######## block 1 ########
Block 1, cell placement:
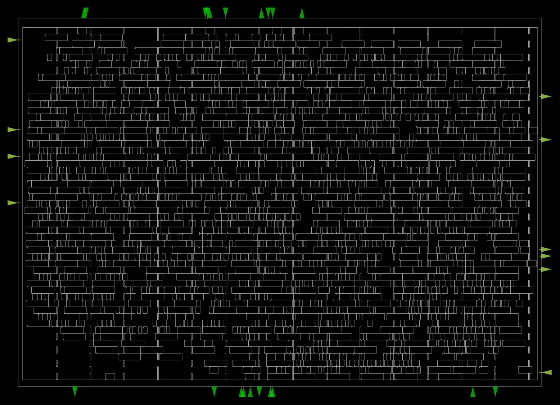
$ cat src/rtl/led_scan_ctrl.sv
// LED scan controller: three-phase (R/G/B) multiplexed PWM drive for seven RGB LEDs.
// A shadow duty array takes host writes at any time. It is copied to the active array
// once per frame, so a frame never shows a partial update.
module led_scan_ctrl #(
  parameter int unsigned PRESCALE = 4,  // clk30 cycles per PWM tick, 1..65535
  parameter int unsigned DEADTIME = 2   // blanking ticks before each colour phase, 1..255
) (
  input  logic       clk30,
  input  logic       rst_n,
  input  logic       enable,
  input  logic       wr_valid,
  output logic       wr_ready,
  input  logic [2:0] wr_led,
  input  logic [1:0] wr_color,
  input  logic [7:0] wr_data,
  output logic       wr_err,
  output logic       frame_start,
  output logic [6:0] led_rgb_multiplex_a,
  output logic [2:0] led_rgb_multiplex_b
);

  localparam logic [15:0] PresMax = 16'(PRESCALE - 1);
  localparam logic [7:0]  DeadMax = 8'(DEADTIME - 1);

  typedef enum logic [1:0] {StOff, StBlank, StDrive} state_e;
  typedef enum logic [1:0] {PhR = 2'd0, PhG = 2'd1, PhB = 2'd2} phase_e;

  state_e      state_q, state_d;
  phase_e      phase_q, phase_d;
  logic [15:0] presc_q, presc_d;
  logic [7:0]  dead_q, dead_d;
  logic [7:0]  pwm_q, pwm_d;
  logic        tick;
  logic        latch;
  logic        wr_ok;
  logic        wr_bad;

  logic [7:0]  shadow_q [3][7];
  logic [7:0]  active_q [3][7];

  logic        frame_start_q;
  logic        wr_err_q;
  logic [6:0]  a_q, a_d;
  logic [2:0]  b_q, b_d;

  // The handshake is always open outside reset, so any cycle with wr_valid is a transfer.
  assign wr_ready = rst_n;
  assign wr_ok    = wr_valid && (wr_led != 3'd7) && (wr_color != 2'd3);
  assign wr_bad   = wr_valid && ((wr_led == 3'd7) || (wr_color == 2'd3));

  // Prescaler: one-cycle tick every PRESCALE cycles, held at zero while not scanning.
  always_comb begin
    presc_d = presc_q;
    tick    = 1'b0;
    if (!enable || (state_q == StOff)) begin
      presc_d = '0;
    end else if (presc_q == PresMax) begin
      presc_d = '0;
      tick    = 1'b1;
    end else begin
      presc_d = presc_q + 16'd1;
    end
  end

  // Scan FSM next state: blank for DEADTIME ticks, drive for 256 ticks, then next colour.
  always_comb begin
    state_d = state_q;
    phase_d = phase_q;
    dead_d  = dead_q;
    pwm_d   = pwm_q;
    if (!enable) begin
      state_d = StOff;
      phase_d = PhR;
      dead_d  = '0;
      pwm_d   = '0;
    end else begin
      unique case (state_q)
        StOff: begin
          state_d = StBlank;
          phase_d = PhR;
          dead_d  = '0;
          pwm_d   = '0;
        end
        StBlank: begin
          if (tick) begin
            if (dead_q == DeadMax) begin
              dead_d  = '0;
              pwm_d   = '0;
              state_d = StDrive;
            end else begin
              dead_d = dead_q + 8'd1;
            end
          end
        end
        StDrive: begin
          if (tick) begin
            pwm_d = pwm_q + 8'd1;  // wraps 255 -> 0 at the end of the phase
            if (pwm_q == 8'hff) begin
              state_d = StBlank;
              unique case (phase_q)
                PhR:     phase_d = PhG;
                PhG:     phase_d = PhB;
                default: phase_d = PhR;
              endcase
            end
          end
        end
        default: begin
          state_d = StOff;
          phase_d = PhR;
        end
      endcase
    end
  end

  // Frame latch fires on every entry to BLANK with the red phase, from OFF or from blue.
  assign latch = (state_d == StBlank) && (state_q != StBlank) && (phase_d == PhR);

  // Scan state registers.
  always_ff @(posedge clk30 or negedge rst_n) begin
    if (!rst_n) begin
      state_q <= StOff;
      phase_q <= PhR;
      presc_q <= '0;
      dead_q  <= '0;
      pwm_q   <= '0;
    end else begin
      state_q <= state_d;
      phase_q <= phase_d;
      presc_q <= presc_d;
      dead_q  <= dead_d;
      pwm_q   <= pwm_d;
    end
  end

  // Shadow duty array: host writes land here, invalid addresses are dropped.
  always_ff @(posedge clk30 or negedge rst_n) begin
    if (!rst_n) begin
      for (int c = 0; c < 3; c++) begin
        for (int l = 0; l < 7; l++) begin
          shadow_q[c][l] <= '0;
        end
      end
    end else if (wr_ok) begin
      shadow_q[wr_color][wr_led] <= wr_data;
    end
  end

  // Active duty array: takes the pre-write shadow contents at the frame latch, so a write in
  // the latch cycle only shows up in the following frame.
  always_ff @(posedge clk30 or negedge rst_n) begin
    if (!rst_n) begin
      for (int c = 0; c < 3; c++) begin
        for (int l = 0; l < 7; l++) begin
          active_q[c][l] <= '0;
        end
      end
    end else if (latch) begin
      active_q <= shadow_q;
    end
  end

  // Drive decode: colour one-hot and per-LED duty compare, only while driving.
  always_comb begin
    a_d = '0;
    b_d = '0;
    if (enable && (state_q == StDrive)) begin
      unique case (phase_q)
        PhR:     b_d = 3'b001;
        PhG:     b_d = 3'b010;
        PhB:     b_d = 3'b100;
        default: b_d = 3'b000;
      endcase
      for (int i = 0; i < 7; i++) begin
        a_d[i] = (b_d != 3'b000) && (pwm_q < active_q[phase_q][i]);
      end
    end
  end

  // Output registers; the async reset blanks the LEDs the moment rst_n falls.
  always_ff @(posedge clk30 or negedge rst_n) begin
    if (!rst_n) begin
      a_q           <= '0;
      b_q           <= '0;
      frame_start_q <= 1'b0;
      wr_err_q      <= 1'b0;
    end else begin
      a_q           <= a_d;
      b_q           <= b_d;
      frame_start_q <= latch;
      wr_err_q      <= wr_bad;
    end
  end

  assign led_rgb_multiplex_a = a_q;
  assign led_rgb_multiplex_b = b_q;
  assign frame_start         = frame_start_q;
  assign wr_err              = wr_err_q;

endmodule
$ cat config.mk
export PLATFORM = sky130hd
export DESIGN_NAME = led_scan_ctrl
export DESIGN_NICKNAME = d
export VERILOG_FILES = /design/src/rtl/led_scan_ctrl.sv
export SDC_FILE = /design/constraint.sdc
export NUM_CORES = 1
export LEC_CHECK = 0
export ABC_AREA = 1
export CORE_ASPECT_RATIO = 0.7
export CORE_MARGIN = 1.5
export CORE_UTILIZATION = 55
export CTS_CLUSTER_DIAMETER = 50
export CTS_CLUSTER_SIZE = 16
export DETAILED_ROUTE_END_ITERATION = 8
export PLACE_DENSITY = 0.72
export SLEW_MARGIN = 20
export SYNTH_ARGS = -nofsm -noshare
export SYNTH_HDL_FRONTEND = slang
export SYNTH_SLANG_ARGS = --single-unit
$ cat constraint.sdc
create_clock -name clk30 -period 4.57 [get_ports clk30]
set_clock_uncertainty 0.1 [all_clocks]
set_input_delay 0.914 -clock clk30 [delete_from_list [all_inputs] [get_ports clk30]]
set_output_delay 0.914 -clock clk30 [all_outputs]
set_load 0.02 [all_outputs]
==> ci_impl_report.md <==
### Yosys + OpenROAD results

| Metric | Value |
|---|---|
| Layout area overhead | 8.60% |
| Slowest CP cell | dfrtp_1 |
| Antenna fix cells | 0 |
| Root buffer cell | clkbuf_16 |
| Status | finished clean |
| DR WL met2 | about 19000 um |
| Core area | 30400 sq um |
| Post-synth EDFFs | 0 |
| Top cell type by total area after synthesis | dfrtp_1 |
| Vias in the first global route | 12320 |
| Fmax | 0.314 GHz |
| Logic pwr share | between 10% and 20% |
| GR Util met3 | 3.62% |
| Grt met1 use | a little under 40% |
| Cell count listed in synth_stat.txt | 1943 |
| Post-DP HPWL | 23900 um |
| Sink Count | about 380 |
| Placed insts | 2289 |
| R2r endpoint | active_q[111] |
| Post-CTS setup buffers | 0 |
| Post-layout minimum cycle time | between 3 and 4 ns |
| Top post-synthesis cells by area | dfrtp_1 (56%), nand2_1 (13%), nand3_1 (6.1%) |
| Largest net degree at the start of global routing | between 150 and 200 |
| Placed cell area | about 18000 sq um |
| IO Count | 30 |
| Synth Seq Share | between 50% and 60% |
| Switching Fraction | 27.6% |
| Max VDD drop | between 0.0003 and 0.0004 V |
| CTS resizes | 0 |
| Worst path cell trace | nand3_1 > nor2_1 > nand4_2 > nand2_1 > nand3_1 > nor2_2 > nor2_4 > nand2_8 > buf_12 > nand2_1 > nand2_1 |
| FP Core Util | between 50% and 60% |
| RSZ-0062 raised after global routing | no |
| Die X | approximately 210 um |
| Hold/Removal Path Class | input pin to async pin |
| Cts bufs inserted | 30 |
| Cells after synthesis | 1943 |
| WS Path Type | flop to flop |
| R2R depth | 11 |
Notes on 'cell placement' of block 1 above:
final core occ: 61.3%
Post-Layout Cell Count: 2333
Taps Inserted: 412
flop share of the area: 51.6%

==> layout make-up <==
cell class,count,area [sq um]
Clock inverter,10,174
Clock buffer,34,796
Tap cell,412,515
Multi-Input combinational cell,1377,6780
Sequential cell,384,9610
Timing Repair Buffer,53,513
Fill cell,2696,11700
Inverter,63,236
==> power groups by stage <==
| stage | Combinational, mW | Sequential [mW] | Clock (mW) |
|---|---|---|---|
| after floorplan | 0.870 | 4.31 | 0 |
| after global placement | 1.11 | 4.37 | 0 |
| after detailed placement | 1.16 | 4.39 | 0 |
| after CTS | 1.17 | 4.33 | 2.71 |
| after global routing | 1.35 | 4.41 | 2.83 |
| final | 1.16 | 4.34 | 2.66 |
==> worst max path at each step <==
stage / endpoint / cells after the start
after CTS: active_q[111] / 11
after global placement: active_q[2] / 13
final: active_q[111] / 11
after global routing: active_q[43] / 11
after detailed placement: active_q[111] / 13
after floorplan: led_rgb_multiplex_a[5] / 11
==> logic make-up (layout without fill, tap and decap cells) <==
kind of cell	Yosys count	after routing	synth area share, %
buffers and inverters	182	160	4.64
xor gates and xnor gates	10	10	0.511
and+or+nand+nor	959	959	23.1
DFF	384	384	56.0
adders and majority gates	57	57	4.16
AOI/OAI and AO/OA	351	351	11.5

######## block 2 ########
File: src/rtl/slave_mem_if.sv
// Request/response bus between a crossbar slave port and a memory-mapped slave.
// The crossbar drives the request side; the slave drives the acceptance and read-return side.
`ifndef DW
`define DW 32
`endif

interface slave_mem_if #(
  parameter int AW = 30,
  parameter int DW = `DW
);
  logic          req;
  logic          cmd;
  logic [AW-1:0] addr;
  logic [DW-1:0] wdata;
  logic          ack;
  logic          resp;
  logic [DW-1:0] rdata;

  modport master (output req, cmd, addr, wdata, input  ack, resp, rdata);
  modport slave  (input  req, cmd, addr, wdata, output ack, resp, rdata);
endinterface

File: src/rtl/slave_mem.sv
// Latency-configurable memory slave: one outstanding request, fixed ack and read-response delays.
// Requests arriving while a transaction is in flight are discarded and counted.
`ifndef DW
`define DW 32
`endif

module slave_mem #(
  parameter int SLAVES   = 4,
  parameter int DW       = `DW,
  parameter int DEPTH    = 16,
  parameter int ACK_LAT  = 2,
  parameter int RESP_LAT = 3
) (
  input  logic        clk,
  input  logic        rst,
  slave_mem_if.slave  bus,
  output logic [7:0]  drop_cnt
);
  localparam int AW = 32 - $clog2(SLAVES);
  localparam int IW = $clog2(DEPTH);

  typedef enum logic [1:0] {IDLE, ACK_WAIT, RESP_WAIT} state_t;

  state_t          r_state, w_state_nxt;
  logic [3:0]      r_cnt, w_cnt_nxt;
  logic            r_cmd;
  logic [IW-1:0]   r_idx;
  logic [DW-1:0]   r_wdata;
  logic [DW-1:0]   r_word;
  logic [DW-1:0]   r_rdata;
  logic            r_ack, r_resp;
  logic [7:0]      r_drop;
  logic [DEPTH-1:0] r_written;
  logic [DW-1:0]   r_mem [DEPTH];

  logic w_accept, w_drop, w_do_ack, w_do_write, w_do_resp;
  logic w_unused_addr;

  // Upper address bits alias onto the same words.
  assign w_unused_addr = ^bus.addr[AW-1:IW];

  // NOTE: every output of a combinational block gets a default first so no path infers a latch.
  always_comb begin
    w_state_nxt = r_state;
    w_cnt_nxt   = r_cnt;
    w_accept    = 1'b0;
    w_drop      = 1'b0;
    w_do_ack    = 1'b0;
    w_do_write  = 1'b0;
    w_do_resp   = 1'b0;
    case (r_state)
      IDLE: begin
        if (bus.req) begin
          w_accept    = 1'b1;
          w_cnt_nxt   = 4'(ACK_LAT - 1);
          w_state_nxt = ACK_WAIT;
        end
      end
      ACK_WAIT: begin
        w_drop = bus.req;
        if (r_cnt == 4'd0) begin
          w_do_ack = 1'b1;
          if (r_cmd) begin
            w_do_write  = 1'b1;
            w_state_nxt = IDLE;
          end else begin
            w_cnt_nxt   = 4'(RESP_LAT - 1);
            w_state_nxt = RESP_WAIT;
          end
        end else begin
          w_cnt_nxt = r_cnt - 4'd1;
        end
      end
      RESP_WAIT: begin
        w_drop = bus.req;
        if (r_cnt == 4'd0) begin
          w_do_resp   = 1'b1;
          w_state_nxt = IDLE;
        end else begin
          w_cnt_nxt = r_cnt - 4'd1;
        end
      end
      default: w_state_nxt = IDLE;
    endcase
  end

  // NOTE: sequential state uses non-blocking assignments so all registers update from pre-edge values.
  always_ff @(posedge clk or negedge rst) begin
    if (!rst) begin
      r_state   <= IDLE;
      r_cnt     <= '0;
      r_cmd     <= 1'b0;
      r_idx     <= '0;
      r_wdata   <= '0;
      r_word    <= '0;
      r_rdata   <= '0;
      r_ack     <= 1'b0;
      r_resp    <= 1'b0;
      r_drop    <= '0;
      r_written <= '0;
    end else begin
      r_state <= w_state_nxt;
      r_cnt   <= w_cnt_nxt;
      r_ack   <= w_do_ack;
      r_resp  <= w_do_resp;
      if (w_accept) begin
        r_cmd   <= bus.cmd;
        r_idx   <= bus.addr[IW-1:0];
        r_wdata <= bus.wdata;
      end
      if (w_do_write)
        r_written[r_idx] <= 1'b1;
      // Unwritten words read as zero regardless of what the array holds.
      if (w_do_ack && !r_cmd)
        r_word <= r_written[r_idx] ? r_mem[r_idx] : '0;
      if (w_do_resp)
        r_rdata <= r_word;
      if (w_drop && (r_drop != 8'hFF))
        r_drop <= r_drop + 8'd1;
    end
  end

  // NOTE: the storage array has no reset; the written flags above make stale contents invisible.
  always_ff @(posedge clk) begin
    if (w_do_write)
      r_mem[r_idx] <= r_wdata;
  end

  assign bus.ack   = r_ack;
  assign bus.resp  = r_resp;
  assign bus.rdata = r_rdata;
  assign drop_cnt  = r_drop;

endmodule

File: src/flat_wrapper.sv
// flat-port wrapper written by rule: the top's interface ports become plain ports
module slave_mem_flat 
#(
  parameter int SLAVES   = 4,
  parameter int DW       = `DW,
  parameter int DEPTH    = 16,
  parameter int ACK_LAT  = 2,
  parameter int RESP_LAT = 3
)
  (clk, rst, drop_cnt, bus_req, bus_cmd, bus_addr, bus_wdata, bus_ack, bus_resp, bus_rdata);
  slave_mem_if #(.AW((30)), .DW(DW)) bus_i ();
  input  logic clk;
  input  logic rst;
  output logic [7:0] drop_cnt;
  input wire logic [$bits(bus_i.req)-1:0] bus_req;
  input wire logic [$bits(bus_i.cmd)-1:0] bus_cmd;
  input wire logic [$bits(bus_i.addr)-1:0] bus_addr;
  input wire logic [$bits(bus_i.wdata)-1:0] bus_wdata;
  output wire logic [$bits(bus_i.ack)-1:0] bus_ack;
  output wire logic [$bits(bus_i.resp)-1:0] bus_resp;
  output wire logic [$bits(bus_i.rdata)-1:0] bus_rdata;
  assign bus_i.req = bus_req;
  assign bus_i.cmd = bus_cmd;
  assign bus_i.addr = bus_addr;
  assign bus_i.wdata = bus_wdata;
  assign bus_ack = bus_i.ack;
  assign bus_resp = bus_i.resp;
  assign bus_rdata = bus_i.rdata;
  slave_mem #(.SLAVES(SLAVES), .DW(DW), .DEPTH(DEPTH), .ACK_LAT(ACK_LAT), .RESP_LAT(RESP_LAT)) u_core (.clk(clk), .rst(rst), .bus(bus_i), .drop_cnt(drop_cnt));
endmodule
File: config.mk
export PLATFORM = sky130hd
export DESIGN_NAME = slave_mem_flat
export DESIGN_NICKNAME = d
export VERILOG_FILES = /design/src/rtl/slave_mem_if.sv /design/src/rtl/slave_mem.sv /design/src/flat_wrapper.sv
export SDC_FILE = /design/constraint.sdc
export NUM_CORES = 1
export LEC_CHECK = 0
export ABC_AREA = 1
export CORE_MARGIN = 4
export CORE_UTILIZATION = 30
export CTS_CLUSTER_SIZE = 40
export DETAILED_ROUTE_END_ITERATION = 7
export PLACE_DENSITY_LB_ADDON = 0.12
export SLEW_MARGIN = 15
export SYNTH_ARGS = -nofsm -noshare
export SYNTH_HDL_FRONTEND = slang
export SYNTH_SLANG_ARGS = --single-unit
File: constraint.sdc
create_clock -name clk -period 3.63 [get_ports clk]
set_input_delay 0.5445 -clock clk [delete_from_list [all_inputs] [get_ports clk]]
set_output_delay 0.5445 -clock clk [all_outputs]
set_load 0.005 [all_outputs]
==> ci_impl_report.md <==
### Yosys + OpenROAD results

| Metric | Value |
|---|---|
| Status | finished clean |
| Cell with the most instances after synthesis | nand2_1 |
| Yosys stat area | 26900 sq um |
| H-Tree Depth | 3 |
| DRC viols | 0 |
| FILL cells | between 8000 and 9000 |
| R2r endpoint | u_core.r_mem[11][15] |
| Hold/Removal Path Class | input pin to async pin |
| Crit-path leading delay family | simple AND/OR/NAND/NOR gates |
| Yosys warns | 0 |
| CP arrival | between 3 and 4 ns |
| Worst path cell trace | inv_1 > ha_1 > nand3_2 > nor2_2 > nand2_1 > inv_2 > nand2_1 > nor2_4 > buf_12 |
| Worst setup SP type | flop |
| WS Path Type | flop to flop |
| XOR/XNOR Fraction of Synth Area | 0.228% |
| Synth Seq Share | approximately 69% |
| Layout area overhead | 17.2% |
| All-layer global routing usage | between 10% and 20% |
[sequential cells by signal, summed over array words and instances, names as in the netlist]
| signal | count |
|---|---|
| u_core.bus.ack | 1 |
| u_core.bus.rdata | 32 |
| u_core.bus.resp | 1 |
| u_core.drop_cnt | 8 |
| u_core.r_cmd | 1 |
| u_core.r_cnt | 4 |
| u_core.r_idx | 4 |
| u_core.r_mem | 512 |
| u_core.r_state | 2 |
| u_core.r_wdata | 32 |
| u_core.r_word | 32 |
| u_core.r_written | 16 |
[routing by layer]
| layer | track usage [%] | routed length [um] | vias to the layer above |
|---|---|---|---|
| li1 | - | - | 8587 |
| met1 | 20.4 | 33200 | 8332 |
| met2 | 25.2 | 32800 | 269 |
| met3 | 1.98 | 2510 | 99 |
| met4 | 4.26 | 1500 | 0 |
| met5 | 0 | 0 | - |
[power by group]
group	switching [mW]	internal [mW]
registers	1.33	9.69
logic	4.88	2.24
clock network	2.97	4.28
total	9.19	16.2
[through the flow]
step	instances	util, %	total power, mW
2_1_floorplan	2618	-	15.6
3_3_place_gp	3797	32.9	18.4
3_5_place_dp	3797	32.9	18.5
4_1_cts	3937	35.6	25.8
5_1_grt	3937	35.6	27.2
6_report	3938	35.6	25.4
Block 2, cell placement:
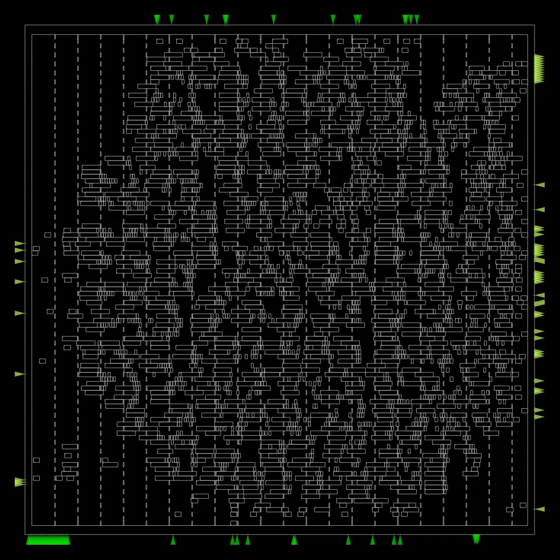
Flops: 645
Post-Layout Cell Count: 3938
flop share of the area: 59.2%
final core occ: 35.6%

Block 2, wiring by layer:
Scale: 1 px per um. Two of the layers only.
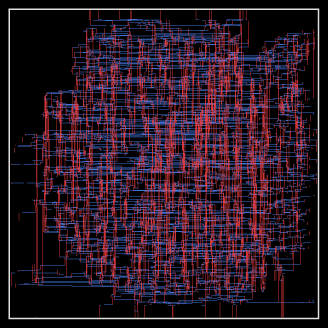
legend:
  red:
    layer: met2
    wire_length: 32.8 mm
  blue:
    layer: met1
    wire_length: 33.2 mm


######## block 3 ########
Block 3, cell classes on the final placement:
Scale: 3 px per um.
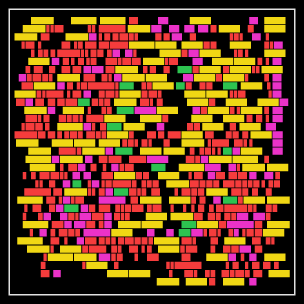
Block 3, wiring by layer:
Scale: 4 px per um. Two of the layers only.
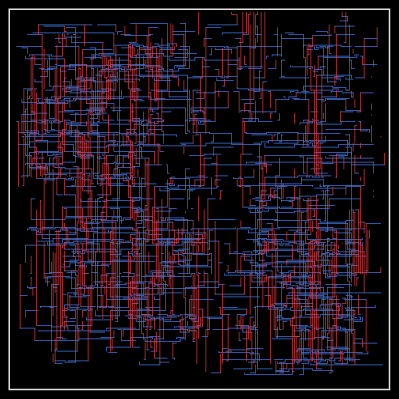
Block 3, cell placement:
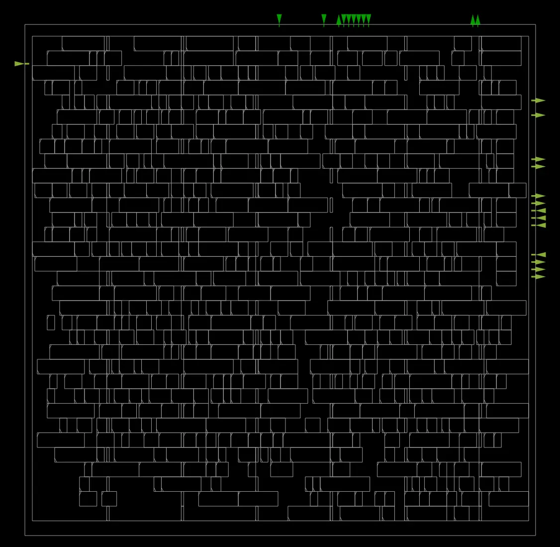
[src/rtl/button_pattern_loader.sv]
// Button/switch front end for the rotating-LED display: sync, debounce, edge-detect, act.
// Optional macro PATTERN_ZERO_GUARD_EN replaces an all-zero loaded pattern with 8'h01.
module button_pattern_loader #(
    parameter int unsigned DEBOUNCE_CYCLES = 1000000,
    parameter int unsigned CNT_W           = 24
) (
    input  logic       clock,
    input  logic       reset,
    input  logic [7:0] sw,
    input  logic       btn_load,
    input  logic       btn_dir,
    input  logic       btn_speed,
    output logic [7:0] pattern,
    output logic       load_pulse,
    output logic       dir,
    output logic [1:0] speed_sel
);

    localparam int unsigned NB = 3;
    localparam int unsigned B_LOAD  = 0;
    localparam int unsigned B_DIR   = 1;
    localparam int unsigned B_SPEED = 2;
    localparam logic [CNT_W-1:0] CNT_MAX = CNT_W'(DEBOUNCE_CYCLES - 1);
    localparam logic [CNT_W-1:0] CNT_ONE = CNT_W'(1);

    logic [7:0]       sw_s1_q, sw_s2_q;
    logic [NB-1:0]    btn_s1_q, btn_s2_q;
    logic [NB-1:0]    stable_q, stable_d;
    logic [NB-1:0]    stable_dly_q;
    logic [CNT_W-1:0] cnt_q [NB];
    logic [CNT_W-1:0] cnt_d [NB];
    logic [NB-1:0]    rise;

    logic [7:0] pattern_q, pattern_d;
    logic       load_pulse_q, load_pulse_d;
    logic       dir_q, dir_d;
    logic [1:0] speed_q, speed_d;
    logic [7:0] load_value;

    // Any sample that matches the accepted level restarts the count, so a single bounce resets it.
    always_comb begin
        for (int i = 0; i < NB; i++) begin
            stable_d[i] = stable_q[i];
            cnt_d[i]    = '0;
            if (btn_s2_q[i] != stable_q[i]) begin
                if (cnt_q[i] == CNT_MAX) begin
                    stable_d[i] = btn_s2_q[i];
                end else begin
                    cnt_d[i] = cnt_q[i] + CNT_ONE;
                end
            end
        end
    end

    assign rise = stable_q & ~stable_dly_q;

`ifdef PATTERN_ZERO_GUARD_EN
    assign load_value = (sw_s2_q == 8'h00) ? 8'h01 : sw_s2_q;
`else
    assign load_value = sw_s2_q;
`endif

    always_comb begin
        pattern_d    = pattern_q;
        load_pulse_d = rise[B_LOAD];
        dir_d        = dir_q ^ rise[B_DIR];
        speed_d      = speed_q + {1'b0, rise[B_SPEED]};
        if (rise[B_LOAD]) begin
            pattern_d = load_value;
        end
    end

    // NOTE: every state register uses non-blocking assignment so all flops update from pre-edge values.
    always_ff @(posedge clock) begin
        if (reset) begin
            sw_s1_q      <= '0;
            sw_s2_q      <= '0;
            btn_s1_q     <= '0;
            btn_s2_q     <= '0;
            stable_q     <= '0;
            stable_dly_q <= '0;
            // NOTE: the counters are discrete flops, not a RAM, so clearing them on reset is legal and required.
            for (int i = 0; i < NB; i++) begin
                cnt_q[i] <= '0;
            end
            pattern_q    <= 8'h01;
            load_pulse_q <= 1'b0;
            dir_q        <= 1'b0;
            speed_q      <= 2'd0;
        end else begin
            sw_s1_q      <= sw;
            sw_s2_q      <= sw_s1_q;
            btn_s1_q     <= {btn_speed, btn_dir, btn_load};
            btn_s2_q     <= btn_s1_q;
            stable_q     <= stable_d;
            stable_dly_q <= stable_q;
            for (int i = 0; i < NB; i++) begin
                cnt_q[i] <= cnt_d[i];
            end
            pattern_q    <= pattern_d;
            load_pulse_q <= load_pulse_d;
            dir_q        <= dir_d;
            speed_q      <= speed_d;
        end
    end

    assign pattern    = pattern_q;
    assign load_pulse = load_pulse_q;
    assign dir        = dir_q;
    assign speed_sel  = speed_q;

endmodule

[config.mk]
export PLATFORM = sky130hd
export DESIGN_NAME = button_pattern_loader
export DESIGN_NICKNAME = d
export VERILOG_FILES = /design/src/rtl/button_pattern_loader.sv
export SDC_FILE = /design/constraint.sdc
export NUM_CORES = 1
export LEC_CHECK = 0
export CAP_MARGIN = 20
export CORE_UTILIZATION = 53
export CTS_CLUSTER_SIZE = 20
export DETAILED_ROUTE_END_ITERATION = 10
export PLACE_DENSITY_LB_ADDON = 0.08
export SETUP_SLACK_MARGIN = 0.3
export SLEW_MARGIN = 20
export SYNTH_ARGS = -nofsm -noshare
export SYNTH_HDL_FRONTEND = slang
export SYNTH_SLANG_ARGS = --single-unit
[constraint.sdc]
create_clock -name clock -period 2 [get_ports clock]
set_input_delay 0.5 -clock clock [delete_from_list [all_inputs] [get_ports clock]]
set_output_delay 0.5 -clock clock [all_outputs]
set_load 0.03 [all_outputs]
==> ci_impl_report.md <==
### Yosys + OpenROAD results

| Metric | Value |
|---|---|
| Layout cells sized above 1 | between 20 and 30% |
| Logic pwr share | under 10% |
| Placed cell area | around 5000 sq um |
| Cell Area, Synth | 4550 sq um |
| Layout area overhead | 31.1% |
| Switching component of the power | between 0.8 and 0.9 mW |
| CTS resizes | 49 |
| # setup viols final | 0 |
| Status | finished clean |
| Worst Clk Skew | 0.0153 ns |
| Final instance area | 5960 sq um |
| Synth cell types | 31 |
| Register bit total from synthesis | ~110 |
| Vias in the first global route | between 3000 and 4000 |
| FP Core Util | ~55% |
| Worst rel slew slack | approximately 63% |
| Clk. pwr | between 1 and 1.5 mW |
| Slowest CP cell | or4_1 |
| CTS tree | yes |
| CP bufs+invs | 0 |
| Gr busiest metal | met2 |
| Grt met2 use | between 30% and 40% |
| Fmax | around 0.54 GHz |
| Total Neg Setup Slack | 0 ns |
| Cts-stage hold buffer count | 0 |
| Inverters | 15 |
| Switching Fraction | between 20% and 30% |
| Total Wirelength | 10200 um |
| Worst setup SP type | flop |
| Largest net degree at the start of global routing | 32 |
| NonClk Buf Share | approximately 13% |
| Fin crit share | ~93% |
| WL/cell | 14.6 um |
| Slowest stage delay, CP | about 0.51 ns |
| First-pass GRT wire length | 15400 um |
| Hold Crit Depth | 2 |
| Logic area | roughly 2400 sq um |
| Antenna viol nets, final | 0 |
| WS Path Type | flop to flop |
| Grt met1 use | between 20% and 30% |
| Syn avg cell area | a little under 9 sq um |
| Yosys warns | 0 |
## Picture notes: 'cell classes on the final placement' of block 3
legend:
  red:
    class: all other logic
    cells: 381
    share_of_their_area: 43%
  magenta:
    class: other buffers and delay cells
    cells: 85
    share_of_their_area: 14%
  yellow:
    class: flops
    cells: 112
    share_of_their_area: 40%
  green:
    class: clock drivers and dummy loads
    cells: 16
    share_of_their_area: 3.5%

## Picture notes: 'wiring by layer' of block 3
legend:
  blue:
    layer: met1
    wire_length: 4510 um
  red:
    layer: met2
    wire_length: 5050 um

## Picture notes: 'cell placement' of block 3
core area: 8260 sq um
flop share of the area: 39.0%

-- logic make-up after synthesis --
| kind of cell | count (synthesis) | synth area share [%] |
|---|---|---|
| simple gates | 246 | 29.4 |
| flops | 112 | 49.3 |
| compound gates | 74 | 9.02 |
| xor+xnor | 42 | 8.08 |
| buf+inv | 38 | 3.16 |
| fa+ha+maj | 4 | 1.10 |
-- metal layers --
layer / up-vias / wire length, um
li1: 1963 / -
met2: 92 / 5050
met1: 1854 / 4510
met4: 0 / 187
met5: - / 0
met3: 20 / 448
-- flip-flops by register name, indices dropped and copies added (netlist names) --
name / count
sw_s1_q: 8
speed_sel: 2
stable_q: 3
stable_dly_q: 3
dir: 1
load_value: 8
btn_s2_q: 3
cnt_q: 72
btn_s1_q: 3
pattern: 8
load_pulse: 1
-- Yosys cell counts, drive strengths merged --
master,n
xnor2,24
o21ai,20
buf,1
nor2,51
and3,8
or2,2
nand4,25
dfxtp,112
a31o,1
o31ai,13
and2,1
nand2,36
nor4,11
nand3b,1
or3,20
or4,17
a21oi,39
nor4bb,3
nand2b,1
o41ai,1
inv,15
and4,6
or3b,1
nor3,8
xor2,18
nor2b,31
clkbuf,22
nand3,24
ha,4

######## block 4 ########
Block 4, where the registers sit:
Scale: 8 px per um. Other sequential cells in the stronger grey, the rest of the logic in the fainter grey.
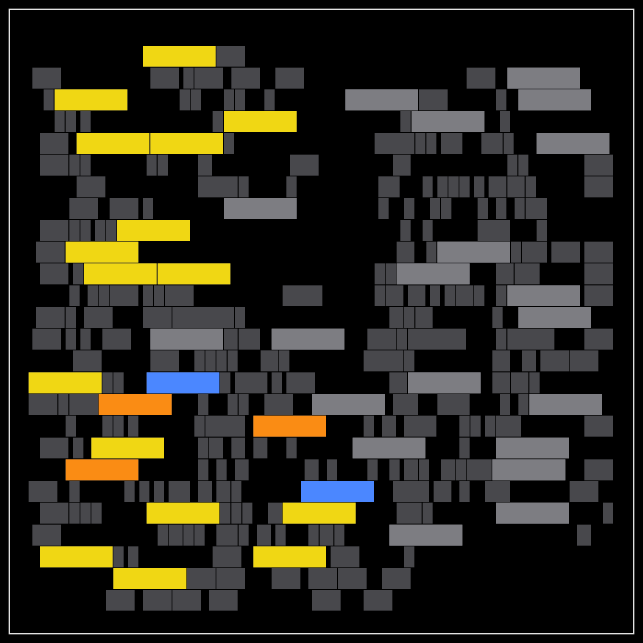
Block 4, cell placement:
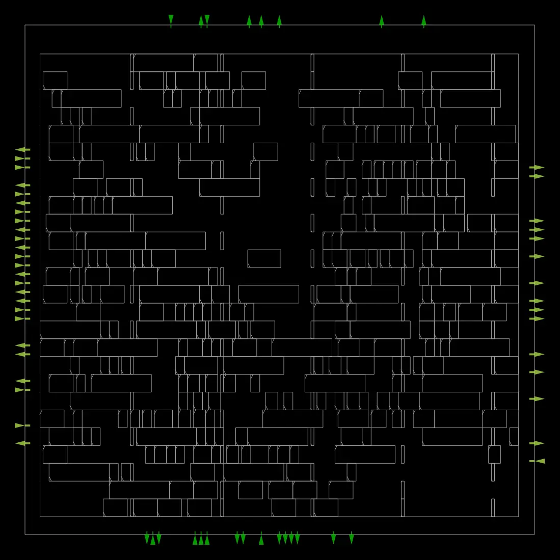
[config.mk]
export PLATFORM = sky130hd
export DESIGN_NAME = decode_stage_flat
export DESIGN_NICKNAME = d
export VERILOG_FILES = /design/src/rtl/decode_pkg.sv /design/src/rtl/decode_if.sv /design/src/rtl/opcode_classify.sv /design/src/rtl/decode_stage.sv /design/src/flat_wrapper.sv
export SDC_FILE = /design/constraint.sdc
export NUM_CORES = 1
export LEC_CHECK = 0
export ABC_AREA = 1
export CAP_MARGIN = 5
export CELL_PAD_IN_SITES_DETAIL_PLACEMENT = 0
export CELL_PAD_IN_SITES_GLOBAL_PLACEMENT = 1
export CORE_MARGIN = 2
export CORE_UTILIZATION = 36
export CTS_CLUSTER_DIAMETER = 120
export DETAILED_ROUTE_END_ITERATION = 10
export PLACE_DENSITY = 0.93
export SLEW_MARGIN = 10
export SYNTH_ARGS = -nofsm -noshare
export SYNTH_HDL_FRONTEND = slang
export SYNTH_SLANG_ARGS = --single-unit
[constraint.sdc]
create_clock -name clk -period 4.1 [get_ports clk]
set_clock_uncertainty 0.2 [all_clocks]
set_input_delay 0.82 -clock clk [delete_from_list [all_inputs] [get_ports clk]]
set_output_delay 0.82 -clock clk [all_outputs]
set_load 0.02 [all_outputs]
[src/rtl/decode_pkg.sv]
// Shared decode definitions: instruction type codes, class enum, opcode constants
// and the decode-stage FSM state type.
package decode_pkg;

  localparam logic [1:0] TYPE_R = 2'b00;
  localparam logic [1:0] TYPE_I = 2'b01;
  localparam logic [1:0] TYPE_J = 2'b10;
  localparam logic [1:0] TYPE_B = 2'b11;

  typedef enum logic [2:0] {
    CLS_ALU  = 3'd0,
    CLS_LD   = 3'd1,
    CLS_ST   = 3'd2,
    CLS_IMM  = 3'd3,
    CLS_JMP  = 3'd4,
    CLS_CALL = 3'd5,
    CLS_RET  = 3'd6,
    CLS_BR   = 3'd7
  } cls_e;

  localparam logic [3:0] OPC_ALU  = 4'b0001;
  localparam logic [3:0] OPC_IMM  = 4'b0010;
  localparam logic [3:0] OPC_JMP  = 4'b0011;
  localparam logic [3:0] OPC_BR   = 4'b0100;
  localparam logic [3:0] OPC_LD   = 4'b0101;
  localparam logic [3:0] OPC_ST   = 4'b0110;
  localparam logic [3:0] OPC_CALL = 4'b0111;
  localparam logic [3:0] OPC_RET  = 4'b1000;
  localparam logic [3:0] OPC_ALU2 = 4'b1001;
  localparam logic [3:0] OPC_ALU3 = 4'b1010;
  localparam logic [3:0] OPC_ALU4 = 4'b1011;

  typedef enum logic {
    ST_RUN   = 1'b0,
    ST_CALL2 = 1'b1
  } state_e;

endpackage

[src/rtl/decode_if.sv]
// Fetch-side and execute-side handshake bundle of the decode stage.
// slave: the decode stage itself; master: the surrounding pipeline.
interface decode_if #(
  parameter int INSTR_W = 16,
  parameter int CNT_W   = 16
);
  logic               in_valid;
  logic               in_ready;
  logic [INSTR_W-1:0] in_instr;
  logic               out_valid;
  logic               out_ready;
  logic [INSTR_W-1:0] out_instr;
  logic [1:0]         out_type;
  logic [2:0]         out_cls;
  logic               out_uop;
  logic               illegal_o;
  logic               trap_o;
  logic [CNT_W-1:0]   dec_count;

  modport slave (
    input  in_valid, in_instr, out_ready,
    output in_ready, out_valid, out_instr, out_type, out_cls, out_uop,
           illegal_o, trap_o, dec_count
  );

  modport master (
    output in_valid, in_instr, out_ready,
    input  in_ready, out_valid, out_instr, out_type, out_cls, out_uop,
           illegal_o, trap_o, dec_count
  );
endinterface

[src/rtl/opcode_classify.sv]
// Combinational opcode classifier: opcode -> type, class, illegal flag.
// Shared with the hazard unit, so it carries no state.
module opcode_classify
  import decode_pkg::*;
#(
  parameter int OPC_W = 4
) (
  input  logic [OPC_W-1:0] i_opc,
  output logic [1:0]       o_type,
  output cls_e             o_cls,
  output logic             o_illegal
);

  logic w_hi;

  // Opcode bits above the 4-bit decoded field make the opcode illegal when present
  generate
    if (OPC_W > 4) begin : g_hi
      assign w_hi = |i_opc[OPC_W-1:4];
    end else begin : g_nohi
      assign w_hi = 1'b0;
    end
  endgenerate

  // Table lookup on the low opcode nibble; unknown codes fall back to ALU and flag illegal
  always_comb begin
    o_type    = TYPE_R;
    o_cls     = CLS_ALU;
    o_illegal = 1'b0;
    case (i_opc[3:0])
      OPC_ALU, OPC_ALU2, OPC_ALU3, OPC_ALU4: begin o_type = TYPE_R; o_cls = CLS_ALU;  end
      OPC_LD:   begin o_type = TYPE_R; o_cls = CLS_LD;   end
      OPC_ST:   begin o_type = TYPE_R; o_cls = CLS_ST;   end
      OPC_IMM:  begin o_type = TYPE_I; o_cls = CLS_IMM;  end
      OPC_JMP:  begin o_type = TYPE_J; o_cls = CLS_JMP;  end
      OPC_CALL: begin o_type = TYPE_J; o_cls = CLS_CALL; end
      OPC_RET:  begin o_type = TYPE_J; o_cls = CLS_RET;  end
      OPC_BR:   begin o_type = TYPE_B; o_cls = CLS_BR;   end
      default:  o_illegal = 1'b1;
    endcase
    if (w_hi) begin
      o_type    = TYPE_R;
      o_cls     = CLS_ALU;
      o_illegal = 1'b1;
    end
  end

endmodule

[src/rtl/decode_stage.sv]
// Registered instruction-decode stage with valid/ready on both sides.
// CALL is split into two micro-ops (push, then jump) via a RUN/CALL2 FSM.
// Optional build macro DECODE_ILLEGAL_TRAP_EN: illegal opcodes are dropped and
// raise a one-cycle trap_o pulse instead of being forwarded with illegal_o=1.
module decode_stage
  import decode_pkg::*;
#(
  parameter int INSTR_W = 16,
  parameter int OPC_W   = 4,
  parameter int CNT_W   = 16
) (
  input  logic      clk,
  input  logic      rst_n,
  input  logic      flush_i,
  decode_if.slave   bus
);

  state_e             r_state, w_state_nxt;
  logic               r_valid, w_valid_nxt;
  logic [INSTR_W-1:0] r_instr, w_instr_nxt;
  logic [1:0]         r_type,  w_type_nxt;
  cls_e               r_cls,   w_cls_nxt;
  logic               r_uop,   w_uop_nxt;
  logic               r_ill,   w_ill_nxt;
  logic               r_trap,  w_trap_nxt;
  logic [CNT_W-1:0]   r_cnt;

  logic [1:0] w_type;
  cls_e       w_cls;
  logic       w_ill;
  logic       w_in_ready;
  logic       w_accept;
  logic       w_consume;
  logic       w_fwd;

  opcode_classify #(.OPC_W(OPC_W)) u_classify (
    .i_opc     (bus.in_instr[INSTR_W-1 -: OPC_W]),
    .o_type    (w_type),
    .o_cls     (w_cls),
    .o_illegal (w_ill)
  );

`ifdef DECODE_ILLEGAL_TRAP_EN
  assign w_fwd = !w_ill;
`else
  assign w_fwd = 1'b1;
`endif

  assign w_in_ready = (!r_valid || bus.out_ready) && (r_state == ST_RUN) && !flush_i;
  assign w_accept   = bus.in_valid && w_in_ready;
  assign w_consume  = r_valid && bus.out_ready && !flush_i;

  // Next-state and next-bundle selection; flush dominates, CALL2 replays with uop=1
  always_comb begin
    w_state_nxt = r_state;
    w_valid_nxt = r_valid;
    w_instr_nxt = r_instr;
    w_type_nxt  = r_type;
    w_cls_nxt   = r_cls;
    w_uop_nxt   = r_uop;
    w_ill_nxt   = r_ill;
    w_trap_nxt  = 1'b0;
    if (flush_i) begin
      w_valid_nxt = 1'b0;
      w_state_nxt = ST_RUN;
    end else begin
      case (r_state)
        ST_CALL2: begin
          if (bus.out_ready) begin
            w_uop_nxt   = 1'b1;
            w_valid_nxt = 1'b1;
            w_state_nxt = ST_RUN;
          end
        end
        default: begin
          if (w_accept) begin
            w_valid_nxt = w_fwd;
            w_trap_nxt  = !w_fwd;
            if (w_fwd) begin
              w_instr_nxt = bus.in_instr;
              w_type_nxt  = w_type;
              w_cls_nxt   = w_cls;
              w_uop_nxt   = 1'b0;
              w_ill_nxt   = w_ill;
              if (w_cls == CLS_CALL) w_state_nxt = ST_CALL2;
            end
          end else if (bus.out_ready) begin
            w_valid_nxt = 1'b0;
          end
        end
      endcase
    end
  end

  // State and output bundle registers
  always_ff @(posedge clk or negedge rst_n) begin
    if (!rst_n) begin
      r_state <= ST_RUN;
      r_valid <= 1'b0;
      r_instr <= '0;
      r_type  <= TYPE_R;
      r_cls   <= CLS_ALU;
      r_uop   <= 1'b0;
      r_ill   <= 1'b0;
      r_trap  <= 1'b0;
    end else begin
      r_state <= w_state_nxt;
      r_valid <= w_valid_nxt;
      r_instr <= w_instr_nxt;
      r_type  <= w_type_nxt;
      r_cls   <= w_cls_nxt;
      r_uop   <= w_uop_nxt;
      r_ill   <= w_ill_nxt;
      r_trap  <= w_trap_nxt;
    end
  end

  // Retired-decode counter, one count per consumed micro-op, wraps naturally
  always_ff @(posedge clk or negedge rst_n) begin
    if (!rst_n) r_cnt <= '0;
    else if (w_consume) r_cnt <= r_cnt + 1'b1;
  end

  assign bus.in_ready  = w_in_ready;
  assign bus.out_valid = r_valid;
  assign bus.out_instr = r_instr;
  assign bus.out_type  = r_type;
  assign bus.out_cls   = r_cls;
  assign bus.out_uop   = r_uop;
  assign bus.illegal_o = r_ill;
  assign bus.trap_o    = r_trap;
  assign bus.dec_count = r_cnt;

endmodule

[src/flat_wrapper.sv]
// flat-port wrapper written by rule: the top's interface ports become plain ports
module decode_stage_flat import decode_pkg::*;
#(
  parameter int INSTR_W = 16,
  parameter int OPC_W   = 4,
  parameter int CNT_W   = 16
)
  (clk, rst_n, flush_i, bus_in_valid, bus_in_instr, bus_out_ready, bus_in_ready, bus_out_valid, bus_out_instr, bus_out_type, bus_out_cls, bus_out_uop, bus_illegal_o, bus_trap_o, bus_dec_count);
  decode_if #(.INSTR_W(INSTR_W), .CNT_W(CNT_W)) bus_i ();
  input  logic clk;
  input  logic rst_n;
  input  logic flush_i;
  input wire logic [$bits(bus_i.in_valid)-1:0] bus_in_valid;
  input wire logic [$bits(bus_i.in_instr)-1:0] bus_in_instr;
  input wire logic [$bits(bus_i.out_ready)-1:0] bus_out_ready;
  output wire logic [$bits(bus_i.in_ready)-1:0] bus_in_ready;
  output wire logic [$bits(bus_i.out_valid)-1:0] bus_out_valid;
  output wire logic [$bits(bus_i.out_instr)-1:0] bus_out_instr;
  output wire logic [$bits(bus_i.out_type)-1:0] bus_out_type;
  output wire logic [$bits(bus_i.out_cls)-1:0] bus_out_cls;
  output wire logic [$bits(bus_i.out_uop)-1:0] bus_out_uop;
  output wire logic [$bits(bus_i.illegal_o)-1:0] bus_illegal_o;
  output wire logic [$bits(bus_i.trap_o)-1:0] bus_trap_o;
  output wire logic [$bits(bus_i.dec_count)-1:0] bus_dec_count;
  assign bus_i.in_valid = bus_in_valid;
  assign bus_i.in_instr = bus_in_instr;
  assign bus_i.out_ready = bus_out_ready;
  assign bus_in_ready = bus_i.in_ready;
  assign bus_out_valid = bus_i.out_valid;
  assign bus_out_instr = bus_i.out_instr;
  assign bus_out_type = bus_i.out_type;
  assign bus_out_cls = bus_i.out_cls;
  assign bus_out_uop = bus_i.out_uop;
  assign bus_illegal_o = bus_i.illegal_o;
  assign bus_trap_o = bus_i.trap_o;
  assign bus_dec_count = bus_i.dec_count;
  decode_stage #(.INSTR_W(INSTR_W), .OPC_W(OPC_W), .CNT_W(CNT_W)) u_core (.clk(clk), .rst_n(rst_n), .flush_i(flush_i), .bus(bus_i));
endmodule
==> ci_impl_report.md <==
### Yosys + OpenROAD results

| Metric | Value |
|---|---|
| CP bufs+invs | 4 |
| Cts-stage hold buffer count | 0 |
| Vias after detailed routing | between 1500 and 2000 |
| WS Path Type | input pin to output port |
| Core area | 5170 sq um |
| Crit. path cell count | 6 |
| IO Count | approximately 63 |
| Iteration tally of the first detailed-router pass | 4 |
| RSZ-0062 raised after global routing | no |
| Status | finished clean |
| Cts bufs inserted | 5 |
| Placed insts | around 360 |
| Pwr dens | about 400 nW/um^2 |
| FILL cells | 499 |
| Setup crit end | bus_in_ready |
| Worst path cell trace | clkdlybuf4s50_1 > inv_1 > nand2_2 > inv_1 > nor3_1 > clkdlybuf4s50_1 |
| Cell row count | 26 |
| Syn avg cell area | 8.54 sq um |
| Post-Synth Adder-Cell Area | less than 1% |
| Vias in the first global route | about 1700 |
| DRT iter0 DRCs | 38 |
| Worst hold start | u_core.bus.out_uop |
| Power Total | approximately 1.1 mW |
| Grt met1 use | between 10% and 20% |
| Clk latency of the worst-skew pair | 0.29 ns |
| Top comb family, area | simple AND/OR/NAND/NOR gates |
| I/O Buffers | slightly above 60 |
About 'where the registers sit' of block 4:
legend:
  orange:
    netlist_name: `u_core.bus.out_cls`
    flops: 3
  blue:
    netlist_name: `u_core.bus.out_type`
    flops: 2
  yellow:
    netlist_name: `u_core.bus.out_instr`
    flops: 16
flop share of the area: 38.0%
Reg area: 1030 sq um
Seq. pwr: 0.507 mW
final core occ: 52.2%

About 'cell placement' of block 4:
Taps Inserted: 70
Post-Layout Cell Count: 364

## cells in the final DEF (no fill, tap or decap), drive strengths merged
master	count
buf	1
dfrtp	41
clkbuf	5
clkinvlp	1
nand2	97
a21oi	2
clkdlybuf4s50	60
conb	1
nand4	9
nor2	23
o31ai	1
a21boi	1
xor2	2
ha	1
nand3b	3
xnor2	5
o21ai	8
clkinv	2
nand3	7
o211ai	1
nor3	1
inv	22
## cell type report
class | count | area (sq um) | share of cell area [%]
multi-input combinational | 162 | 815 | 30.1
sequential | 41 | 1030 | 38.0
timing repair buffer | 61 | 606 | 22.4
inverter | 22 | 82.6 | 3.06
clock buffer | 5 | 68.8 | 2.55
tap | 70 | 87.6 | 3.24
clock inverter | 3 | 17.5 | 0.648
## power breakdown
group	internal [mW]	total (mW)	switching (mW)
Clock	0.118	0.261	0.143
Combinational	0.147	0.306	0.158
Sequential	0.459	0.507	0.0478
Total	0.724	1.07	0.349
## worst reg2reg max path, cell delays in order, from the launching register on
cell and delay (ns):
dfrtp_1 0.43, nand2_2 0.12, nand4_4 0.36, inv_2 0.38
nand2_1 0.12, nand2_1 0.07

######## block 5 ########
### src/rtl/uart_line_buffer.sv
// -----------------------------------------------------------------------------
// uart_line_buffer
//
// Buffers console bytes in a circular FIFO and releases them to a consumer
// a whole line at a time. A line ends with 0x0A. If the input goes quiet for
// TIMEOUT cycles while a partial line sits in the FIFO, the bytes present at
// that moment are released as one "flush window".
//
// Parameters
//   DEPTH    FIFO byte capacity (power of 2, >= 4)
//   TIMEOUT  quiet cycles before a partial line is flushed (>= 2)
//
// Ports
//   clock       rising-edge clock
//   reset       synchronous, active-high reset
//   in_valid    console byte present this cycle (no backpressure)
//   in_ch       console byte
//   out_valid   out_ch holds a byte ready for transfer
//   out_ready   consumer accepts; transfer when out_valid && out_ready
//   out_ch      FIFO head byte
//   out_last    out_ch ends a line or a flush window
//   level       current FIFO occupancy
//   drop_count  number of dropped input bytes, saturating at 0xFFFF
//   overflow    sticky, set on the first dropped byte
// -----------------------------------------------------------------------------
module uart_line_buffer #(
    parameter int DEPTH   = 64,
    parameter int TIMEOUT = 1000
) (
    input  logic                     clock,
    input  logic                     reset,
    input  logic                     in_valid,
    input  logic [7:0]               in_ch,
    output logic                     out_valid,
    input  logic                     out_ready,
    output logic [7:0]               out_ch,
    output logic                     out_last,
    output logic [$clog2(DEPTH):0]   level,
    output logic [15:0]              drop_count,
    output logic                     overflow
);

    localparam int AW = $clog2(DEPTH);
    localparam int CW = $clog2(TIMEOUT + 1);

    localparam logic [7:0]    NEWLINE   = 8'h0A;
    localparam logic [AW:0]   DEPTH_L   = (AW + 1)'(DEPTH);
    localparam logic [AW:0]   ONE_L     = (AW + 1)'(1);
    localparam logic [CW-1:0] TIMEOUT_L = CW'(TIMEOUT);

    typedef enum logic [1:0] {
        IDLE  = 2'd0,
        LINE  = 2'd1,
        FLUSH = 2'd2
    } state_t;

    state_t        state_reg, state_next;

    // Pointers carry one extra wrap bit so full and empty are distinguishable.
    logic [AW:0]   wr_ptr_reg;
    logic [AW:0]   rd_ptr_reg;
    logic [AW:0]   rd_ptr_next;
    logic [AW:0]   lines_pending_reg, lines_pending_next;
    logic [AW:0]   flush_rem_reg, flush_rem_next;
    logic [CW-1:0] idle_cnt_reg;
    logic [15:0]   drop_count_reg;
    logic          overflow_reg;

    logic [7:0]    mem [DEPTH];
    logic [7:0]    head_reg;

    logic          pop;
    logic          push;
    logic          drop;
    logic          head_fwd;

    // ------------------------------------------------------------------
    // Handshake and occupancy
    // ------------------------------------------------------------------
    assign level     = wr_ptr_reg - rd_ptr_reg;
    assign out_valid = ((state_reg == LINE) || (state_reg == FLUSH)) && (level != '0);
    assign pop       = out_valid && out_ready;
    // A full FIFO still takes a byte when the head leaves in the same cycle.
    assign push      = in_valid && ((level != DEPTH_L) || pop);
    assign drop      = in_valid && !push;

    assign rd_ptr_next = rd_ptr_reg + {{AW{1'b0}}, pop};

    // The head register is a registered read of the location that will be
    // the head after this edge. If that location is being written right now
    // (empty FIFO receiving its first byte), forward the incoming byte since
    // the array still holds stale data for this edge.
    assign head_fwd = push && (wr_ptr_reg[AW-1:0] == rd_ptr_next[AW-1:0]);

    assign out_ch   = head_reg;
    assign out_last = ((state_reg == LINE)  && (head_reg == NEWLINE)) ||
                      ((state_reg == FLUSH) && (flush_rem_reg == ONE_L));

    assign drop_count = drop_count_reg;
    assign overflow   = overflow_reg;

    // ------------------------------------------------------------------
    // Storage
    // ------------------------------------------------------------------
    always_ff @(posedge clock) begin
        if (push && !reset) begin
            mem[wr_ptr_reg[AW-1:0]] <= in_ch;
        end
    end

    always_ff @(posedge clock) begin
        if (reset) begin
            head_reg <= '0;
        end else if (head_fwd) begin
            head_reg <= in_ch;
        end else begin
            head_reg <= mem[rd_ptr_next[AW-1:0]];
        end
    end

    always_ff @(posedge clock) begin
        if (reset) begin
            wr_ptr_reg <= '0;
            rd_ptr_reg <= '0;
        end else begin
            if (push) begin
                wr_ptr_reg <= wr_ptr_reg + ONE_L;
            end
            rd_ptr_reg <= rd_ptr_next;
        end
    end

    // ------------------------------------------------------------------
    // Newline bookkeeping: count of 0x0A bytes currently in the FIFO
    // ------------------------------------------------------------------
    always_comb begin
        lines_pending_next = lines_pending_reg;
        case ({push && (in_ch == NEWLINE), pop && (head_reg == NEWLINE)})
            2'b10:   lines_pending_next = lines_pending_reg + ONE_L;
            2'b01:   lines_pending_next = lines_pending_reg - ONE_L;
            default: lines_pending_next = lines_pending_reg;
        endcase
    end

    always_ff @(posedge clock) begin
        if (reset) begin
            lines_pending_reg <= '0;
        end else begin
            lines_pending_reg <= lines_pending_next;
        end
    end

    // ------------------------------------------------------------------
    // Quiet-time counter, drop counter, overflow flag
    // ------------------------------------------------------------------
    always_ff @(posedge clock) begin
        if (reset) begin
            idle_cnt_reg <= '0;
        end else if (in_valid) begin
            idle_cnt_reg <= '0;
        end else if (idle_cnt_reg != TIMEOUT_L) begin
            idle_cnt_reg <= idle_cnt_reg + CW'(1);
        end
    end

    always_ff @(posedge clock) begin
        if (reset) begin
            drop_count_reg <= '0;
            overflow_reg   <= 1'b0;
        end else if (drop) begin
            if (drop_count_reg != 16'hFFFF) begin
                drop_count_reg <= drop_count_reg + 16'd1;
            end
            overflow_reg <= 1'b1;
        end
    end

    // ------------------------------------------------------------------
    // Release FSM
    // ------------------------------------------------------------------
    always_ff @(posedge clock) begin
        if (reset) begin
            state_reg     <= IDLE;
            flush_rem_reg <= '0;
        end else begin
            state_reg     <= state_next;
            flush_rem_reg <= flush_rem_next;
        end
    end

    always_comb begin
        state_next     = state_reg;
        flush_rem_next = flush_rem_reg;
        case (state_reg)
            IDLE: begin
                // Complete lines win over a pending timeout flush.
                if (lines_pending_reg != '0) begin
                    state_next = LINE;
                end else if ((level != '0) && (idle_cnt_reg == TIMEOUT_L)) begin
                    // The window covers only bytes present now; later
                    // arrivals wait for their own line end or timeout.
                    state_next     = FLUSH;
                    flush_rem_next = level;
                end
            end
            LINE: begin
                if (pop && (head_reg == NEWLINE)) begin
                    state_next = IDLE;
                end
            end
            FLUSH: begin
                if (pop) begin
                    flush_rem_next = flush_rem_reg - ONE_L;
                    if (flush_rem_reg == ONE_L) begin
                        state_next = IDLE;
                    end
                end
            end
            default: begin
                state_next = IDLE;
            end
        endcase
    end

endmodule

### config.mk
export PLATFORM = sky130hd
export DESIGN_NAME = uart_line_buffer
export DESIGN_NICKNAME = d
export VERILOG_FILES = /design/src/rtl/uart_line_buffer.sv
export SDC_FILE = /design/constraint.sdc
export NUM_CORES = 1
export LEC_CHECK = 0
export ABC_AREA = 0
export CAP_MARGIN = 40
export CORE_MARGIN = 5
export CORE_UTILIZATION = 33
export CTS_CLUSTER_DIAMETER = 200
export DETAILED_ROUTE_END_ITERATION = 10
export GPL_TIMING_DRIVEN = 0
export PLACE_DENSITY = 0.45
export RECOVER_POWER = 100
export SLEW_MARGIN = 25
export SYNTH_ARGS = -nofsm -noshare
export SYNTH_HDL_FRONTEND = slang
export SYNTH_SLANG_ARGS = --single-unit
### constraint.sdc
create_clock -name clock -period 13.2 [get_ports clock]
set_input_delay 2.64 -clock clock [delete_from_list [all_inputs] [get_ports clock]]
set_output_delay 2.64 -clock clock [all_outputs]
set_load 0.05 [all_outputs]
==> ci_impl_report.md <==
### Yosys + OpenROAD results

| Metric | Value |
|---|---|
| Synth Seq Share | 70.7% |
| H-Tree Depth | 3 |
| Total Neg Setup Slack | 0 ns |
| Top cell type by total area after synthesis | edfxtp_1 |
| WS Path Type | input pin to flop |
| Total leakage power | ~8.6 nW |
| FP Core Util | between 30% and 40% |
| Slowest CP cell | clkbuf_1 |
| # setup viols final | 0 |
| Syn avg cell area | around 17 sq um |
| GR Util met3 | around 3% |
| CTS tree | yes |
| Max reg flops | between 500 and 600 |
| Wl on met1 | between 20000 and 30000 um |
| Routability cong. | around 0.84 |
| Max Cap Viol | 9 |
| Clock-pin slew on the worst setup and hold paths | 0.06 ns |
| Die X | roughly 280 um |
| Grt total ovfl | 0 |
| Status | finished with violations |
| IO Count | 46 |
| Fin crit share | approximately three fifths |
| Slowest stage delay, CP | around 1.6 ns |
| Met3 wire len | approximately 2700 um |
| Failing checks | capacitance limit, slew limit |
| CP Max Fanout | 45 |
| Max Root-Sink Buffers | 3 |
| Max VDD drop | approximately 0.000075 V |
| Cell with the most instances after synthesis | edfxtp_1 |
| Post-DP HPWL | 41400 um |
| Yosys stat area | approximately 24000 sq um |
| Max-slew violation count | between 400 and 500 |
final timing paths:
path | from | endpoint | slack, ns | cells past startpoint
worst min-delay path | overflow | overflow | 0.45 | 2
worst max-delay path | in_ch[1] | lines_pending_reg[6] | 5.52 | 15
worst min register to register | overflow | overflow | 0.45 | 2
worst max register to register | wr_ptr_reg[0] | out_ch[7] | 5.86 | 20
through the flow:
stage	hold WS (ns)	cells	total power, mW	setup slack [ns]	utilization, %
global placement	0.448	2359	2.29	5.01	35.4
floorplan	0.449	1365	2.19	6.66	-
CTS	0.458	2514	4.09	6.24	39.0
detailed placement	0.449	2396	2.30	5.96	36.0
global route	0.466	2543	4.17	5.03	38.7
finish	0.448	2543	4.02	5.52	38.7
layout make-up:
| cell class | instances | area share [%] |
|---|---|---|
| sequential | 577 | 60.6 |
| multi-input combinational | 664 | 23.1 |
| clock buffer | 81 | 6.51 |
| tap | 950 | 4.32 |
| timing repair buffer | 110 | 2.51 |
| clock inverter | 37 | 1.13 |
| buffer | 74 | 1.11 |
| inverter | 50 | 0.682 |
power breakdown:
group	internal, mW	switching [mW]	total (mW)
Clock	1.05	0.733	1.78
Sequential	2.00	0.00737	2.01
Combinational	0.0824	0.152	0.235
Block 5, wiring by layer:
Scale: 1.5 px per um. Two of the layers only.
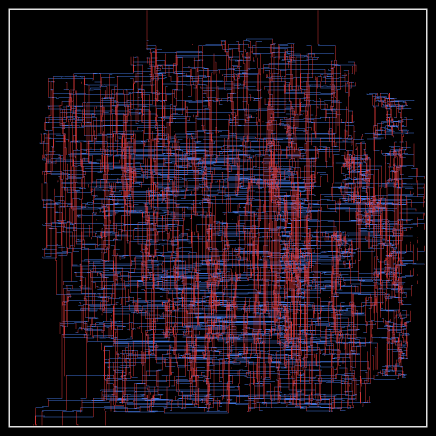
legend:
  red:
    layer: met2
    wire_length: 29.0 mm
  blue:
    layer: met1
    wire_length: 27.5 mm
all-layer global routing usage: 15.6%
vias after detailed routing: 12873
Total Wirelength: 60500 um
WL/cell: 23.8 um


######## block 6 ########
$ cat config.mk
export PLATFORM = sky130hd
export DESIGN_NAME = clock_mode_ctrl
export DESIGN_NICKNAME = d
export VERILOG_FILES = /design/src/rtl/clock_mode_ctrl.sv
export SDC_FILE = /design/constraint.sdc
export NUM_CORES = 1
export LEC_CHECK = 0
export ABC_CLOCK_PERIOD_IN_PS = 3600
export CORE_MARGIN = 1.5
export CORE_UTILIZATION = 59
export CTS_CLUSTER_SIZE = 12
export DETAILED_ROUTE_END_ITERATION = 12
export GPL_ROUTABILITY_DRIVEN = 0
export PLACE_DENSITY = 0.84
export SLEW_MARGIN = 20
export SYNTH_ARGS = -nofsm -noshare
export SYNTH_HDL_FRONTEND = slang
export SYNTH_SLANG_ARGS = --single-unit
$ cat constraint.sdc
create_clock -name clk -period 3.6 [get_ports clk]
set_input_delay 0.9 -clock clk [delete_from_list [all_inputs] [get_ports clk]]
set_output_delay 0.9 -clock clk [all_outputs]
set_load 0.05 [all_outputs]
$ cat src/rtl/clock_mode_ctrl.sv
// -----------------------------------------------------------------------------
// clock_mode_ctrl
// Top-level mode controller for the digital clock. Conditions the four raw
// front-panel buttons (sync + debounce + rising-edge pulse), then sequences the
// shared HH:MM digit setter between editing the current time and the alarm.
//
// Ports:
//   clk, rst        system clock, asynchronous active-low reset
//   tick_1hz        one-cycle pulse per second
//   btn_*_raw       raw asynchronous active-high buttons (set, alarm, mode, inc)
//   ack_in          setter reports all four digits stepped through
//   edit_en         setter enable (high in SET_TIME / SET_ALARM)
//   edit_mode/inc   one-cycle forwarded mode / increment pulses to the setter
//   edit_target     0 = time, 1 = alarm; held until the next edit entry
//   time_load       one-cycle strobe: load setter digits into timekeeper
//   alarm_load      one-cycle strobe: load setter digits into alarm register
//   abort           one-cycle pulse on cancel or timeout
//   digit_sel       digit being edited (0 = hours tens .. 3 = minutes units)
//   blink           display blink phase for the selected digit
//   state           FSM state (RUN=0, SET_TIME=1, SET_ALARM=2, COMMIT=3)
// -----------------------------------------------------------------------------
module clock_mode_ctrl #(
    parameter int DEBOUNCE_CYCLES = 4,
    parameter int TIMEOUT_SEC     = 30
) (
    input  logic       clk,
    input  logic       rst,
    input  logic       tick_1hz,
    input  logic       btn_set_raw,
    input  logic       btn_alarm_raw,
    input  logic       btn_mode_raw,
    input  logic       btn_inc_raw,
    input  logic       ack_in,
    output logic       edit_en,
    output logic       edit_mode,
    output logic       edit_inc,
    output logic       edit_target,
    output logic       time_load,
    output logic       alarm_load,
    output logic       abort,
    output logic [1:0] digit_sel,
    output logic       blink,
    output logic [1:0] state
);

    localparam int DW = $clog2(DEBOUNCE_CYCLES + 1);
    localparam int TW = $clog2(TIMEOUT_SEC + 1);

    typedef enum logic [1:0] {
        ST_RUN       = 2'd0,
        ST_SET_TIME  = 2'd1,
        ST_SET_ALARM = 2'd2,
        ST_COMMIT    = 2'd3
    } state_t;

    // Button index: 0 = set, 1 = alarm, 2 = mode, 3 = inc
    logic [3:0] btn_raw;
    logic [3:0] btn_pulse;

    assign btn_raw = {btn_inc_raw, btn_mode_raw, btn_alarm_raw, btn_set_raw};

    genvar gi;
    generate
        for (gi = 0; gi < 4; gi++) begin : g_btn
            logic          meta_reg;
            logic          sync_reg;
            logic          level_reg;
            logic          pulse_reg;
            logic [DW-1:0] cnt_reg;
            logic          flip;

            // The level flips on the sample that would bring the count to
            // DEBOUNCE_CYCLES, so the edge pulse is registered on that same
            // clock and appears one cycle after the level decision.
            assign flip = (sync_reg != level_reg) &&
                          (cnt_reg == DW'(DEBOUNCE_CYCLES - 1));

            always_ff @(posedge clk or negedge rst) begin
                if (!rst) begin
                    meta_reg  <= 1'b0;
                    sync_reg  <= 1'b0;
                    level_reg <= 1'b0;
                    pulse_reg <= 1'b0;
                    cnt_reg   <= '0;
                end else begin
                    meta_reg <= btn_raw[gi];
                    sync_reg <= meta_reg;
                    if (sync_reg == level_reg) begin
                        cnt_reg <= '0;
                    end else if (flip) begin
                        cnt_reg   <= '0;
                        level_reg <= ~level_reg;
                    end else begin
                        cnt_reg <= cnt_reg + 1'b1;
                    end
                    pulse_reg <= flip & ~level_reg;
                end
            end

            assign btn_pulse[gi] = pulse_reg;
        end
    endgenerate

    logic set_p, alarm_p, mode_p, inc_p;
    assign set_p   = btn_pulse[0];
    assign alarm_p = btn_pulse[1];
    assign mode_p  = btn_pulse[2];
    assign inc_p   = btn_pulse[3];

    state_t        state_reg, state_next;
    logic [1:0]    digit_sel_reg, digit_sel_next;
    logic          blink_reg, blink_next;
    logic [TW-1:0] tmo_reg, tmo_next;
    logic          target_reg, target_next;
    logic          mode_reg, mode_next;
    logic          inc_reg, inc_next;
    logic          abort_reg, abort_next;

    logic own_pulse;
    logic edit_evt;
    logic timeout;

    // Cancel uses the same button that opened the edit; the other one is ignored.
    assign own_pulse = (state_reg == ST_SET_TIME) ? set_p : alarm_p;
    assign edit_evt  = mode_p | inc_p;
    // An edit pulse in the same cycle as the tick clears the count instead.
    assign timeout   = tick_1hz & ~edit_evt & (tmo_reg == TW'(TIMEOUT_SEC - 1));

    always_ff @(posedge clk or negedge rst) begin
        if (!rst) begin
            state_reg     <= ST_RUN;
            digit_sel_reg <= 2'd0;
            blink_reg     <= 1'b0;
            tmo_reg       <= '0;
            target_reg    <= 1'b0;
            mode_reg      <= 1'b0;
            inc_reg       <= 1'b0;
            abort_reg     <= 1'b0;
        end else begin
            state_reg     <= state_next;
            digit_sel_reg <= digit_sel_next;
            blink_reg     <= blink_next;
            tmo_reg       <= tmo_next;
            target_reg    <= target_next;
            mode_reg      <= mode_next;
            inc_reg       <= inc_next;
            abort_reg     <= abort_next;
        end
    end

    always_comb begin
        state_next     = state_reg;
        digit_sel_next = digit_sel_reg;
        blink_next     = blink_reg;
        tmo_next       = tmo_reg;
        target_next    = target_reg;
        mode_next      = 1'b0;
        inc_next       = 1'b0;
        abort_next     = 1'b0;

        case (state_reg)
            ST_RUN: begin
                digit_sel_next = 2'd0;
                blink_next     = 1'b0;
                tmo_next       = '0;
                if (set_p) begin
                    state_next  = ST_SET_TIME;
                    target_next = 1'b0;
                    blink_next  = 1'b1;
                end else if (alarm_p) begin
                    state_next  = ST_SET_ALARM;
                    target_next = 1'b1;
                    blink_next  = 1'b1;
                end
            end

            ST_SET_TIME, ST_SET_ALARM: begin
                if (ack_in) begin
                    state_next = ST_COMMIT;
                end else if (own_pulse || timeout) begin
                    state_next = ST_RUN;
                    abort_next = 1'b1;
                end else begin
                    mode_next = mode_p;
                    inc_next  = inc_p;
                    if (mode_p && (digit_sel_reg != 2'd3)) begin
                        digit_sel_next = digit_sel_reg + 2'd1;
                    end
                    if (edit_evt) begin
                        tmo_next = '0;
                    end else if (tick_1hz) begin
                        tmo_next = tmo_reg + 1'b1;
                    end
                    if (tick_1hz) begin
                        blink_next = ~blink_reg;
                    end
                end
                if (state_next != state_reg) begin
                    digit_sel_next = 2'd0;
                    blink_next     = 1'b0;
                    tmo_next       = '0;
                end
            end

            default: begin  // ST_COMMIT: single cycle, back to RUN
                state_next     = ST_RUN;
                digit_sel_next = 2'd0;
                blink_next     = 1'b0;
                tmo_next       = '0;
            end
        endcase
    end

    assign edit_en     = (state_reg == ST_SET_TIME) || (state_reg == ST_SET_ALARM);
    assign edit_mode   = mode_reg;
    assign edit_inc    = inc_reg;
    assign edit_target = target_reg;
    assign time_load   = (state_reg == ST_COMMIT) && !target_reg;
    assign alarm_load  = (state_reg == ST_COMMIT) && target_reg;
    assign abort       = abort_reg;
    assign digit_sel   = digit_sel_reg;
    assign blink       = blink_reg;
    assign state       = state_reg;

endmodule

Block 6, signal wires on met3:
Scale: 6 px per um.
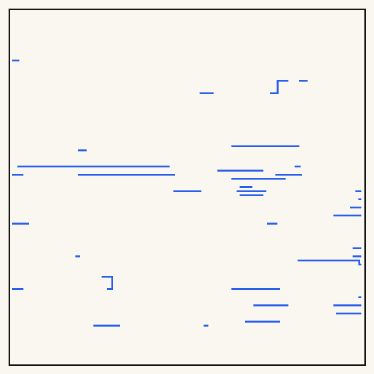
nets with wire on the layer: 29
wire length on this layer: 161 um
main direction: horizontal
longest straight run: 25.1 um
share of all routed wire: 5.0%
Total Wirelength: 3220 um
vias after detailed routing: 1279

Block 6, cell classes on the final placement:
Scale: 4 px per um.
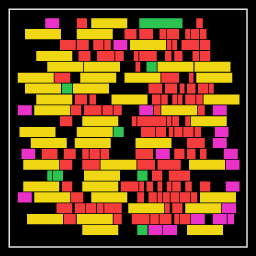
legend:
  green:
    class: clock drivers and dummy loads
    cells: 8
    share_of_their_area: 3.7%
  yellow:
    class: flops
    cells: 42
    share_of_their_area: 50%
  magenta:
    class: other buffers and delay cells
    cells: 19
    share_of_their_area: 8.8%
  red:
    class: all other logic
    cells: 109
    share_of_their_area: 38%
final core occ: 71.7%
final instance area: 2170 sq um
core area: 3030 sq um
cell row count: 20
flop share of the area: 48.4%

worst paths after layout:
path	to	start	slack [ns]
worst max-delay path	edit_en	state[1]	0.46
worst max register to register	tmo_reg[4]	state[1]	1.15
min in group asynchronous	state[0]	rst	0.66
worst min-delay path	g_btn[3].sync_reg	g_btn[3].meta_reg	0.37
max in group asynchronous	g_btn[2].level_reg	rst	2.39
worst min register to register	g_btn[3].sync_reg	g_btn[3].meta_reg	0.37
critical path, cell delays in order (launching register included):
cell and delay, ns:
dfrtp_1 0.52, inv_1 0.12, ha_1 0.41, clkdlybuf4s50_1 0.84
metrics by stage:
stage	instance area [sq um]	hold WS (ns)	worst slack [ns]	utilization, %
global placement	2090	0.336	0.739	69.0
floorplan	1860	0.331	1.02	-
CTS	2170	0.376	0.453	71.7
finish	2170	0.368	0.462	71.7
global route	2170	0.376	0.351	71.7
detailed placement	2090	0.348	0.577	69.0
per-layer routing:
layer / vias up / track usage, %
met5: - / 0
met4: 0 / 13.6
met3: 10 / 5.02
met2: 54 / 36.8
met1: 625 / 25.3
li1: 590 / -
report_power, final:
part	switching, mW	internal, mW
combinational	0.323	0.232
sequential	0.0787	0.561
clock	0.150	0.146
==> ci_impl_report.md <==
### Yosys + OpenROAD results

| Metric | Value |
|---|---|
| Top comb family, area | simple AND/OR/NAND/NOR gates |
| Status | finished clean |
| Main flop type | dfrtp_1 |
| Cell Area, Synth | 1860 sq um |
| Critical Path RT | between 2 and 3 ns |
| Largest net degree at the start of global routing | around 43 |
| Grt total ovfl | 0 |
| Clock network area share | 3.63% |
| Post-Synth Adder-Cell Area | roughly 7.4% |
| Max Root-Sink Buffers | 2 |
| Sink Count | 42 |
| Iteration tally of the first detailed-router pass | 4 |
| DRT iter0 DRCs | between 100 and 150 |
| Yosys warns | 0 |
| FP Core Util | roughly three fifths |
| CP Capture Type | output port |
| Worst rel slew slack | about two fifths |
| First-pass GRT wire length | approximately 5500 um |
| Post-Layout Cell Count | 222 |
| Clock-pin slew on the worst setup and hold paths | 0.12 ns |
| CP arrival | approximately 2.2 ns |
| Power Total | 1.49 mW |
| Synth Seq Share | a little under three fifths |
| Yosys stat area | roughly 1900 sq um |
| Max-area cell class | flip-flops and latches |
| H-Tree Depth | 2 |
| DR WL met2 | 1650 um |
| Post-synth EDFFs | 0 |
| R2R depth | 7 |
| Max VDD drop | approximately 0.00037 V |
| Comb/total area | a little over a third |
| Most numerous logic cell after layout | dfrtp_1 |
| Max-area cell share | between 50% and 60% |
| Die y size | between 50 and 60 um |
| Max-slew violation count | 0 |
| Syn avg cell area | approximately 12 sq um |
| Top post-synthesis cells by area | dfrtp_1 (57%), ha_1 (7.4%), nor3b_1 (4.5%) |
| Taps Inserted | 44 |
| Max reg flops | 12 |
| FILL cells | ~220 |
| Post-DP HPWL | between 2000 and 2500 um |
| All-layer global routing usage | 21.9% |
| Most common logic cells in the final layout | dfrtp_1 (42), clkdlybuf4s50_1 (18), a21oi_1 (12) |

######## block 7 ########
Block 7, cell classes on the final placement:
Scale: 4 px per um.
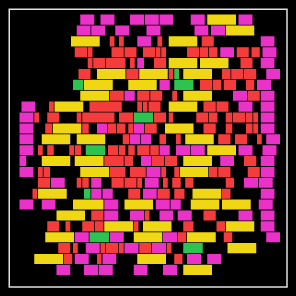
Block 7, cell placement:
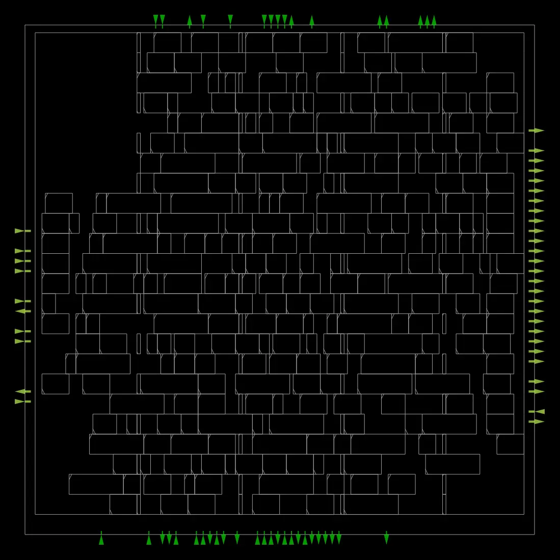
Block 7, signal wires on met3:
Scale: 6 px per um.
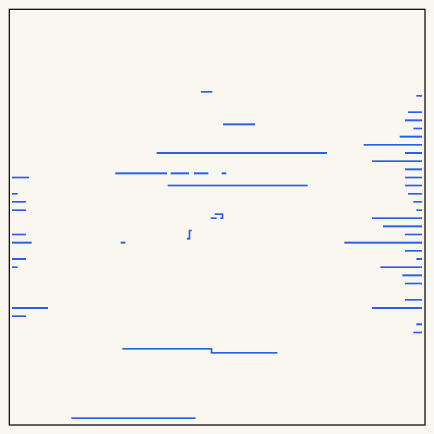
### src/rtl/ctrl_pipe.sv
// Pipeline control carrier: moves decoded controls through ID/EX, EX/MEM and MEM/WB,
// detects load-use hazards, injects bubbles on stall/flush and selects EX forwarding sources.
module ctrl_pipe #(
    parameter int REGW = 5
) (
    input  logic            clk,
    input  logic            reset,
    input  logic            regdst,
    input  logic            jump,
    input  logic            branch_beq,
    input  logic            branch_bne,
    input  logic            memread,
    input  logic            memtoreg,
    input  logic            memwrite,
    input  logic            regwrite,
    input  logic            alusrc,
    input  logic [1:0]      aluop,
    input  logic [REGW-1:0] id_rs,
    input  logic [REGW-1:0] id_rt,
    input  logic [REGW-1:0] id_rd,
    input  logic            flush,
    output logic            stall,
    output logic            if_flush,
    output logic            ex_regdst,
    output logic            ex_alusrc,
    output logic            ex_memread,
    output logic            ex_memwrite,
    output logic            ex_memtoreg,
    output logic            ex_regwrite,
    output logic            ex_branch_beq,
    output logic            ex_branch_bne,
    output logic [1:0]      ex_aluop,
    output logic [REGW-1:0] ex_rs,
    output logic [REGW-1:0] ex_rt,
    output logic [REGW-1:0] ex_dst,
    output logic            mem_memread,
    output logic            mem_memwrite,
    output logic            mem_memtoreg,
    output logic            mem_regwrite,
    output logic            mem_branch_beq,
    output logic            mem_branch_bne,
    output logic [REGW-1:0] mem_dst,
    output logic            wb_memtoreg,
    output logic            wb_regwrite,
    output logic [REGW-1:0] wb_dst,
    output logic [1:0]      fwd_a,
    output logic [1:0]      fwd_b
);

    logic            id_uses_rt;
    logic            hazard;
    logic [REGW-1:0] ex_rd;

    // ID stage: hazard detection and fetch squash
    assign id_uses_rt = regdst | branch_beq | branch_bne | memwrite;
    assign hazard     = ex_memread && (ex_dst != '0) &&
                        ((ex_dst == id_rs) || (id_uses_rt && (ex_dst == id_rt)));
    assign stall      = hazard & ~flush;
    assign if_flush   = (jump & ~stall) | flush;

    // ID/EX register
    always_ff @(posedge clk) begin
        if (reset || flush || stall) begin
            ex_regdst     <= 1'b0;
            ex_alusrc     <= 1'b0;
            ex_memread    <= 1'b0;
            ex_memwrite   <= 1'b0;
            ex_memtoreg   <= 1'b0;
            ex_regwrite   <= 1'b0;
            ex_branch_beq <= 1'b0;
            ex_branch_bne <= 1'b0;
            ex_aluop      <= 2'b00;
            ex_rs         <= '0;
            ex_rt         <= '0;
            ex_rd         <= '0;
        end else begin
            ex_regdst     <= regdst;
            ex_alusrc     <= alusrc;
            ex_memread    <= memread;
            ex_memwrite   <= memwrite;
            ex_memtoreg   <= memtoreg;
            ex_regwrite   <= regwrite;
            ex_branch_beq <= branch_beq;
            ex_branch_bne <= branch_bne;
            ex_aluop      <= aluop;
            ex_rs         <= id_rs;
            ex_rt         <= id_rt;
            ex_rd         <= id_rd;
        end
    end

    assign ex_dst = ex_regdst ? ex_rd : ex_rt;

    // EX/MEM register; writes to r0 are dropped here so later stages never forward them
    always_ff @(posedge clk) begin
        if (reset || flush) begin
            mem_memread    <= 1'b0;
            mem_memwrite   <= 1'b0;
            mem_memtoreg   <= 1'b0;
            mem_regwrite   <= 1'b0;
            mem_branch_beq <= 1'b0;
            mem_branch_bne <= 1'b0;
            mem_dst        <= '0;
        end else begin
            mem_memread    <= ex_memread;
            mem_memwrite   <= ex_memwrite;
            mem_memtoreg   <= ex_memtoreg;
            mem_regwrite   <= ex_regwrite & (ex_dst != '0);
            mem_branch_beq <= ex_branch_beq;
            mem_branch_bne <= ex_branch_bne;
            mem_dst        <= ex_dst;
        end
    end

    // MEM/WB register: never flushed, the resolving branch itself commits
    always_ff @(posedge clk) begin
        if (reset) begin
            wb_memtoreg <= 1'b0;
            wb_regwrite <= 1'b0;
            wb_dst      <= '0;
        end else begin
            wb_memtoreg <= mem_memtoreg;
            wb_regwrite <= mem_regwrite;
            wb_dst      <= mem_dst;
        end
    end

    // EX forwarding: MEM result beats WB; a load in MEM has no data yet
    always_comb begin
        fwd_a = 2'b00;
        fwd_b = 2'b00;
        if (mem_regwrite && (mem_dst == ex_rs) && !mem_memread)
            fwd_a = 2'b10;
        else if (wb_regwrite && (wb_dst == ex_rs))
            fwd_a = 2'b01;
        if (mem_regwrite && (mem_dst == ex_rt) && !mem_memread)
            fwd_b = 2'b10;
        else if (wb_regwrite && (wb_dst == ex_rt))
            fwd_b = 2'b01;
    end

endmodule

### config.mk
export PLATFORM = sky130hd
export DESIGN_NAME = ctrl_pipe
export DESIGN_NICKNAME = d
export VERILOG_FILES = /design/src/rtl/ctrl_pipe.sv
export SDC_FILE = /design/constraint.sdc
export NUM_CORES = 1
export LEC_CHECK = 0
export ABC_CLOCK_PERIOD_IN_PS = 3000
export CORE_UTILIZATION = 42
export DETAILED_ROUTE_END_ITERATION = 8
export PLACE_DENSITY = 0.8
export SYNTH_ARGS = -nofsm -noshare
export SYNTH_HDL_FRONTEND = slang
export SYNTH_SLANG_ARGS = --single-unit
### constraint.sdc
create_clock -name clk -period 3 [get_ports clk]
set_input_delay 0.6 -clock clk [delete_from_list [all_inputs] [get_ports clk]]
set_output_delay 0.6 -clock clk [all_outputs]
set_load 0.01 [all_outputs]
==> ci_impl_report.md <==
### Yosys + OpenROAD results

| Metric | Value |
|---|---|
| Status | finished clean |
| XOR/XNOR Fraction of Synth Area | 12.5% |
| Area of the die | ~4800 sq um |
| Max Cap Viol | 0 |
| CP bufs+invs | 2 |
| Post-layout minimum cycle time | 2.95 ns |
| Pwr dens | about 410 nW/um^2 |
| Post-CTS setup buffers | 1 |
| Aoi share | 12.9% |
| Fin crit share | a little over nine tenths |
| Clk latency of the worst-skew pair | approximately 0.3 ns |
| Cell count listed in synth_stat.txt | between 150 and 200 |
| Syn avg cell area | a little over 10 sq um |
| Largest net degree at the start of global routing | 21 |
| Antenna viol nets, final | 0 |
| Grt total ovfl | 0 |
| Most common logic cells in the final layout | clkdlybuf4s50_1 (75), dfxtp_1 (42), nand2_1 (25) |
| Layout area overhead | 46.8% |
| Die X | 69.0 um |
| CTS tree | yes |
| Worst rel slew slack | around two thirds |
| Antenna fix cells | 0 |
| Cts-stage hold buffer count | 0 |
| DR WL met2 | 2310 um |
| Post-DP HPWL | around 3600 um |
| Switching Fraction | about a quarter |
| Cell with the most instances after synthesis | dfxtp_1 |
| Comb pwr | between 0.15 and 0.2 mW |
| Grt met1 use | approximately a quarter |
| OpenROAD warning count | 26 |
| Vias per inst | 4.82 |
| Power Total | 1.14 mW |
| Crit-path leading delay family | simple AND/OR/NAND/NOR gates |
| Pwr top | registers |
| WS Path Type | input pin to output port |
| Cts bufs inserted | 5 |
| Clock-pin slew on the worst setup and hold paths | 0.08 ns |
| Worst path cell trace | clkdlybuf4s50_1 > or4_4 > o21ai_1 > nor4_1 > a32o_2 > and2_2 > buf_2 |
About 'cell classes on the final placement' of block 7:
legend:
  magenta:
    class: other buffers and delay cells
    cells: 89
    share_of_their_area: 31%
  green:
    class: clock drivers and dummy loads
    cells: 8
    share_of_their_area: 3.1%
  yellow:
    class: flops
    cells: 43
    share_of_their_area: 32%
  red:
    class: all other logic
    cells: 133
    share_of_their_area: 34%
cell row count: 24
final instance area: 2770 sq um
core area: 4320 sq um

About 'cell placement' of block 7:
Post-Layout Cell Count: 325
FILL cells: 380
flop share of the area: 31.1%
Taps Inserted: 52
final core occ: 64.1%

About 'signal wires on met3' of block 7:
wire length on this layer: 244 um
longest straight run: 28.1 um
nets with wire on the layer: 46

[layout make-up]
| cell class | instances | area share, % |
|---|---|---|
| multi-input combinational | 128 | 32.1 |
| sequential | 43 | 31.1 |
| timing repair buffer | 89 | 30.7 |
| clock buffer | 6 | 2.62 |
| tap | 52 | 2.35 |
| inverter | 5 | 0.677 |
| clock inverter | 2 | 0.451 |
[registers in the layout (all words and copies together) (netlist names), 2 cells and up]
signal	flops
ex_rs	5
mem_dst	5
ex_rt	5
ex_rd	5
wb_dst	5
ex_aluop	2
[path summary, 6_finish.rpt]
check	slack (ns)	start	end	cells past startpoint
setup / recovery	0.05	branch_beq	stall	7
hold / removal	0.46	ex_branch_beq	mem_branch_beq	1
setup reg to reg	0.74	ex_regdst	ex_rt[1]	7
hold reg to reg	0.46	ex_branch_beq	mem_branch_beq	1
[per-stage QoR]
stage / worst slack (ns) / TNS (ns) / std cells / instance area [sq um]
floorplan: 0.498 / 0 / 186 / 1890
finish: 0.0520 / 0 / 325 / 2770
global route: 0.00962 / 0 / 325 / 2770
detailed placement: -0.327 / -0.613 / 316 / 2680
CTS: 0.00987 / 0 / 325 / 2780
global placement: -0.290 / -0.541 / 316 / 2680

######## block 8 ########
### src/rtl/ex_mul_pipe_pkg.sv
// rtl/ex_mul_pipe_pkg.sv - shared pipeline constants, stage record and hazard helper
//
// Purpose : widths, stage count and the per-stage record (valid, rd, payload)
//           used by the multiply pipe, plus the register-match helper used by
//           the RAW hazard check.
// Contents: PIPE_XLEN, PIPE_STAGES, PIPE_HALF, stage_t, STAGE_EMPTY, rd_hazard()

package ex_mul_pipe_pkg;

    localparam int PIPE_XLEN   = 32;
    localparam int PIPE_STAGES = 5;
    localparam int PIPE_HALF   = PIPE_XLEN / 2;

    typedef struct packed {
        logic                 valid;
        logic [4:0]           rd;
        logic [PIPE_XLEN-1:0] data;
    } stage_t;

    localparam stage_t STAGE_EMPTY = '0;

    // A stage conflicts with decode when it is live and writes one of the
    // decode sources. x0 is never a real destination, so rd=0 never matches.
    function automatic logic rd_hazard(input logic       v,
                                       input logic [4:0] rd,
                                       input logic [4:0] rs1,
                                       input logic [4:0] rs2);
        return v && (rd != 5'd0) && ((rd == rs1) || (rd == rs2));
    endfunction

endpackage

### src/rtl/ex_mul_pipe_mul16.sv
// rtl/ex_mul_pipe_mul16.sv - 16x16 unsigned partial-product multiplier
//
// Purpose : one unsigned 16x16 -> 32 partial product for the first multiply stage.
// Ports   : a, b (16-bit operand halves), p (32-bit full product)

module mul16_pp (
    input  logic [15:0] a,
    input  logic [15:0] b,
    output logic [31:0] p
);

    assign p = {16'd0, a} * {16'd0, b};

endmodule

### src/rtl/ex_mul_pipe.sv
// rtl/ex_mul_pipe.sv - five-stage pipelined 32-bit multiplier with RAW hazard detect
//
// Purpose : accepts a multiply from EX, retires (a*b) mod 2^XLEN at M5 five
//           unfrozen cycles later, one multiply per cycle, and flags decode
//           RAW hazards against in-flight destinations.
// Ports   : clk, rst (sync, active-high)
//           EX_a, EX_b, EX_mul, EX_rd   - multiply issued from EX
//           MEM_stall                   - global freeze
//           D_rs1, D_rs2, mul_hazard    - decode hazard check
//           M5_valid, M5_rd, M5_result  - writeback request
//           fwd_valid, fwd_rd, fwd_data - forwarding source
// Config  : MUL_BYPASS_EN - when defined, M5 is forwarded and excluded from
//           the hazard check; otherwise forwarding outputs are tied to 0.

module ex_mul_pipe
    import ex_mul_pipe_pkg::*;
#(
    parameter int XLEN       = PIPE_XLEN,
    parameter int MUL_STAGES = PIPE_STAGES
) (
    input  logic            clk,
    input  logic            rst,
    input  logic [XLEN-1:0] EX_a,
    input  logic [XLEN-1:0] EX_b,
    input  logic            EX_mul,
    input  logic [4:0]      EX_rd,
    input  logic            MEM_stall,
    input  logic [4:0]      D_rs1,
    input  logic [4:0]      D_rs2,
    output logic            mul_hazard,
    output logic            M5_valid,
    output logic [4:0]      M5_rd,
    output logic [XLEN-1:0] M5_result,
    output logic            fwd_valid,
    output logic [4:0]      fwd_rd,
    output logic [XLEN-1:0] fwd_data
);

    // M1 carries lo*lo in its record payload plus the two cross terms;
    // M2 carries lo*lo plus the summed cross term; M3..M5 carry the product.
    stage_t            m1_q, m1_d;
    logic [XLEN-1:0]   m1_lh_q, m1_lh_d;
    logic [XLEN-1:0]   m1_hl_q, m1_hl_d;
    stage_t            m2_q, m2_d;
    logic [XLEN-1:0]   m2_cross_q, m2_cross_d;
    stage_t            pass_q [3:MUL_STAGES];
    stage_t            pass_d [3:MUL_STAGES];

    logic [XLEN-1:0]   pp_ll, pp_lh, pp_hl;
    logic              capture;

    mul16_pp u_pp_ll (.a(EX_a[PIPE_HALF-1:0]),    .b(EX_b[PIPE_HALF-1:0]),    .p(pp_ll));
    mul16_pp u_pp_lh (.a(EX_a[PIPE_HALF-1:0]),    .b(EX_b[XLEN-1:PIPE_HALF]), .p(pp_lh));
    mul16_pp u_pp_hl (.a(EX_a[XLEN-1:PIPE_HALF]), .b(EX_b[PIPE_HALF-1:0]),    .p(pp_hl));

    // A multiply to x0 has no architectural effect, so it is never tracked.
    assign capture = EX_mul && (EX_rd != 5'd0);

    always_comb begin
        m1_d       = m1_q;
        m1_lh_d    = m1_lh_q;
        m1_hl_d    = m1_hl_q;
        m2_d       = m2_q;
        m2_cross_d = m2_cross_q;
        pass_d     = pass_q;
        if (!MEM_stall) begin
            m1_d    = STAGE_EMPTY;
            m1_lh_d = '0;
            m1_hl_d = '0;
            if (capture) begin
                m1_d.valid = 1'b1;
                m1_d.rd    = EX_rd;
                m1_d.data  = pp_ll;
                m1_lh_d    = pp_lh;
                m1_hl_d    = pp_hl;
            end
            m2_d       = m1_q;
            m2_cross_d = m1_lh_q + m1_hl_q;
            // hi*hi only affects bits >= 2^32, so it is never formed.
            pass_d[3]      = m2_q;
            pass_d[3].data = m2_q.data + (m2_cross_q << PIPE_HALF);
            for (int k = 4; k <= MUL_STAGES; k++) begin
                pass_d[k] = pass_q[k-1];
            end
        end
    end

    always_ff @(posedge clk) begin
        if (rst) begin
            m1_q       <= STAGE_EMPTY;
            m1_lh_q    <= '0;
            m1_hl_q    <= '0;
            m2_q       <= STAGE_EMPTY;
            m2_cross_q <= '0;
            for (int k = 3; k <= MUL_STAGES; k++) begin
                pass_q[k] <= STAGE_EMPTY;
            end
        end else begin
            m1_q       <= m1_d;
            m1_lh_q    <= m1_lh_d;
            m1_hl_q    <= m1_hl_d;
            m2_q       <= m2_d;
            m2_cross_q <= m2_cross_d;
            pass_q     <= pass_d;
        end
    end

    assign M5_valid  = pass_q[MUL_STAGES].valid;
    assign M5_rd     = pass_q[MUL_STAGES].rd;
    assign M5_result = pass_q[MUL_STAGES].data;

`ifdef MUL_BYPASS_EN
    // M5 is served by the bypass, so only younger stages stall decode.
    localparam int HZ_LAST = MUL_STAGES - 1;
    assign fwd_valid = M5_valid;
    assign fwd_rd    = M5_rd;
    assign fwd_data  = M5_result;
`else
    localparam int HZ_LAST = MUL_STAGES;
    assign fwd_valid = 1'b0;
    assign fwd_rd    = 5'd0;
    assign fwd_data  = '0;
`endif

    // The EX term is masked during reset: that multiply will not be captured,
    // so it cannot produce a result decode would need to wait for.
    always_comb begin
        mul_hazard = rd_hazard(EX_mul && !rst, EX_rd, D_rs1, D_rs2);
        mul_hazard = mul_hazard | rd_hazard(m1_q.valid, m1_q.rd, D_rs1, D_rs2);
        mul_hazard = mul_hazard | rd_hazard(m2_q.valid, m2_q.rd, D_rs1, D_rs2);
        for (int k = 3; k <= HZ_LAST; k++) begin
            mul_hazard = mul_hazard | rd_hazard(pass_q[k].valid, pass_q[k].rd, D_rs1, D_rs2);
        end
    end

endmodule

### config.mk
export PLATFORM = sky130hd
export DESIGN_NAME = ex_mul_pipe
export DESIGN_NICKNAME = d
export VERILOG_FILES = /design/src/rtl/ex_mul_pipe_pkg.sv /design/src/rtl/ex_mul_pipe_mul16.sv /design/src/rtl/ex_mul_pipe.sv
export SDC_FILE = /design/constraint.sdc
export NUM_CORES = 2
export LEC_CHECK = 0
export CORE_MARGIN = 2
export CORE_UTILIZATION = 45
export CTS_CLUSTER_DIAMETER = 40
export DETAILED_ROUTE_END_ITERATION = 10
export GPL_TIMING_DRIVEN = 1
export HOLD_SLACK_MARGIN = 0.02
export SLEW_MARGIN = 30
export SYNTH_ARGS = -nofsm -noshare
export SYNTH_HDL_FRONTEND = slang
export SYNTH_HIERARCHICAL = 1
export SYNTH_SLANG_ARGS = --single-unit
### constraint.sdc
create_clock -name clk -period 13 [get_ports clk]
set_input_delay 1.95 -clock clk [delete_from_list [all_inputs] [get_ports clk]]
set_output_delay 1.95 -clock clk [all_outputs]
set_load 0.005 [all_outputs]
Block 8, wiring by layer:
Scale: 1.5 px per um. Two of the layers only.
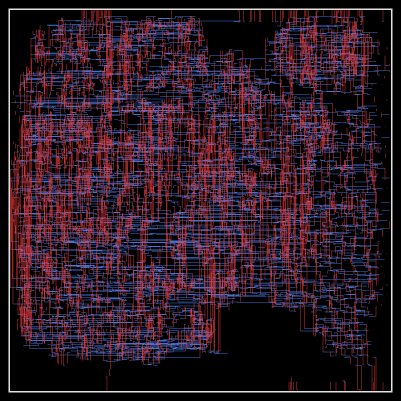
legend:
  red:
    layer: met2
    wire_length: 35.4 mm
  blue:
    layer: met1
    wire_length: 32.4 mm
vias after detailed routing: 20875
Total Wirelength: 72300 um
WL/cell: 18.0 um
all-layer global routing usage: 22.6%

Block 8, hierarchy map:
Scale: 1.5 px per um. Other cells in grey.
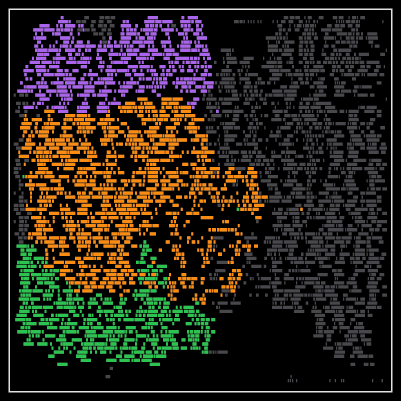
legend:
  orange:
    instance: `u_pp_ll`
    cells: 983
  green:
    instance: `u_pp_hl`
    cells: 450
  purple:
    instance: `u_pp_lh`
    cells: 448
area of the die: 64500 sq um
Post-Layout Cell Count: 4029
final core occ: 49.0%

-- cells in the final DEF, fill, tap and decap left out, drive strengths merged, types with 20 or more instances in the layout --
| master | count |
|---|---|
| inv | 482 |
| fa | 384 |
| nand2 | 349 |
| nor2 | 256 |
| and2 | 256 |
| dfxtp | 238 |
| ha | 234 |
| a21oi | 161 |
| mux2i | 146 |
| clkdlybuf4s50 | 109 |
| xnor2 | 79 |
| and3 | 74 |
| xor2 | 48 |
| o21ai | 46 |
| conb | 38 |
| a21o | 34 |
| buf | 34 |
| clkbuf | 30 |
| nor3 | 23 |
| nand3 | 20 |
-- power breakdown --
group	internal [mW]	switching, mW
clock	0.475	0.307
sequential	0.793	0.0425
combinational	2.22	3.76
total	3.49	4.11
-- stage by stage --
stage / hold WS [ns] / setup WS, ns / std cells
floorplan: 0.424 / 5.67 / 3266
global placement: 0.445 / 4.25 / 3980
detailed placement: 0.449 / 4.24 / 3980
CTS: 0.463 / 4.81 / 4027
global route: 0.476 / 4.66 / 4028
finish: 0.461 / 4.85 / 4029
-- layer usage --
metal,vias to the layer above,part of all wire (%)
met5,-,0
met4,0,2.6
met3,74,3.7
met2,479,49
met1,10462,45
li1,9860,-
==> ci_impl_report.md <==
### Yosys + OpenROAD results

| Metric | Value |
|---|---|
| Status | finished clean |
| Max Root-Sink Buffers | 3 |
| Hold Fails Final Rpt | 0 |
| FILL cells | 5990 |
| Total leakage power | approximately 15 nW |
| Die y size | 254 um |
| Initial antenna violation count | 0 |
| Root buffer cell | clkbuf_16 |
| Reg2reg start | m1_lh_q[0] |
| # setup viols final | 0 |
| Sink Count | between 200 and 250 |
| Cell Area, Synth | approximately 28000 sq um |
| Grt total ovfl | 0 |
| Taps Inserted | 837 |
| Cell row count | approximately 91 |
| Final instance area | around 30000 sq um |
| CP arrival | between 8 and 9 ns |
| Logic area | roughly 20000 sq um |
| Cts-stage hold buffer count | 0 |
| Post-CTS setup buffers | 0 |
| Crit-path leading delay family | adder cells |
| Placed cell area | 29300 sq um |
| Comb/total area | 67.2% |
| Mi-comb count | roughly 2300 |
| Die X | 254 um |
| FP Core Util | 45.6% |

######## block 9 ########
### src/rtl/iopmp_tl_err_resp.sv
// rtl/iopmp_tl_err_resp.sv - per-master TL-UL error responder for denied IOPMP requests
//
// Purpose:
//   Absorbs A-channel requests that the IOPMP checker denied and answers each
//   one with a TL-UL D-channel response carrying d_error=1. Every master owns
//   an independent DEPTH-entry FIFO of pending {opcode, source, size} tuples;
//   responses leave in arrival order. Masters share no state.
//
// Ports (vectors are packed per master, master m at slice [W*m +: W]):
//   clk_i, rst_i        clock, asynchronous active-high reset
//   blk_valid_i/ready_o denied-request handshake, per master
//   blk_opcode_i        a_opcode (3 bits per master)
//   blk_source_i        a_source (AIW bits per master)
//   blk_size_i          a_size   (SZW bits per master)
//   d_valid_o/d_ready_i D-channel handshake, per master
//   d_opcode_o          AccessAckData(1) for Get, AccessAck(0) otherwise
//   d_source_o/d_size_o echoed source and size
//   d_error_o           always 1 while d_valid_o is 1
//   d_data_o            always 0
//   busy_o              control state per master (0=NO_OP, 1=RESP)
//
// Optional feature (macro IOPMP_ERR_CNT_EN):
//   cnt_clr_i           per-master synchronous clear of the violation counter
//   cnt_o               16-bit saturating count of accepted denied requests

module iopmp_tl_err_resp #(
  parameter int NUM_MASTERS = 3,
  parameter int DEPTH       = 2,
  parameter int AIW         = 8,
  parameter int SZW         = 2,
  parameter int DW          = 32
) (
  input  logic                       clk_i,
  input  logic                       rst_i,
  input  logic [NUM_MASTERS-1:0]     blk_valid_i,
  output logic [NUM_MASTERS-1:0]     blk_ready_o,
  input  logic [3*NUM_MASTERS-1:0]   blk_opcode_i,
  input  logic [AIW*NUM_MASTERS-1:0] blk_source_i,
  input  logic [SZW*NUM_MASTERS-1:0] blk_size_i,
  output logic [NUM_MASTERS-1:0]     d_valid_o,
  input  logic [NUM_MASTERS-1:0]     d_ready_i,
  output logic [3*NUM_MASTERS-1:0]   d_opcode_o,
  output logic [AIW*NUM_MASTERS-1:0] d_source_o,
  output logic [SZW*NUM_MASTERS-1:0] d_size_o,
  output logic [NUM_MASTERS-1:0]     d_error_o,
  output logic [DW*NUM_MASTERS-1:0]  d_data_o,
  output logic [NUM_MASTERS-1:0]     busy_o
`ifdef IOPMP_ERR_CNT_EN
  ,
  input  logic [NUM_MASTERS-1:0]     cnt_clr_i,
  output logic [16*NUM_MASTERS-1:0]  cnt_o
`endif
);

  // A pointer needs at least one bit even when DEPTH is 1.
  localparam int PW = (DEPTH > 1) ? $clog2(DEPTH) : 1;
  localparam int CW = $clog2(DEPTH) + 1;
  localparam int EW = 3 + AIW + SZW;

  localparam logic [2:0] OP_GET       = 3'd4;
  localparam logic [2:0] OP_ACK       = 3'd0;
  localparam logic [2:0] OP_ACK_DATA  = 3'd1;

  localparam logic [0:0] ST_NO_OP = 1'b0;
  localparam logic [0:0] ST_RESP  = 1'b1;

  // Wraps at DEPTH explicitly so non-trivial depths of 1 behave correctly.
  function automatic logic [PW-1:0] ptr_inc(input logic [PW-1:0] p);
    return (p == PW'(DEPTH - 1)) ? '0 : p + PW'(1);
  endfunction

  // Only Get returns data; Put* and anything unrecognised get a plain ack.
  function automatic logic [2:0] map_opcode(input logic [2:0] op);
    return (op == OP_GET) ? OP_ACK_DATA : OP_ACK;
  endfunction

  assign d_data_o = '0;

  for (genvar m = 0; m < NUM_MASTERS; m++) begin : g_ch
    logic [EW-1:0]  mem [DEPTH];
    logic [PW-1:0]  wptr;
    logic [PW-1:0]  rptr;
    logic [CW-1:0]  count;
    logic [0:0]     state;
    logic [0:0]     state_next;
    logic           push;
    logic           pop;
    logic           valid;
    logic [EW-1:0]  head;
    logic [2:0]     head_op;
    logic [AIW-1:0] head_src;
    logic [SZW-1:0] head_size;

    // Ready comes only from the registered count, so a full queue never
    // accepts in the same cycle it pops.
    assign blk_ready_o[m] = (count != CW'(DEPTH));
    assign valid          = (count != '0);
    assign push           = blk_valid_i[m] & blk_ready_o[m];
    assign pop            = valid & d_ready_i[m];

    // Payload storage needs no reset: it is only visible while count > 0.
    always_ff @(posedge clk_i) begin
      if (push) begin
        mem[wptr] <= {blk_opcode_i[3*m +: 3],
                      blk_source_i[AIW*m +: AIW],
                      blk_size_i[SZW*m +: SZW]};
      end
    end

    always_comb begin
      state_next = state;
      case (state)
        ST_NO_OP: if (push) state_next = ST_RESP;
        ST_RESP:  if (pop && !push && (count == CW'(1))) state_next = ST_NO_OP;
        default:  state_next = ST_NO_OP;
      endcase
    end

    always_ff @(posedge clk_i or posedge rst_i) begin
      if (rst_i) begin
        wptr  <= '0;
        rptr  <= '0;
        count <= '0;
        state <= ST_NO_OP;
      end else begin
        if (push) wptr <= ptr_inc(wptr);
        if (pop)  rptr <= ptr_inc(rptr);
        case ({push, pop})
          2'b10:   count <= count + CW'(1);
          2'b01:   count <= count - CW'(1);
          default: count <= count;
        endcase
        state <= state_next;
      end
    end

    assign head      = mem[rptr];
    assign head_op   = head[EW-1 -: 3];
    assign head_src  = head[SZW +: AIW];
    assign head_size = head[SZW-1:0];

    // Outputs are forced to zero when idle so reset leaves them clean even
    // though the storage array itself is not cleared.
    assign d_valid_o[m]              = valid;
    assign d_error_o[m]              = valid;
    assign d_opcode_o[3*m +: 3]      = valid ? map_opcode(head_op) : 3'd0;
    assign d_source_o[AIW*m +: AIW]  = valid ? head_src : '0;
    assign d_size_o[SZW*m +: SZW]    = valid ? head_size : '0;
    assign busy_o[m]                 = state[0];

`ifdef IOPMP_ERR_CNT_EN
    logic [15:0] cnt;

    always_ff @(posedge clk_i or posedge rst_i) begin
      if (rst_i) begin
        cnt <= '0;
      end else if (cnt_clr_i[m]) begin
        cnt <= '0;
      end else if (push && (cnt != 16'hFFFF)) begin
        cnt <= cnt + 16'd1;
      end
    end

    assign cnt_o[16*m +: 16] = cnt;
`endif
  end

endmodule

### config.mk
export PLATFORM = sky130hd
export DESIGN_NAME = iopmp_tl_err_resp
export DESIGN_NICKNAME = d
export VERILOG_FILES = /design/src/rtl/iopmp_tl_err_resp.sv
export SDC_FILE = /design/constraint.sdc
export NUM_CORES = 1
export LEC_CHECK = 0
export CAP_MARGIN = 15
export CORE_MARGIN = 2
export CORE_UTILIZATION = 35
export DETAILED_ROUTE_END_ITERATION = 8
export DONT_BUFFER_PORTS = 1
export SLEW_MARGIN = 20
export SYNTH_ARGS = -nofsm -noshare
export SYNTH_HDL_FRONTEND = slang
export SYNTH_SLANG_ARGS = --single-unit
export TNS_END_PERCENT = 20
### constraint.sdc
create_clock -name clk_i -period 2 [get_ports clk_i]
set_clock_uncertainty 0.1 [all_clocks]
set_input_delay 0.4 -clock clk_i [delete_from_list [all_inputs] [get_ports clk_i]]
set_output_delay 0.4 -clock clk_i [all_outputs]
set_load 0.02 [all_outputs]
Block 9, cell classes on the final placement:
Scale: 2 px per um.
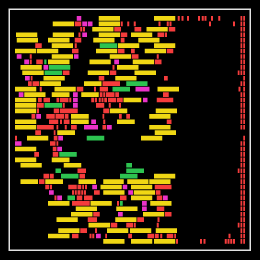
legend:
  yellow:
    class: flops
    cells: 93
    share_of_their_area: 57%
  magenta:
    class: other buffers and delay cells
    cells: 33
    share_of_their_area: 5.7%
  red:
    class: all other logic
    cells: 245
    share_of_their_area: 31%
  green:
    class: clock drivers and dummy loads
    cells: 16
    share_of_their_area: 6.7%

Block 9, wiring by layer:
Scale: 3 px per um. Two of the layers only.
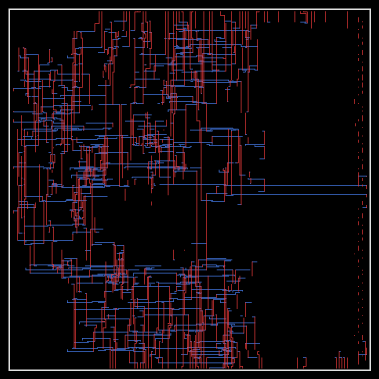
legend:
  red:
    layer: met2
    wire_length: 3630 um
  blue:
    layer: met1
    wire_length: 2610 um

Block 9, where the registers sit:
Scale: 4 px per um. Other sequential cells in the stronger grey, the rest of the logic in the fainter grey.
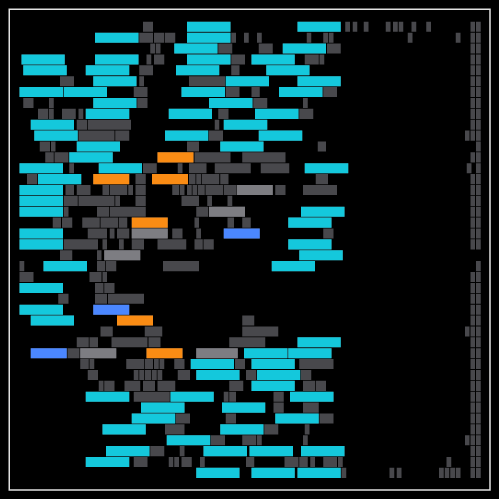
legend:
  blue:
    netlist_name: `g_ch.state`
    flops: 3
  cyan:
    netlist_name: `g_ch.mem`
    flops: 78
  orange:
    netlist_name: `g_ch.count`
    flops: 6

==> ci_impl_report.md <==
### Yosys + OpenROAD results

| Metric | Value |
|---|---|
| Status | finished clean |
| Cell with the most instances after synthesis | buf_4 |
| Grt met1 use | roughly a tenth |
| Slowest CP cell | dfrtp_1 |
| Vias per inst | between 3 and 4 |
| R2R depth | 6 |
| Clock network area share | around 6.4% |
| OpenROAD warning count | 34 |
| Antenna viol nets, final | 0 |
| Hold Fails Final Rpt | 0 |
| Total Wirelength | ~7200 um |
| Power Total | between 8 and 9 mW |
| Fin crit share | roughly 97% |
| Final WS setup | ~0.056 ns |
| Count of non-CTS buffers in the layout | 33 |
| WS Path Type | flop to output port |
| RSZ-0062 raised after global routing | yes |
| Pwr dens | 1600 nW/um^2 |
| WL/cell | 12.7 um |
| Cts bufs inserted | 9 |
| WHS Endpoint | g_ch[1].mem[1][7] |
| Aoi share | 1.84% |
| Syn avg cell area | roughly 13 sq um |
| Reg2reg start | g_ch[1].count[0] |
| Uppermost routed layer | met4 |
| Grt total ovfl | 0 |
[sequential cells by signal, indices dropped and copies added, names as in the netlist]
signal	flops
g_ch.count	6
g_ch.rptr	3
g_ch.state	3
g_ch.mem	78
g_ch.wptr	3
[where the power goes]
group	internal, mW	switching [mW]	leakage, nW
Sequential	2.69	0.261	0.897
Clock	1.10	0.729	0.159
Combinational	1.20	2.05	1.06
[how the worst max path moves through the flow]
| stage | start | to | cells after the start |
|---|---|---|---|
| 6_report | g_ch[2].rptr | d_opcode_o[6] | 4 |
| 5_1_grt | g_ch[0].rptr | d_size_o[0] | 3 |
| 4_1_cts | g_ch[1].count[0] | d_error_o[1] | 3 |
| 3_5_place_dp | g_ch[1].count[0] | g_ch[1].count[0] | 6 |
| 3_3_place_gp | g_ch[1].count[0] | g_ch[1].count[0] | 6 |
| 2_1_floorplan | g_ch[2].count[0] | g_ch[2].mem[0][0] | 4 |
[timing repair]
item                                    in CTS  in global routing
endpoints found under the setup margin      40                 31
gates resized                               10                  7
endpoints found under the hold margin       15                  0
buffers inserted                             0                  7
hold buffers                                 1                  0
pin swaps                                    0                  0

######## block 10 ########
Block 10, cell classes on the final placement:
Scale: 2 px per um.
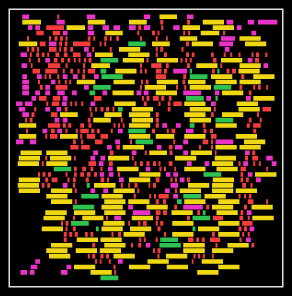
Block 10, where the registers sit:
Scale: 4 px per um. Other sequential cells in the stronger grey, the rest of the logic in the fainter grey.
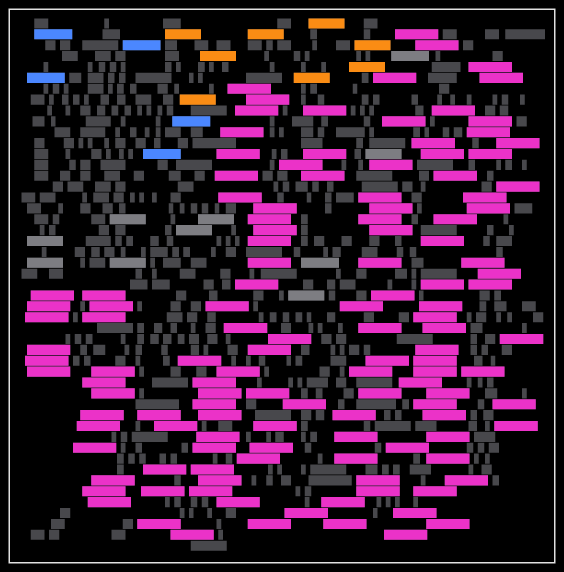
$ cat src/rtl/sync_fifo_ctrl_pkg.sv
// Shared types and helpers for the synchronous FIFO controller and its consumers.
package fifo_pkg;

  typedef enum logic {
    FIFO_STD  = 1'b0,
    FIFO_FWFT = 1'b1
  } fifo_mode_e;

  // Occupancy counter width: must represent 0..depth inclusive.
  function automatic int fifo_cnt_w(input int depth);
    return $clog2(depth) + 1;
  endfunction

endpackage

$ cat src/rtl/sync_fifo_ctrl_if.sv
// FIFO handshake bundle: the producer/consumer side drives via master, the FIFO sits on slave.
interface sync_fifo_ctrl_if #(
  parameter int WIDTH = 8,
  parameter int DEPTH = 16
);
  localparam int CW = fifo_pkg::fifo_cnt_w(DEPTH);

  logic             flush;
  logic             wr_en;
  logic [WIDTH-1:0] data_in;
  logic             full;
  logic             almost_full;
  logic             rd_en;
  logic [WIDTH-1:0] data_out;
  logic             empty;
  logic             almost_empty;
  logic [CW-1:0]    count;
  logic             overflow;
  logic             underflow;

  modport master (
    output flush, wr_en, data_in, rd_en,
    input  full, almost_full, data_out, empty, almost_empty, count, overflow, underflow
  );

  modport slave (
    input  flush, wr_en, data_in, rd_en,
    output full, almost_full, data_out, empty, almost_empty, count, overflow, underflow
  );
endinterface

$ cat src/rtl/sync_fifo_ctrl_ram.sv
// FIFO storage: one synchronous write port, one asynchronous read port, contents not reset.
module fifo_ram #(
  parameter int WIDTH = 8,
  parameter int DEPTH = 16,
  localparam int AW   = $clog2(DEPTH)
) (
  input  logic             clk,
  input  logic             we,
  input  logic [AW-1:0]    waddr,
  input  logic [WIDTH-1:0] wdata,
  input  logic [AW-1:0]    raddr,
  output logic [WIDTH-1:0] rdata
);
  logic [WIDTH-1:0] mem [DEPTH];

  // Write port: store on accepted write.
  always_ff @(posedge clk) begin
    if (we) mem[waddr] <= wdata;
  end

  assign rdata = mem[raddr];
endmodule

$ cat src/rtl/sync_fifo_ctrl.sv
// Single-clock FIFO controller: pointers, occupancy, threshold flags, read-mode mux and
// sticky error flags around a fifo_ram storage array.
module sync_fifo_ctrl
  import fifo_pkg::*;
#(
  parameter int         WIDTH  = 8,
  parameter int         DEPTH  = 16,
  parameter fifo_mode_e MODE   = FIFO_STD,
  parameter int         AF_LVL = DEPTH - 2,
  parameter int         AE_LVL = 2
) (
  input logic             clk,
  input logic             rst_n,
  sync_fifo_ctrl_if.slave bus
);
  localparam int AW = $clog2(DEPTH);
  localparam int CW = fifo_cnt_w(DEPTH);

  if ((DEPTH < 2) || ((DEPTH & (DEPTH - 1)) != 0)) begin : g_bad_depth
    $error("sync_fifo_ctrl: DEPTH must be a power of 2 and >= 2");
  end
  if ((AF_LVL < 1) || (AF_LVL > DEPTH)) begin : g_bad_af
    $error("sync_fifo_ctrl: AF_LVL must be in 1..DEPTH");
  end
  if ((AE_LVL < 0) || (AE_LVL > DEPTH - 1)) begin : g_bad_ae
    $error("sync_fifo_ctrl: AE_LVL must be in 0..DEPTH-1");
  end

  logic [AW-1:0]    wr_ptr, rd_ptr;
  logic [CW-1:0]    cnt_q;
  logic [WIDTH-1:0] dout_q;
  logic [WIDTH-1:0] rd_data;
  logic             ovf_q, unf_q;
  logic             wr_acc, rd_acc;

  // Flush masks both requests so nothing is stored or popped in the flush cycle.
  assign wr_acc = bus.wr_en & ~bus.full  & ~bus.flush;
  assign rd_acc = bus.rd_en & ~bus.empty & ~bus.flush;

  fifo_ram #(
    .WIDTH (WIDTH),
    .DEPTH (DEPTH)
  ) u_ram (
    .clk   (clk),
    .we    (wr_acc),
    .waddr (wr_ptr),
    .wdata (bus.data_in),
    .raddr (rd_ptr),
    .rdata (rd_data)
  );

  // Pointer, occupancy, registered read data and sticky error state.
  always_ff @(posedge clk or negedge rst_n) begin
    if (!rst_n) begin
      wr_ptr <= '0;
      rd_ptr <= '0;
      cnt_q  <= '0;
      dout_q <= '0;
      ovf_q  <= 1'b0;
      unf_q  <= 1'b0;
    end else if (bus.flush) begin
      wr_ptr <= '0;
      rd_ptr <= '0;
      cnt_q  <= '0;
      dout_q <= '0;
      ovf_q  <= 1'b0;
      unf_q  <= 1'b0;
    end else begin
      if (wr_acc) wr_ptr <= wr_ptr + 1'b1;
      if (rd_acc) rd_ptr <= rd_ptr + 1'b1;
      case ({wr_acc, rd_acc})
        2'b10:   cnt_q <= cnt_q + 1'b1;
        2'b01:   cnt_q <= cnt_q - 1'b1;
        default: cnt_q <= cnt_q;
      endcase
      if (rd_acc && (MODE == FIFO_STD)) dout_q <= rd_data;
      if (bus.wr_en && bus.full)  ovf_q <= 1'b1;
      if (bus.rd_en && bus.empty) unf_q <= 1'b1;
    end
  end

  assign bus.count        = cnt_q;
  assign bus.full         = (cnt_q == CW'(DEPTH));
  assign bus.empty        = (cnt_q == '0);
  assign bus.almost_full  = (cnt_q >= CW'(AF_LVL));
  assign bus.almost_empty = (cnt_q <= CW'(AE_LVL));
  assign bus.overflow     = ovf_q;
  assign bus.underflow    = unf_q;

  // FWFT shows the head word directly; STD presents the word captured on the last read.
  assign bus.data_out = (MODE == FIFO_FWFT) ? (bus.empty ? '0 : rd_data) : dout_q;
endmodule
$ cat src/flat_wrapper.sv
// flat-port wrapper written by rule: the top's interface ports become plain ports
module sync_fifo_ctrl_flat import fifo_pkg::*;
#(
  parameter int         WIDTH  = 8,
  parameter int         DEPTH  = 16,
  parameter fifo_mode_e MODE   = FIFO_STD,
  parameter int         AF_LVL = DEPTH - 2,
  parameter int         AE_LVL = 2
)
  (clk, rst_n, bus_flush, bus_wr_en, bus_data_in, bus_rd_en, bus_full, bus_almost_full, bus_data_out, bus_empty, bus_almost_empty, bus_count, bus_overflow, bus_underflow);
  sync_fifo_ctrl_if #(.WIDTH(WIDTH), .DEPTH(DEPTH)) bus_i ();
  input logic clk;
  input logic rst_n;
  input wire logic [$bits(bus_i.flush)-1:0] bus_flush;
  input wire logic [$bits(bus_i.wr_en)-1:0] bus_wr_en;
  input wire logic [$bits(bus_i.data_in)-1:0] bus_data_in;
  input wire logic [$bits(bus_i.rd_en)-1:0] bus_rd_en;
  output wire logic [$bits(bus_i.full)-1:0] bus_full;
  output wire logic [$bits(bus_i.almost_full)-1:0] bus_almost_full;
  output wire logic [$bits(bus_i.data_out)-1:0] bus_data_out;
  output wire logic [$bits(bus_i.empty)-1:0] bus_empty;
  output wire logic [$bits(bus_i.almost_empty)-1:0] bus_almost_empty;
  output wire logic [$bits(bus_i.count)-1:0] bus_count;
  output wire logic [$bits(bus_i.overflow)-1:0] bus_overflow;
  output wire logic [$bits(bus_i.underflow)-1:0] bus_underflow;
  assign bus_i.flush = bus_flush;
  assign bus_i.wr_en = bus_wr_en;
  assign bus_i.data_in = bus_data_in;
  assign bus_i.rd_en = bus_rd_en;
  assign bus_full = bus_i.full;
  assign bus_almost_full = bus_i.almost_full;
  assign bus_data_out = bus_i.data_out;
  assign bus_empty = bus_i.empty;
  assign bus_almost_empty = bus_i.almost_empty;
  assign bus_count = bus_i.count;
  assign bus_overflow = bus_i.overflow;
  assign bus_underflow = bus_i.underflow;
  sync_fifo_ctrl #(.WIDTH(WIDTH), .DEPTH(DEPTH), .MODE(MODE), .AF_LVL(AF_LVL), .AE_LVL(AE_LVL)) u_core (.clk(clk), .rst_n(rst_n), .bus(bus_i));
endmodule
$ cat config.mk
export PLATFORM = sky130hd
export DESIGN_NAME = sync_fifo_ctrl_flat
export DESIGN_NICKNAME = d
export VERILOG_FILES = /design/src/rtl/sync_fifo_ctrl_pkg.sv /design/src/rtl/sync_fifo_ctrl_if.sv /design/src/rtl/sync_fifo_ctrl_ram.sv /design/src/rtl/sync_fifo_ctrl.sv /design/src/flat_wrapper.sv
export SDC_FILE = /design/constraint.sdc
export NUM_CORES = 1
export LEC_CHECK = 0
export ABC_AREA = 1
export CAP_MARGIN = 30
export CELL_PAD_IN_SITES_DETAIL_PLACEMENT = 1
export CELL_PAD_IN_SITES_GLOBAL_PLACEMENT = 2
export CORE_AREA = 2 2 134 136
export CTS_CLUSTER_SIZE = 8
export DETAILED_ROUTE_END_ITERATION = 8
export DIE_AREA = 0 0 136 138
export PLACE_DENSITY_LB_ADDON = 0.1
export SKIP_LAST_GASP = 1
export SLEW_MARGIN = 20
export SYNTH_ARGS = -nofsm -noshare
export SYNTH_HDL_FRONTEND = slang
export SYNTH_SLANG_ARGS = --single-unit
export TNS_END_PERCENT = 100
$ cat constraint.sdc
create_clock -name clk -period 1.9 [get_ports clk]
set_clock_uncertainty 0.1 [all_clocks]
set_input_delay 0.19 -clock clk [delete_from_list [all_inputs] [get_ports clk]]
set_output_delay 0.19 -clock clk [all_outputs]
set_load 0.02 [all_outputs]
==> ci_impl_report.md <==
### Yosys + OpenROAD results

| Metric | Value |
|---|---|
| Status | finished with violations |
| Failing checks | setup timing |
| Final WS setup | -0.0468 ns |
| WL/cell | slightly above 20 um |
| Post-layout minimum cycle time | 1.95 ns |
| Post-CTS setup buffers | 4 |
| Pwr top | registers |
| Vias per inst | 5.02 |
| Hold Fails Final Rpt | 0 |
| Clk latency of the worst-skew pair | 0.43 ns |
| # setup viols final | 1 |
| Cell row count | 49 |
| Fmax | roughly 0.5 GHz |
| Sequential Power Share | 34.9% |
| First-pass GRT wire length | approximately 28000 um |
| Inverters | 32 |
Notes on 'cell classes on the final placement' of block 10 above:
legend:
  green:
    class: clock drivers and dummy loads
    cells: 32
    share_of_their_area: 7.2%
  red:
    class: all other logic
    cells: 359
    share_of_their_area: 24%
  magenta:
    class: other buffers and delay cells
    cells: 124
    share_of_their_area: 14%
  yellow:
    class: flops
    cells: 151
    share_of_their_area: 54%

Notes on 'where the registers sit' of block 10 above:
legend:
  orange:
    netlist_name: `u_core.bus.data_out`
    flops: 8
    where: top centre
  magenta:
    netlist_name: `u_core.u_ram.mem`
    flops: 128
    where: all over the die
  blue:
    netlist_name: `u_core.bus.count`
    flops: 5
    where: upper left
not coloured: 10

==> Yosys cell counts, drive strengths merged <==
cell type,instances,area (sq um)
buf,10,62.6
ha,7,87.6
nand4,7,43.8
o221ai,9,78.8
inv,30,115
nand3,45,245
a21oi,24,120
clkbuf,14,52.6
clkinv,2,7.51
nor3,2,10.0
o21ai,61,305
nand2,98,390
a221oi,5,43.8
dfrtp,23,576
o22ai,6,37.5
edfxtp,128,3840
xor2,1,8.76
o21bai,1,11.3
o221a,1,11.3
a211oi,1,7.51
nor2,59,256
==> path summary, 6_finish.rpt <==
| check | start | endpoint | slack [ns] |
|---|---|---|---|
| max | u_core.bus.count[2] | u_core.bus.count[4] | -0.05 |
| min | rst_n | u_core.bus.count[4] | 0.04 |
| max reg2reg | u_core.bus.count[2] | u_core.bus.count[4] | -0.05 |
| min reg2reg | u_core.bus.underflow | u_core.bus.underflow | 0.40 |
| max in group asynchronous | rst_n | u_core.rd_ptr[2] | 1.36 |
| min in group clk | u_core.bus.underflow | u_core.bus.underflow | 0.40 |
==> routing by layer <==
metal	up-vias	global-route usage (%)	wire length, um
li1	2146	-	-
met1	2250	26.8	8230
met2	75	32.9	9360
met3	20	3.85	672
met4	0	7.51	260
met5	-	0	0


==> layout pictures side by side <==
Where the registers sit.
image #1
Scale: 3 px per um. Other sequential cells in the stronger grey, the rest of the logic in the fainter grey.
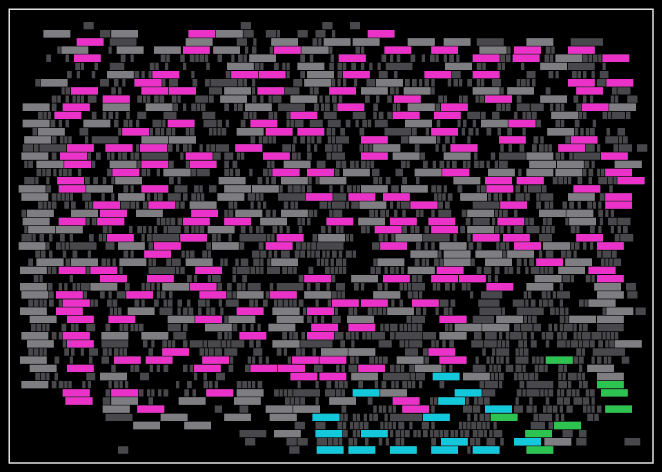
image #2
Scale: 2 px per um. Other sequential cells in the stronger grey, the rest of the logic in the fainter grey.
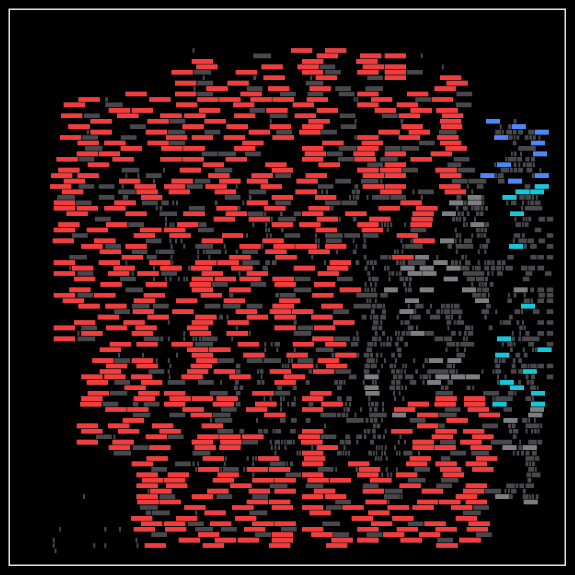
image #3
Scale: 2 px per um. Other sequential cells in the stronger grey, the rest of the logic in the fainter grey.
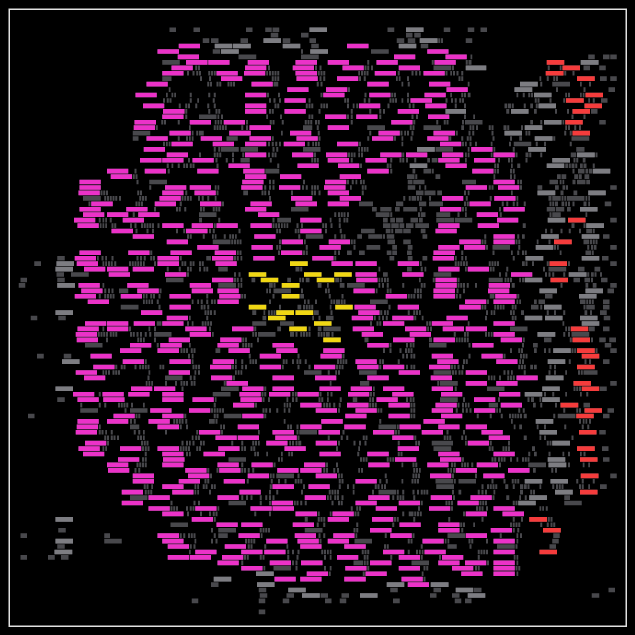
image #4
Scale: 6 px per um. Other sequential cells in the stronger grey, the rest of the logic in the fainter grey.
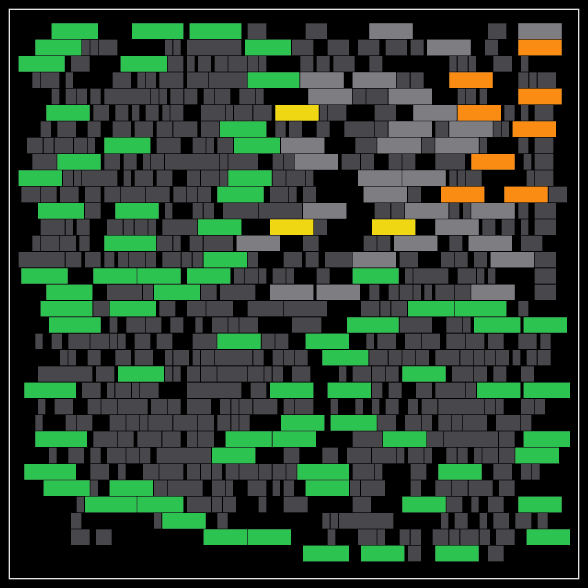
image #5
Scale: 2 px per um. Other sequential cells in the stronger grey, the rest of the logic in the fainter grey.
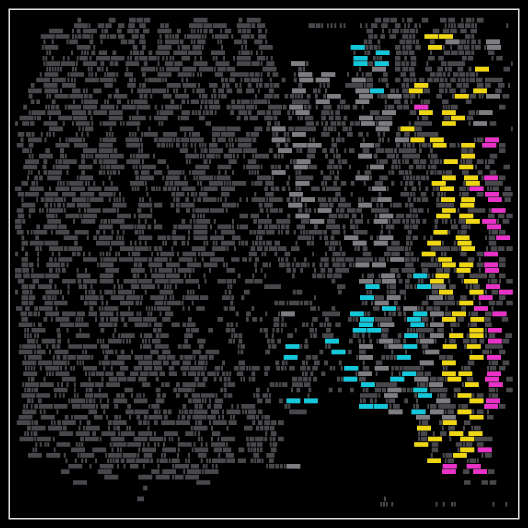
image #6
Scale: 10 px per um. Other sequential cells in the stronger grey, the rest of the logic in the fainter grey.
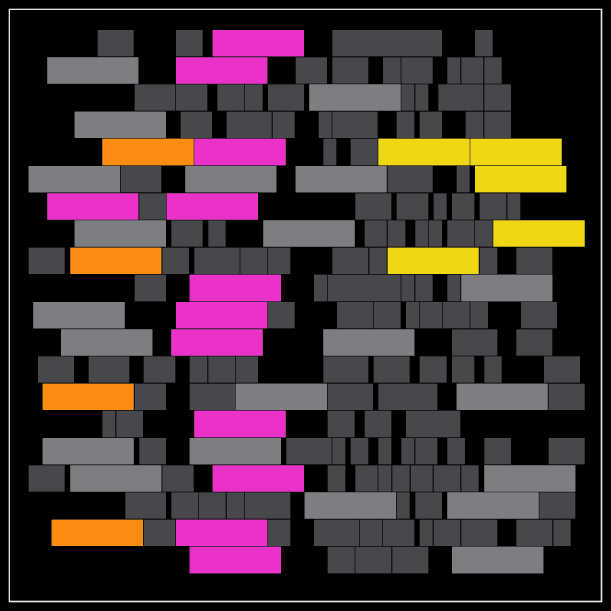
block 6 -> image #6
block 5 -> image #2
block 1 -> image #1
block 3 -> image #4
block 2 -> image #3
block 8 -> image #5


==> layout pictures side by side <==
Wiring by layer.
panel A
Scale: 3 px per um. Two of the layers only.
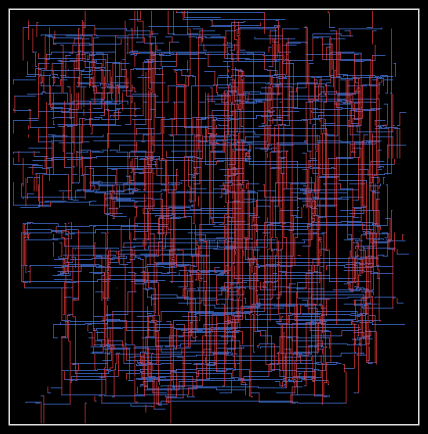
panel B
Scale: 1.5 px per um. Two of the layers only.
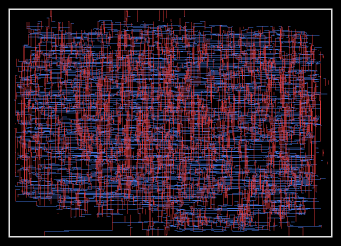
panel C
Scale: 6 px per um. Two of the layers only.
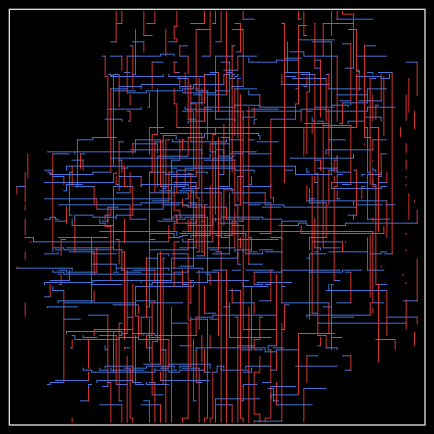
panel D
Scale: 4 px per um. Two of the layers only.
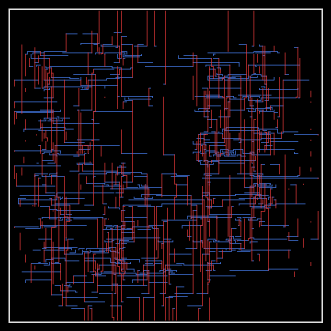
panel E
Scale: 6 px per um. Two of the layers only.
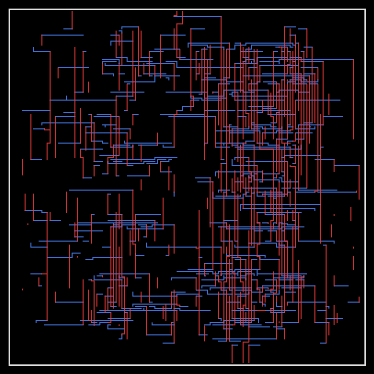
panel A -> block 10
panel B -> block 1
panel D -> block 4
panel C -> block 7
panel E -> block 6

No activity file was given, so power comes from the tool's default toggle rates.
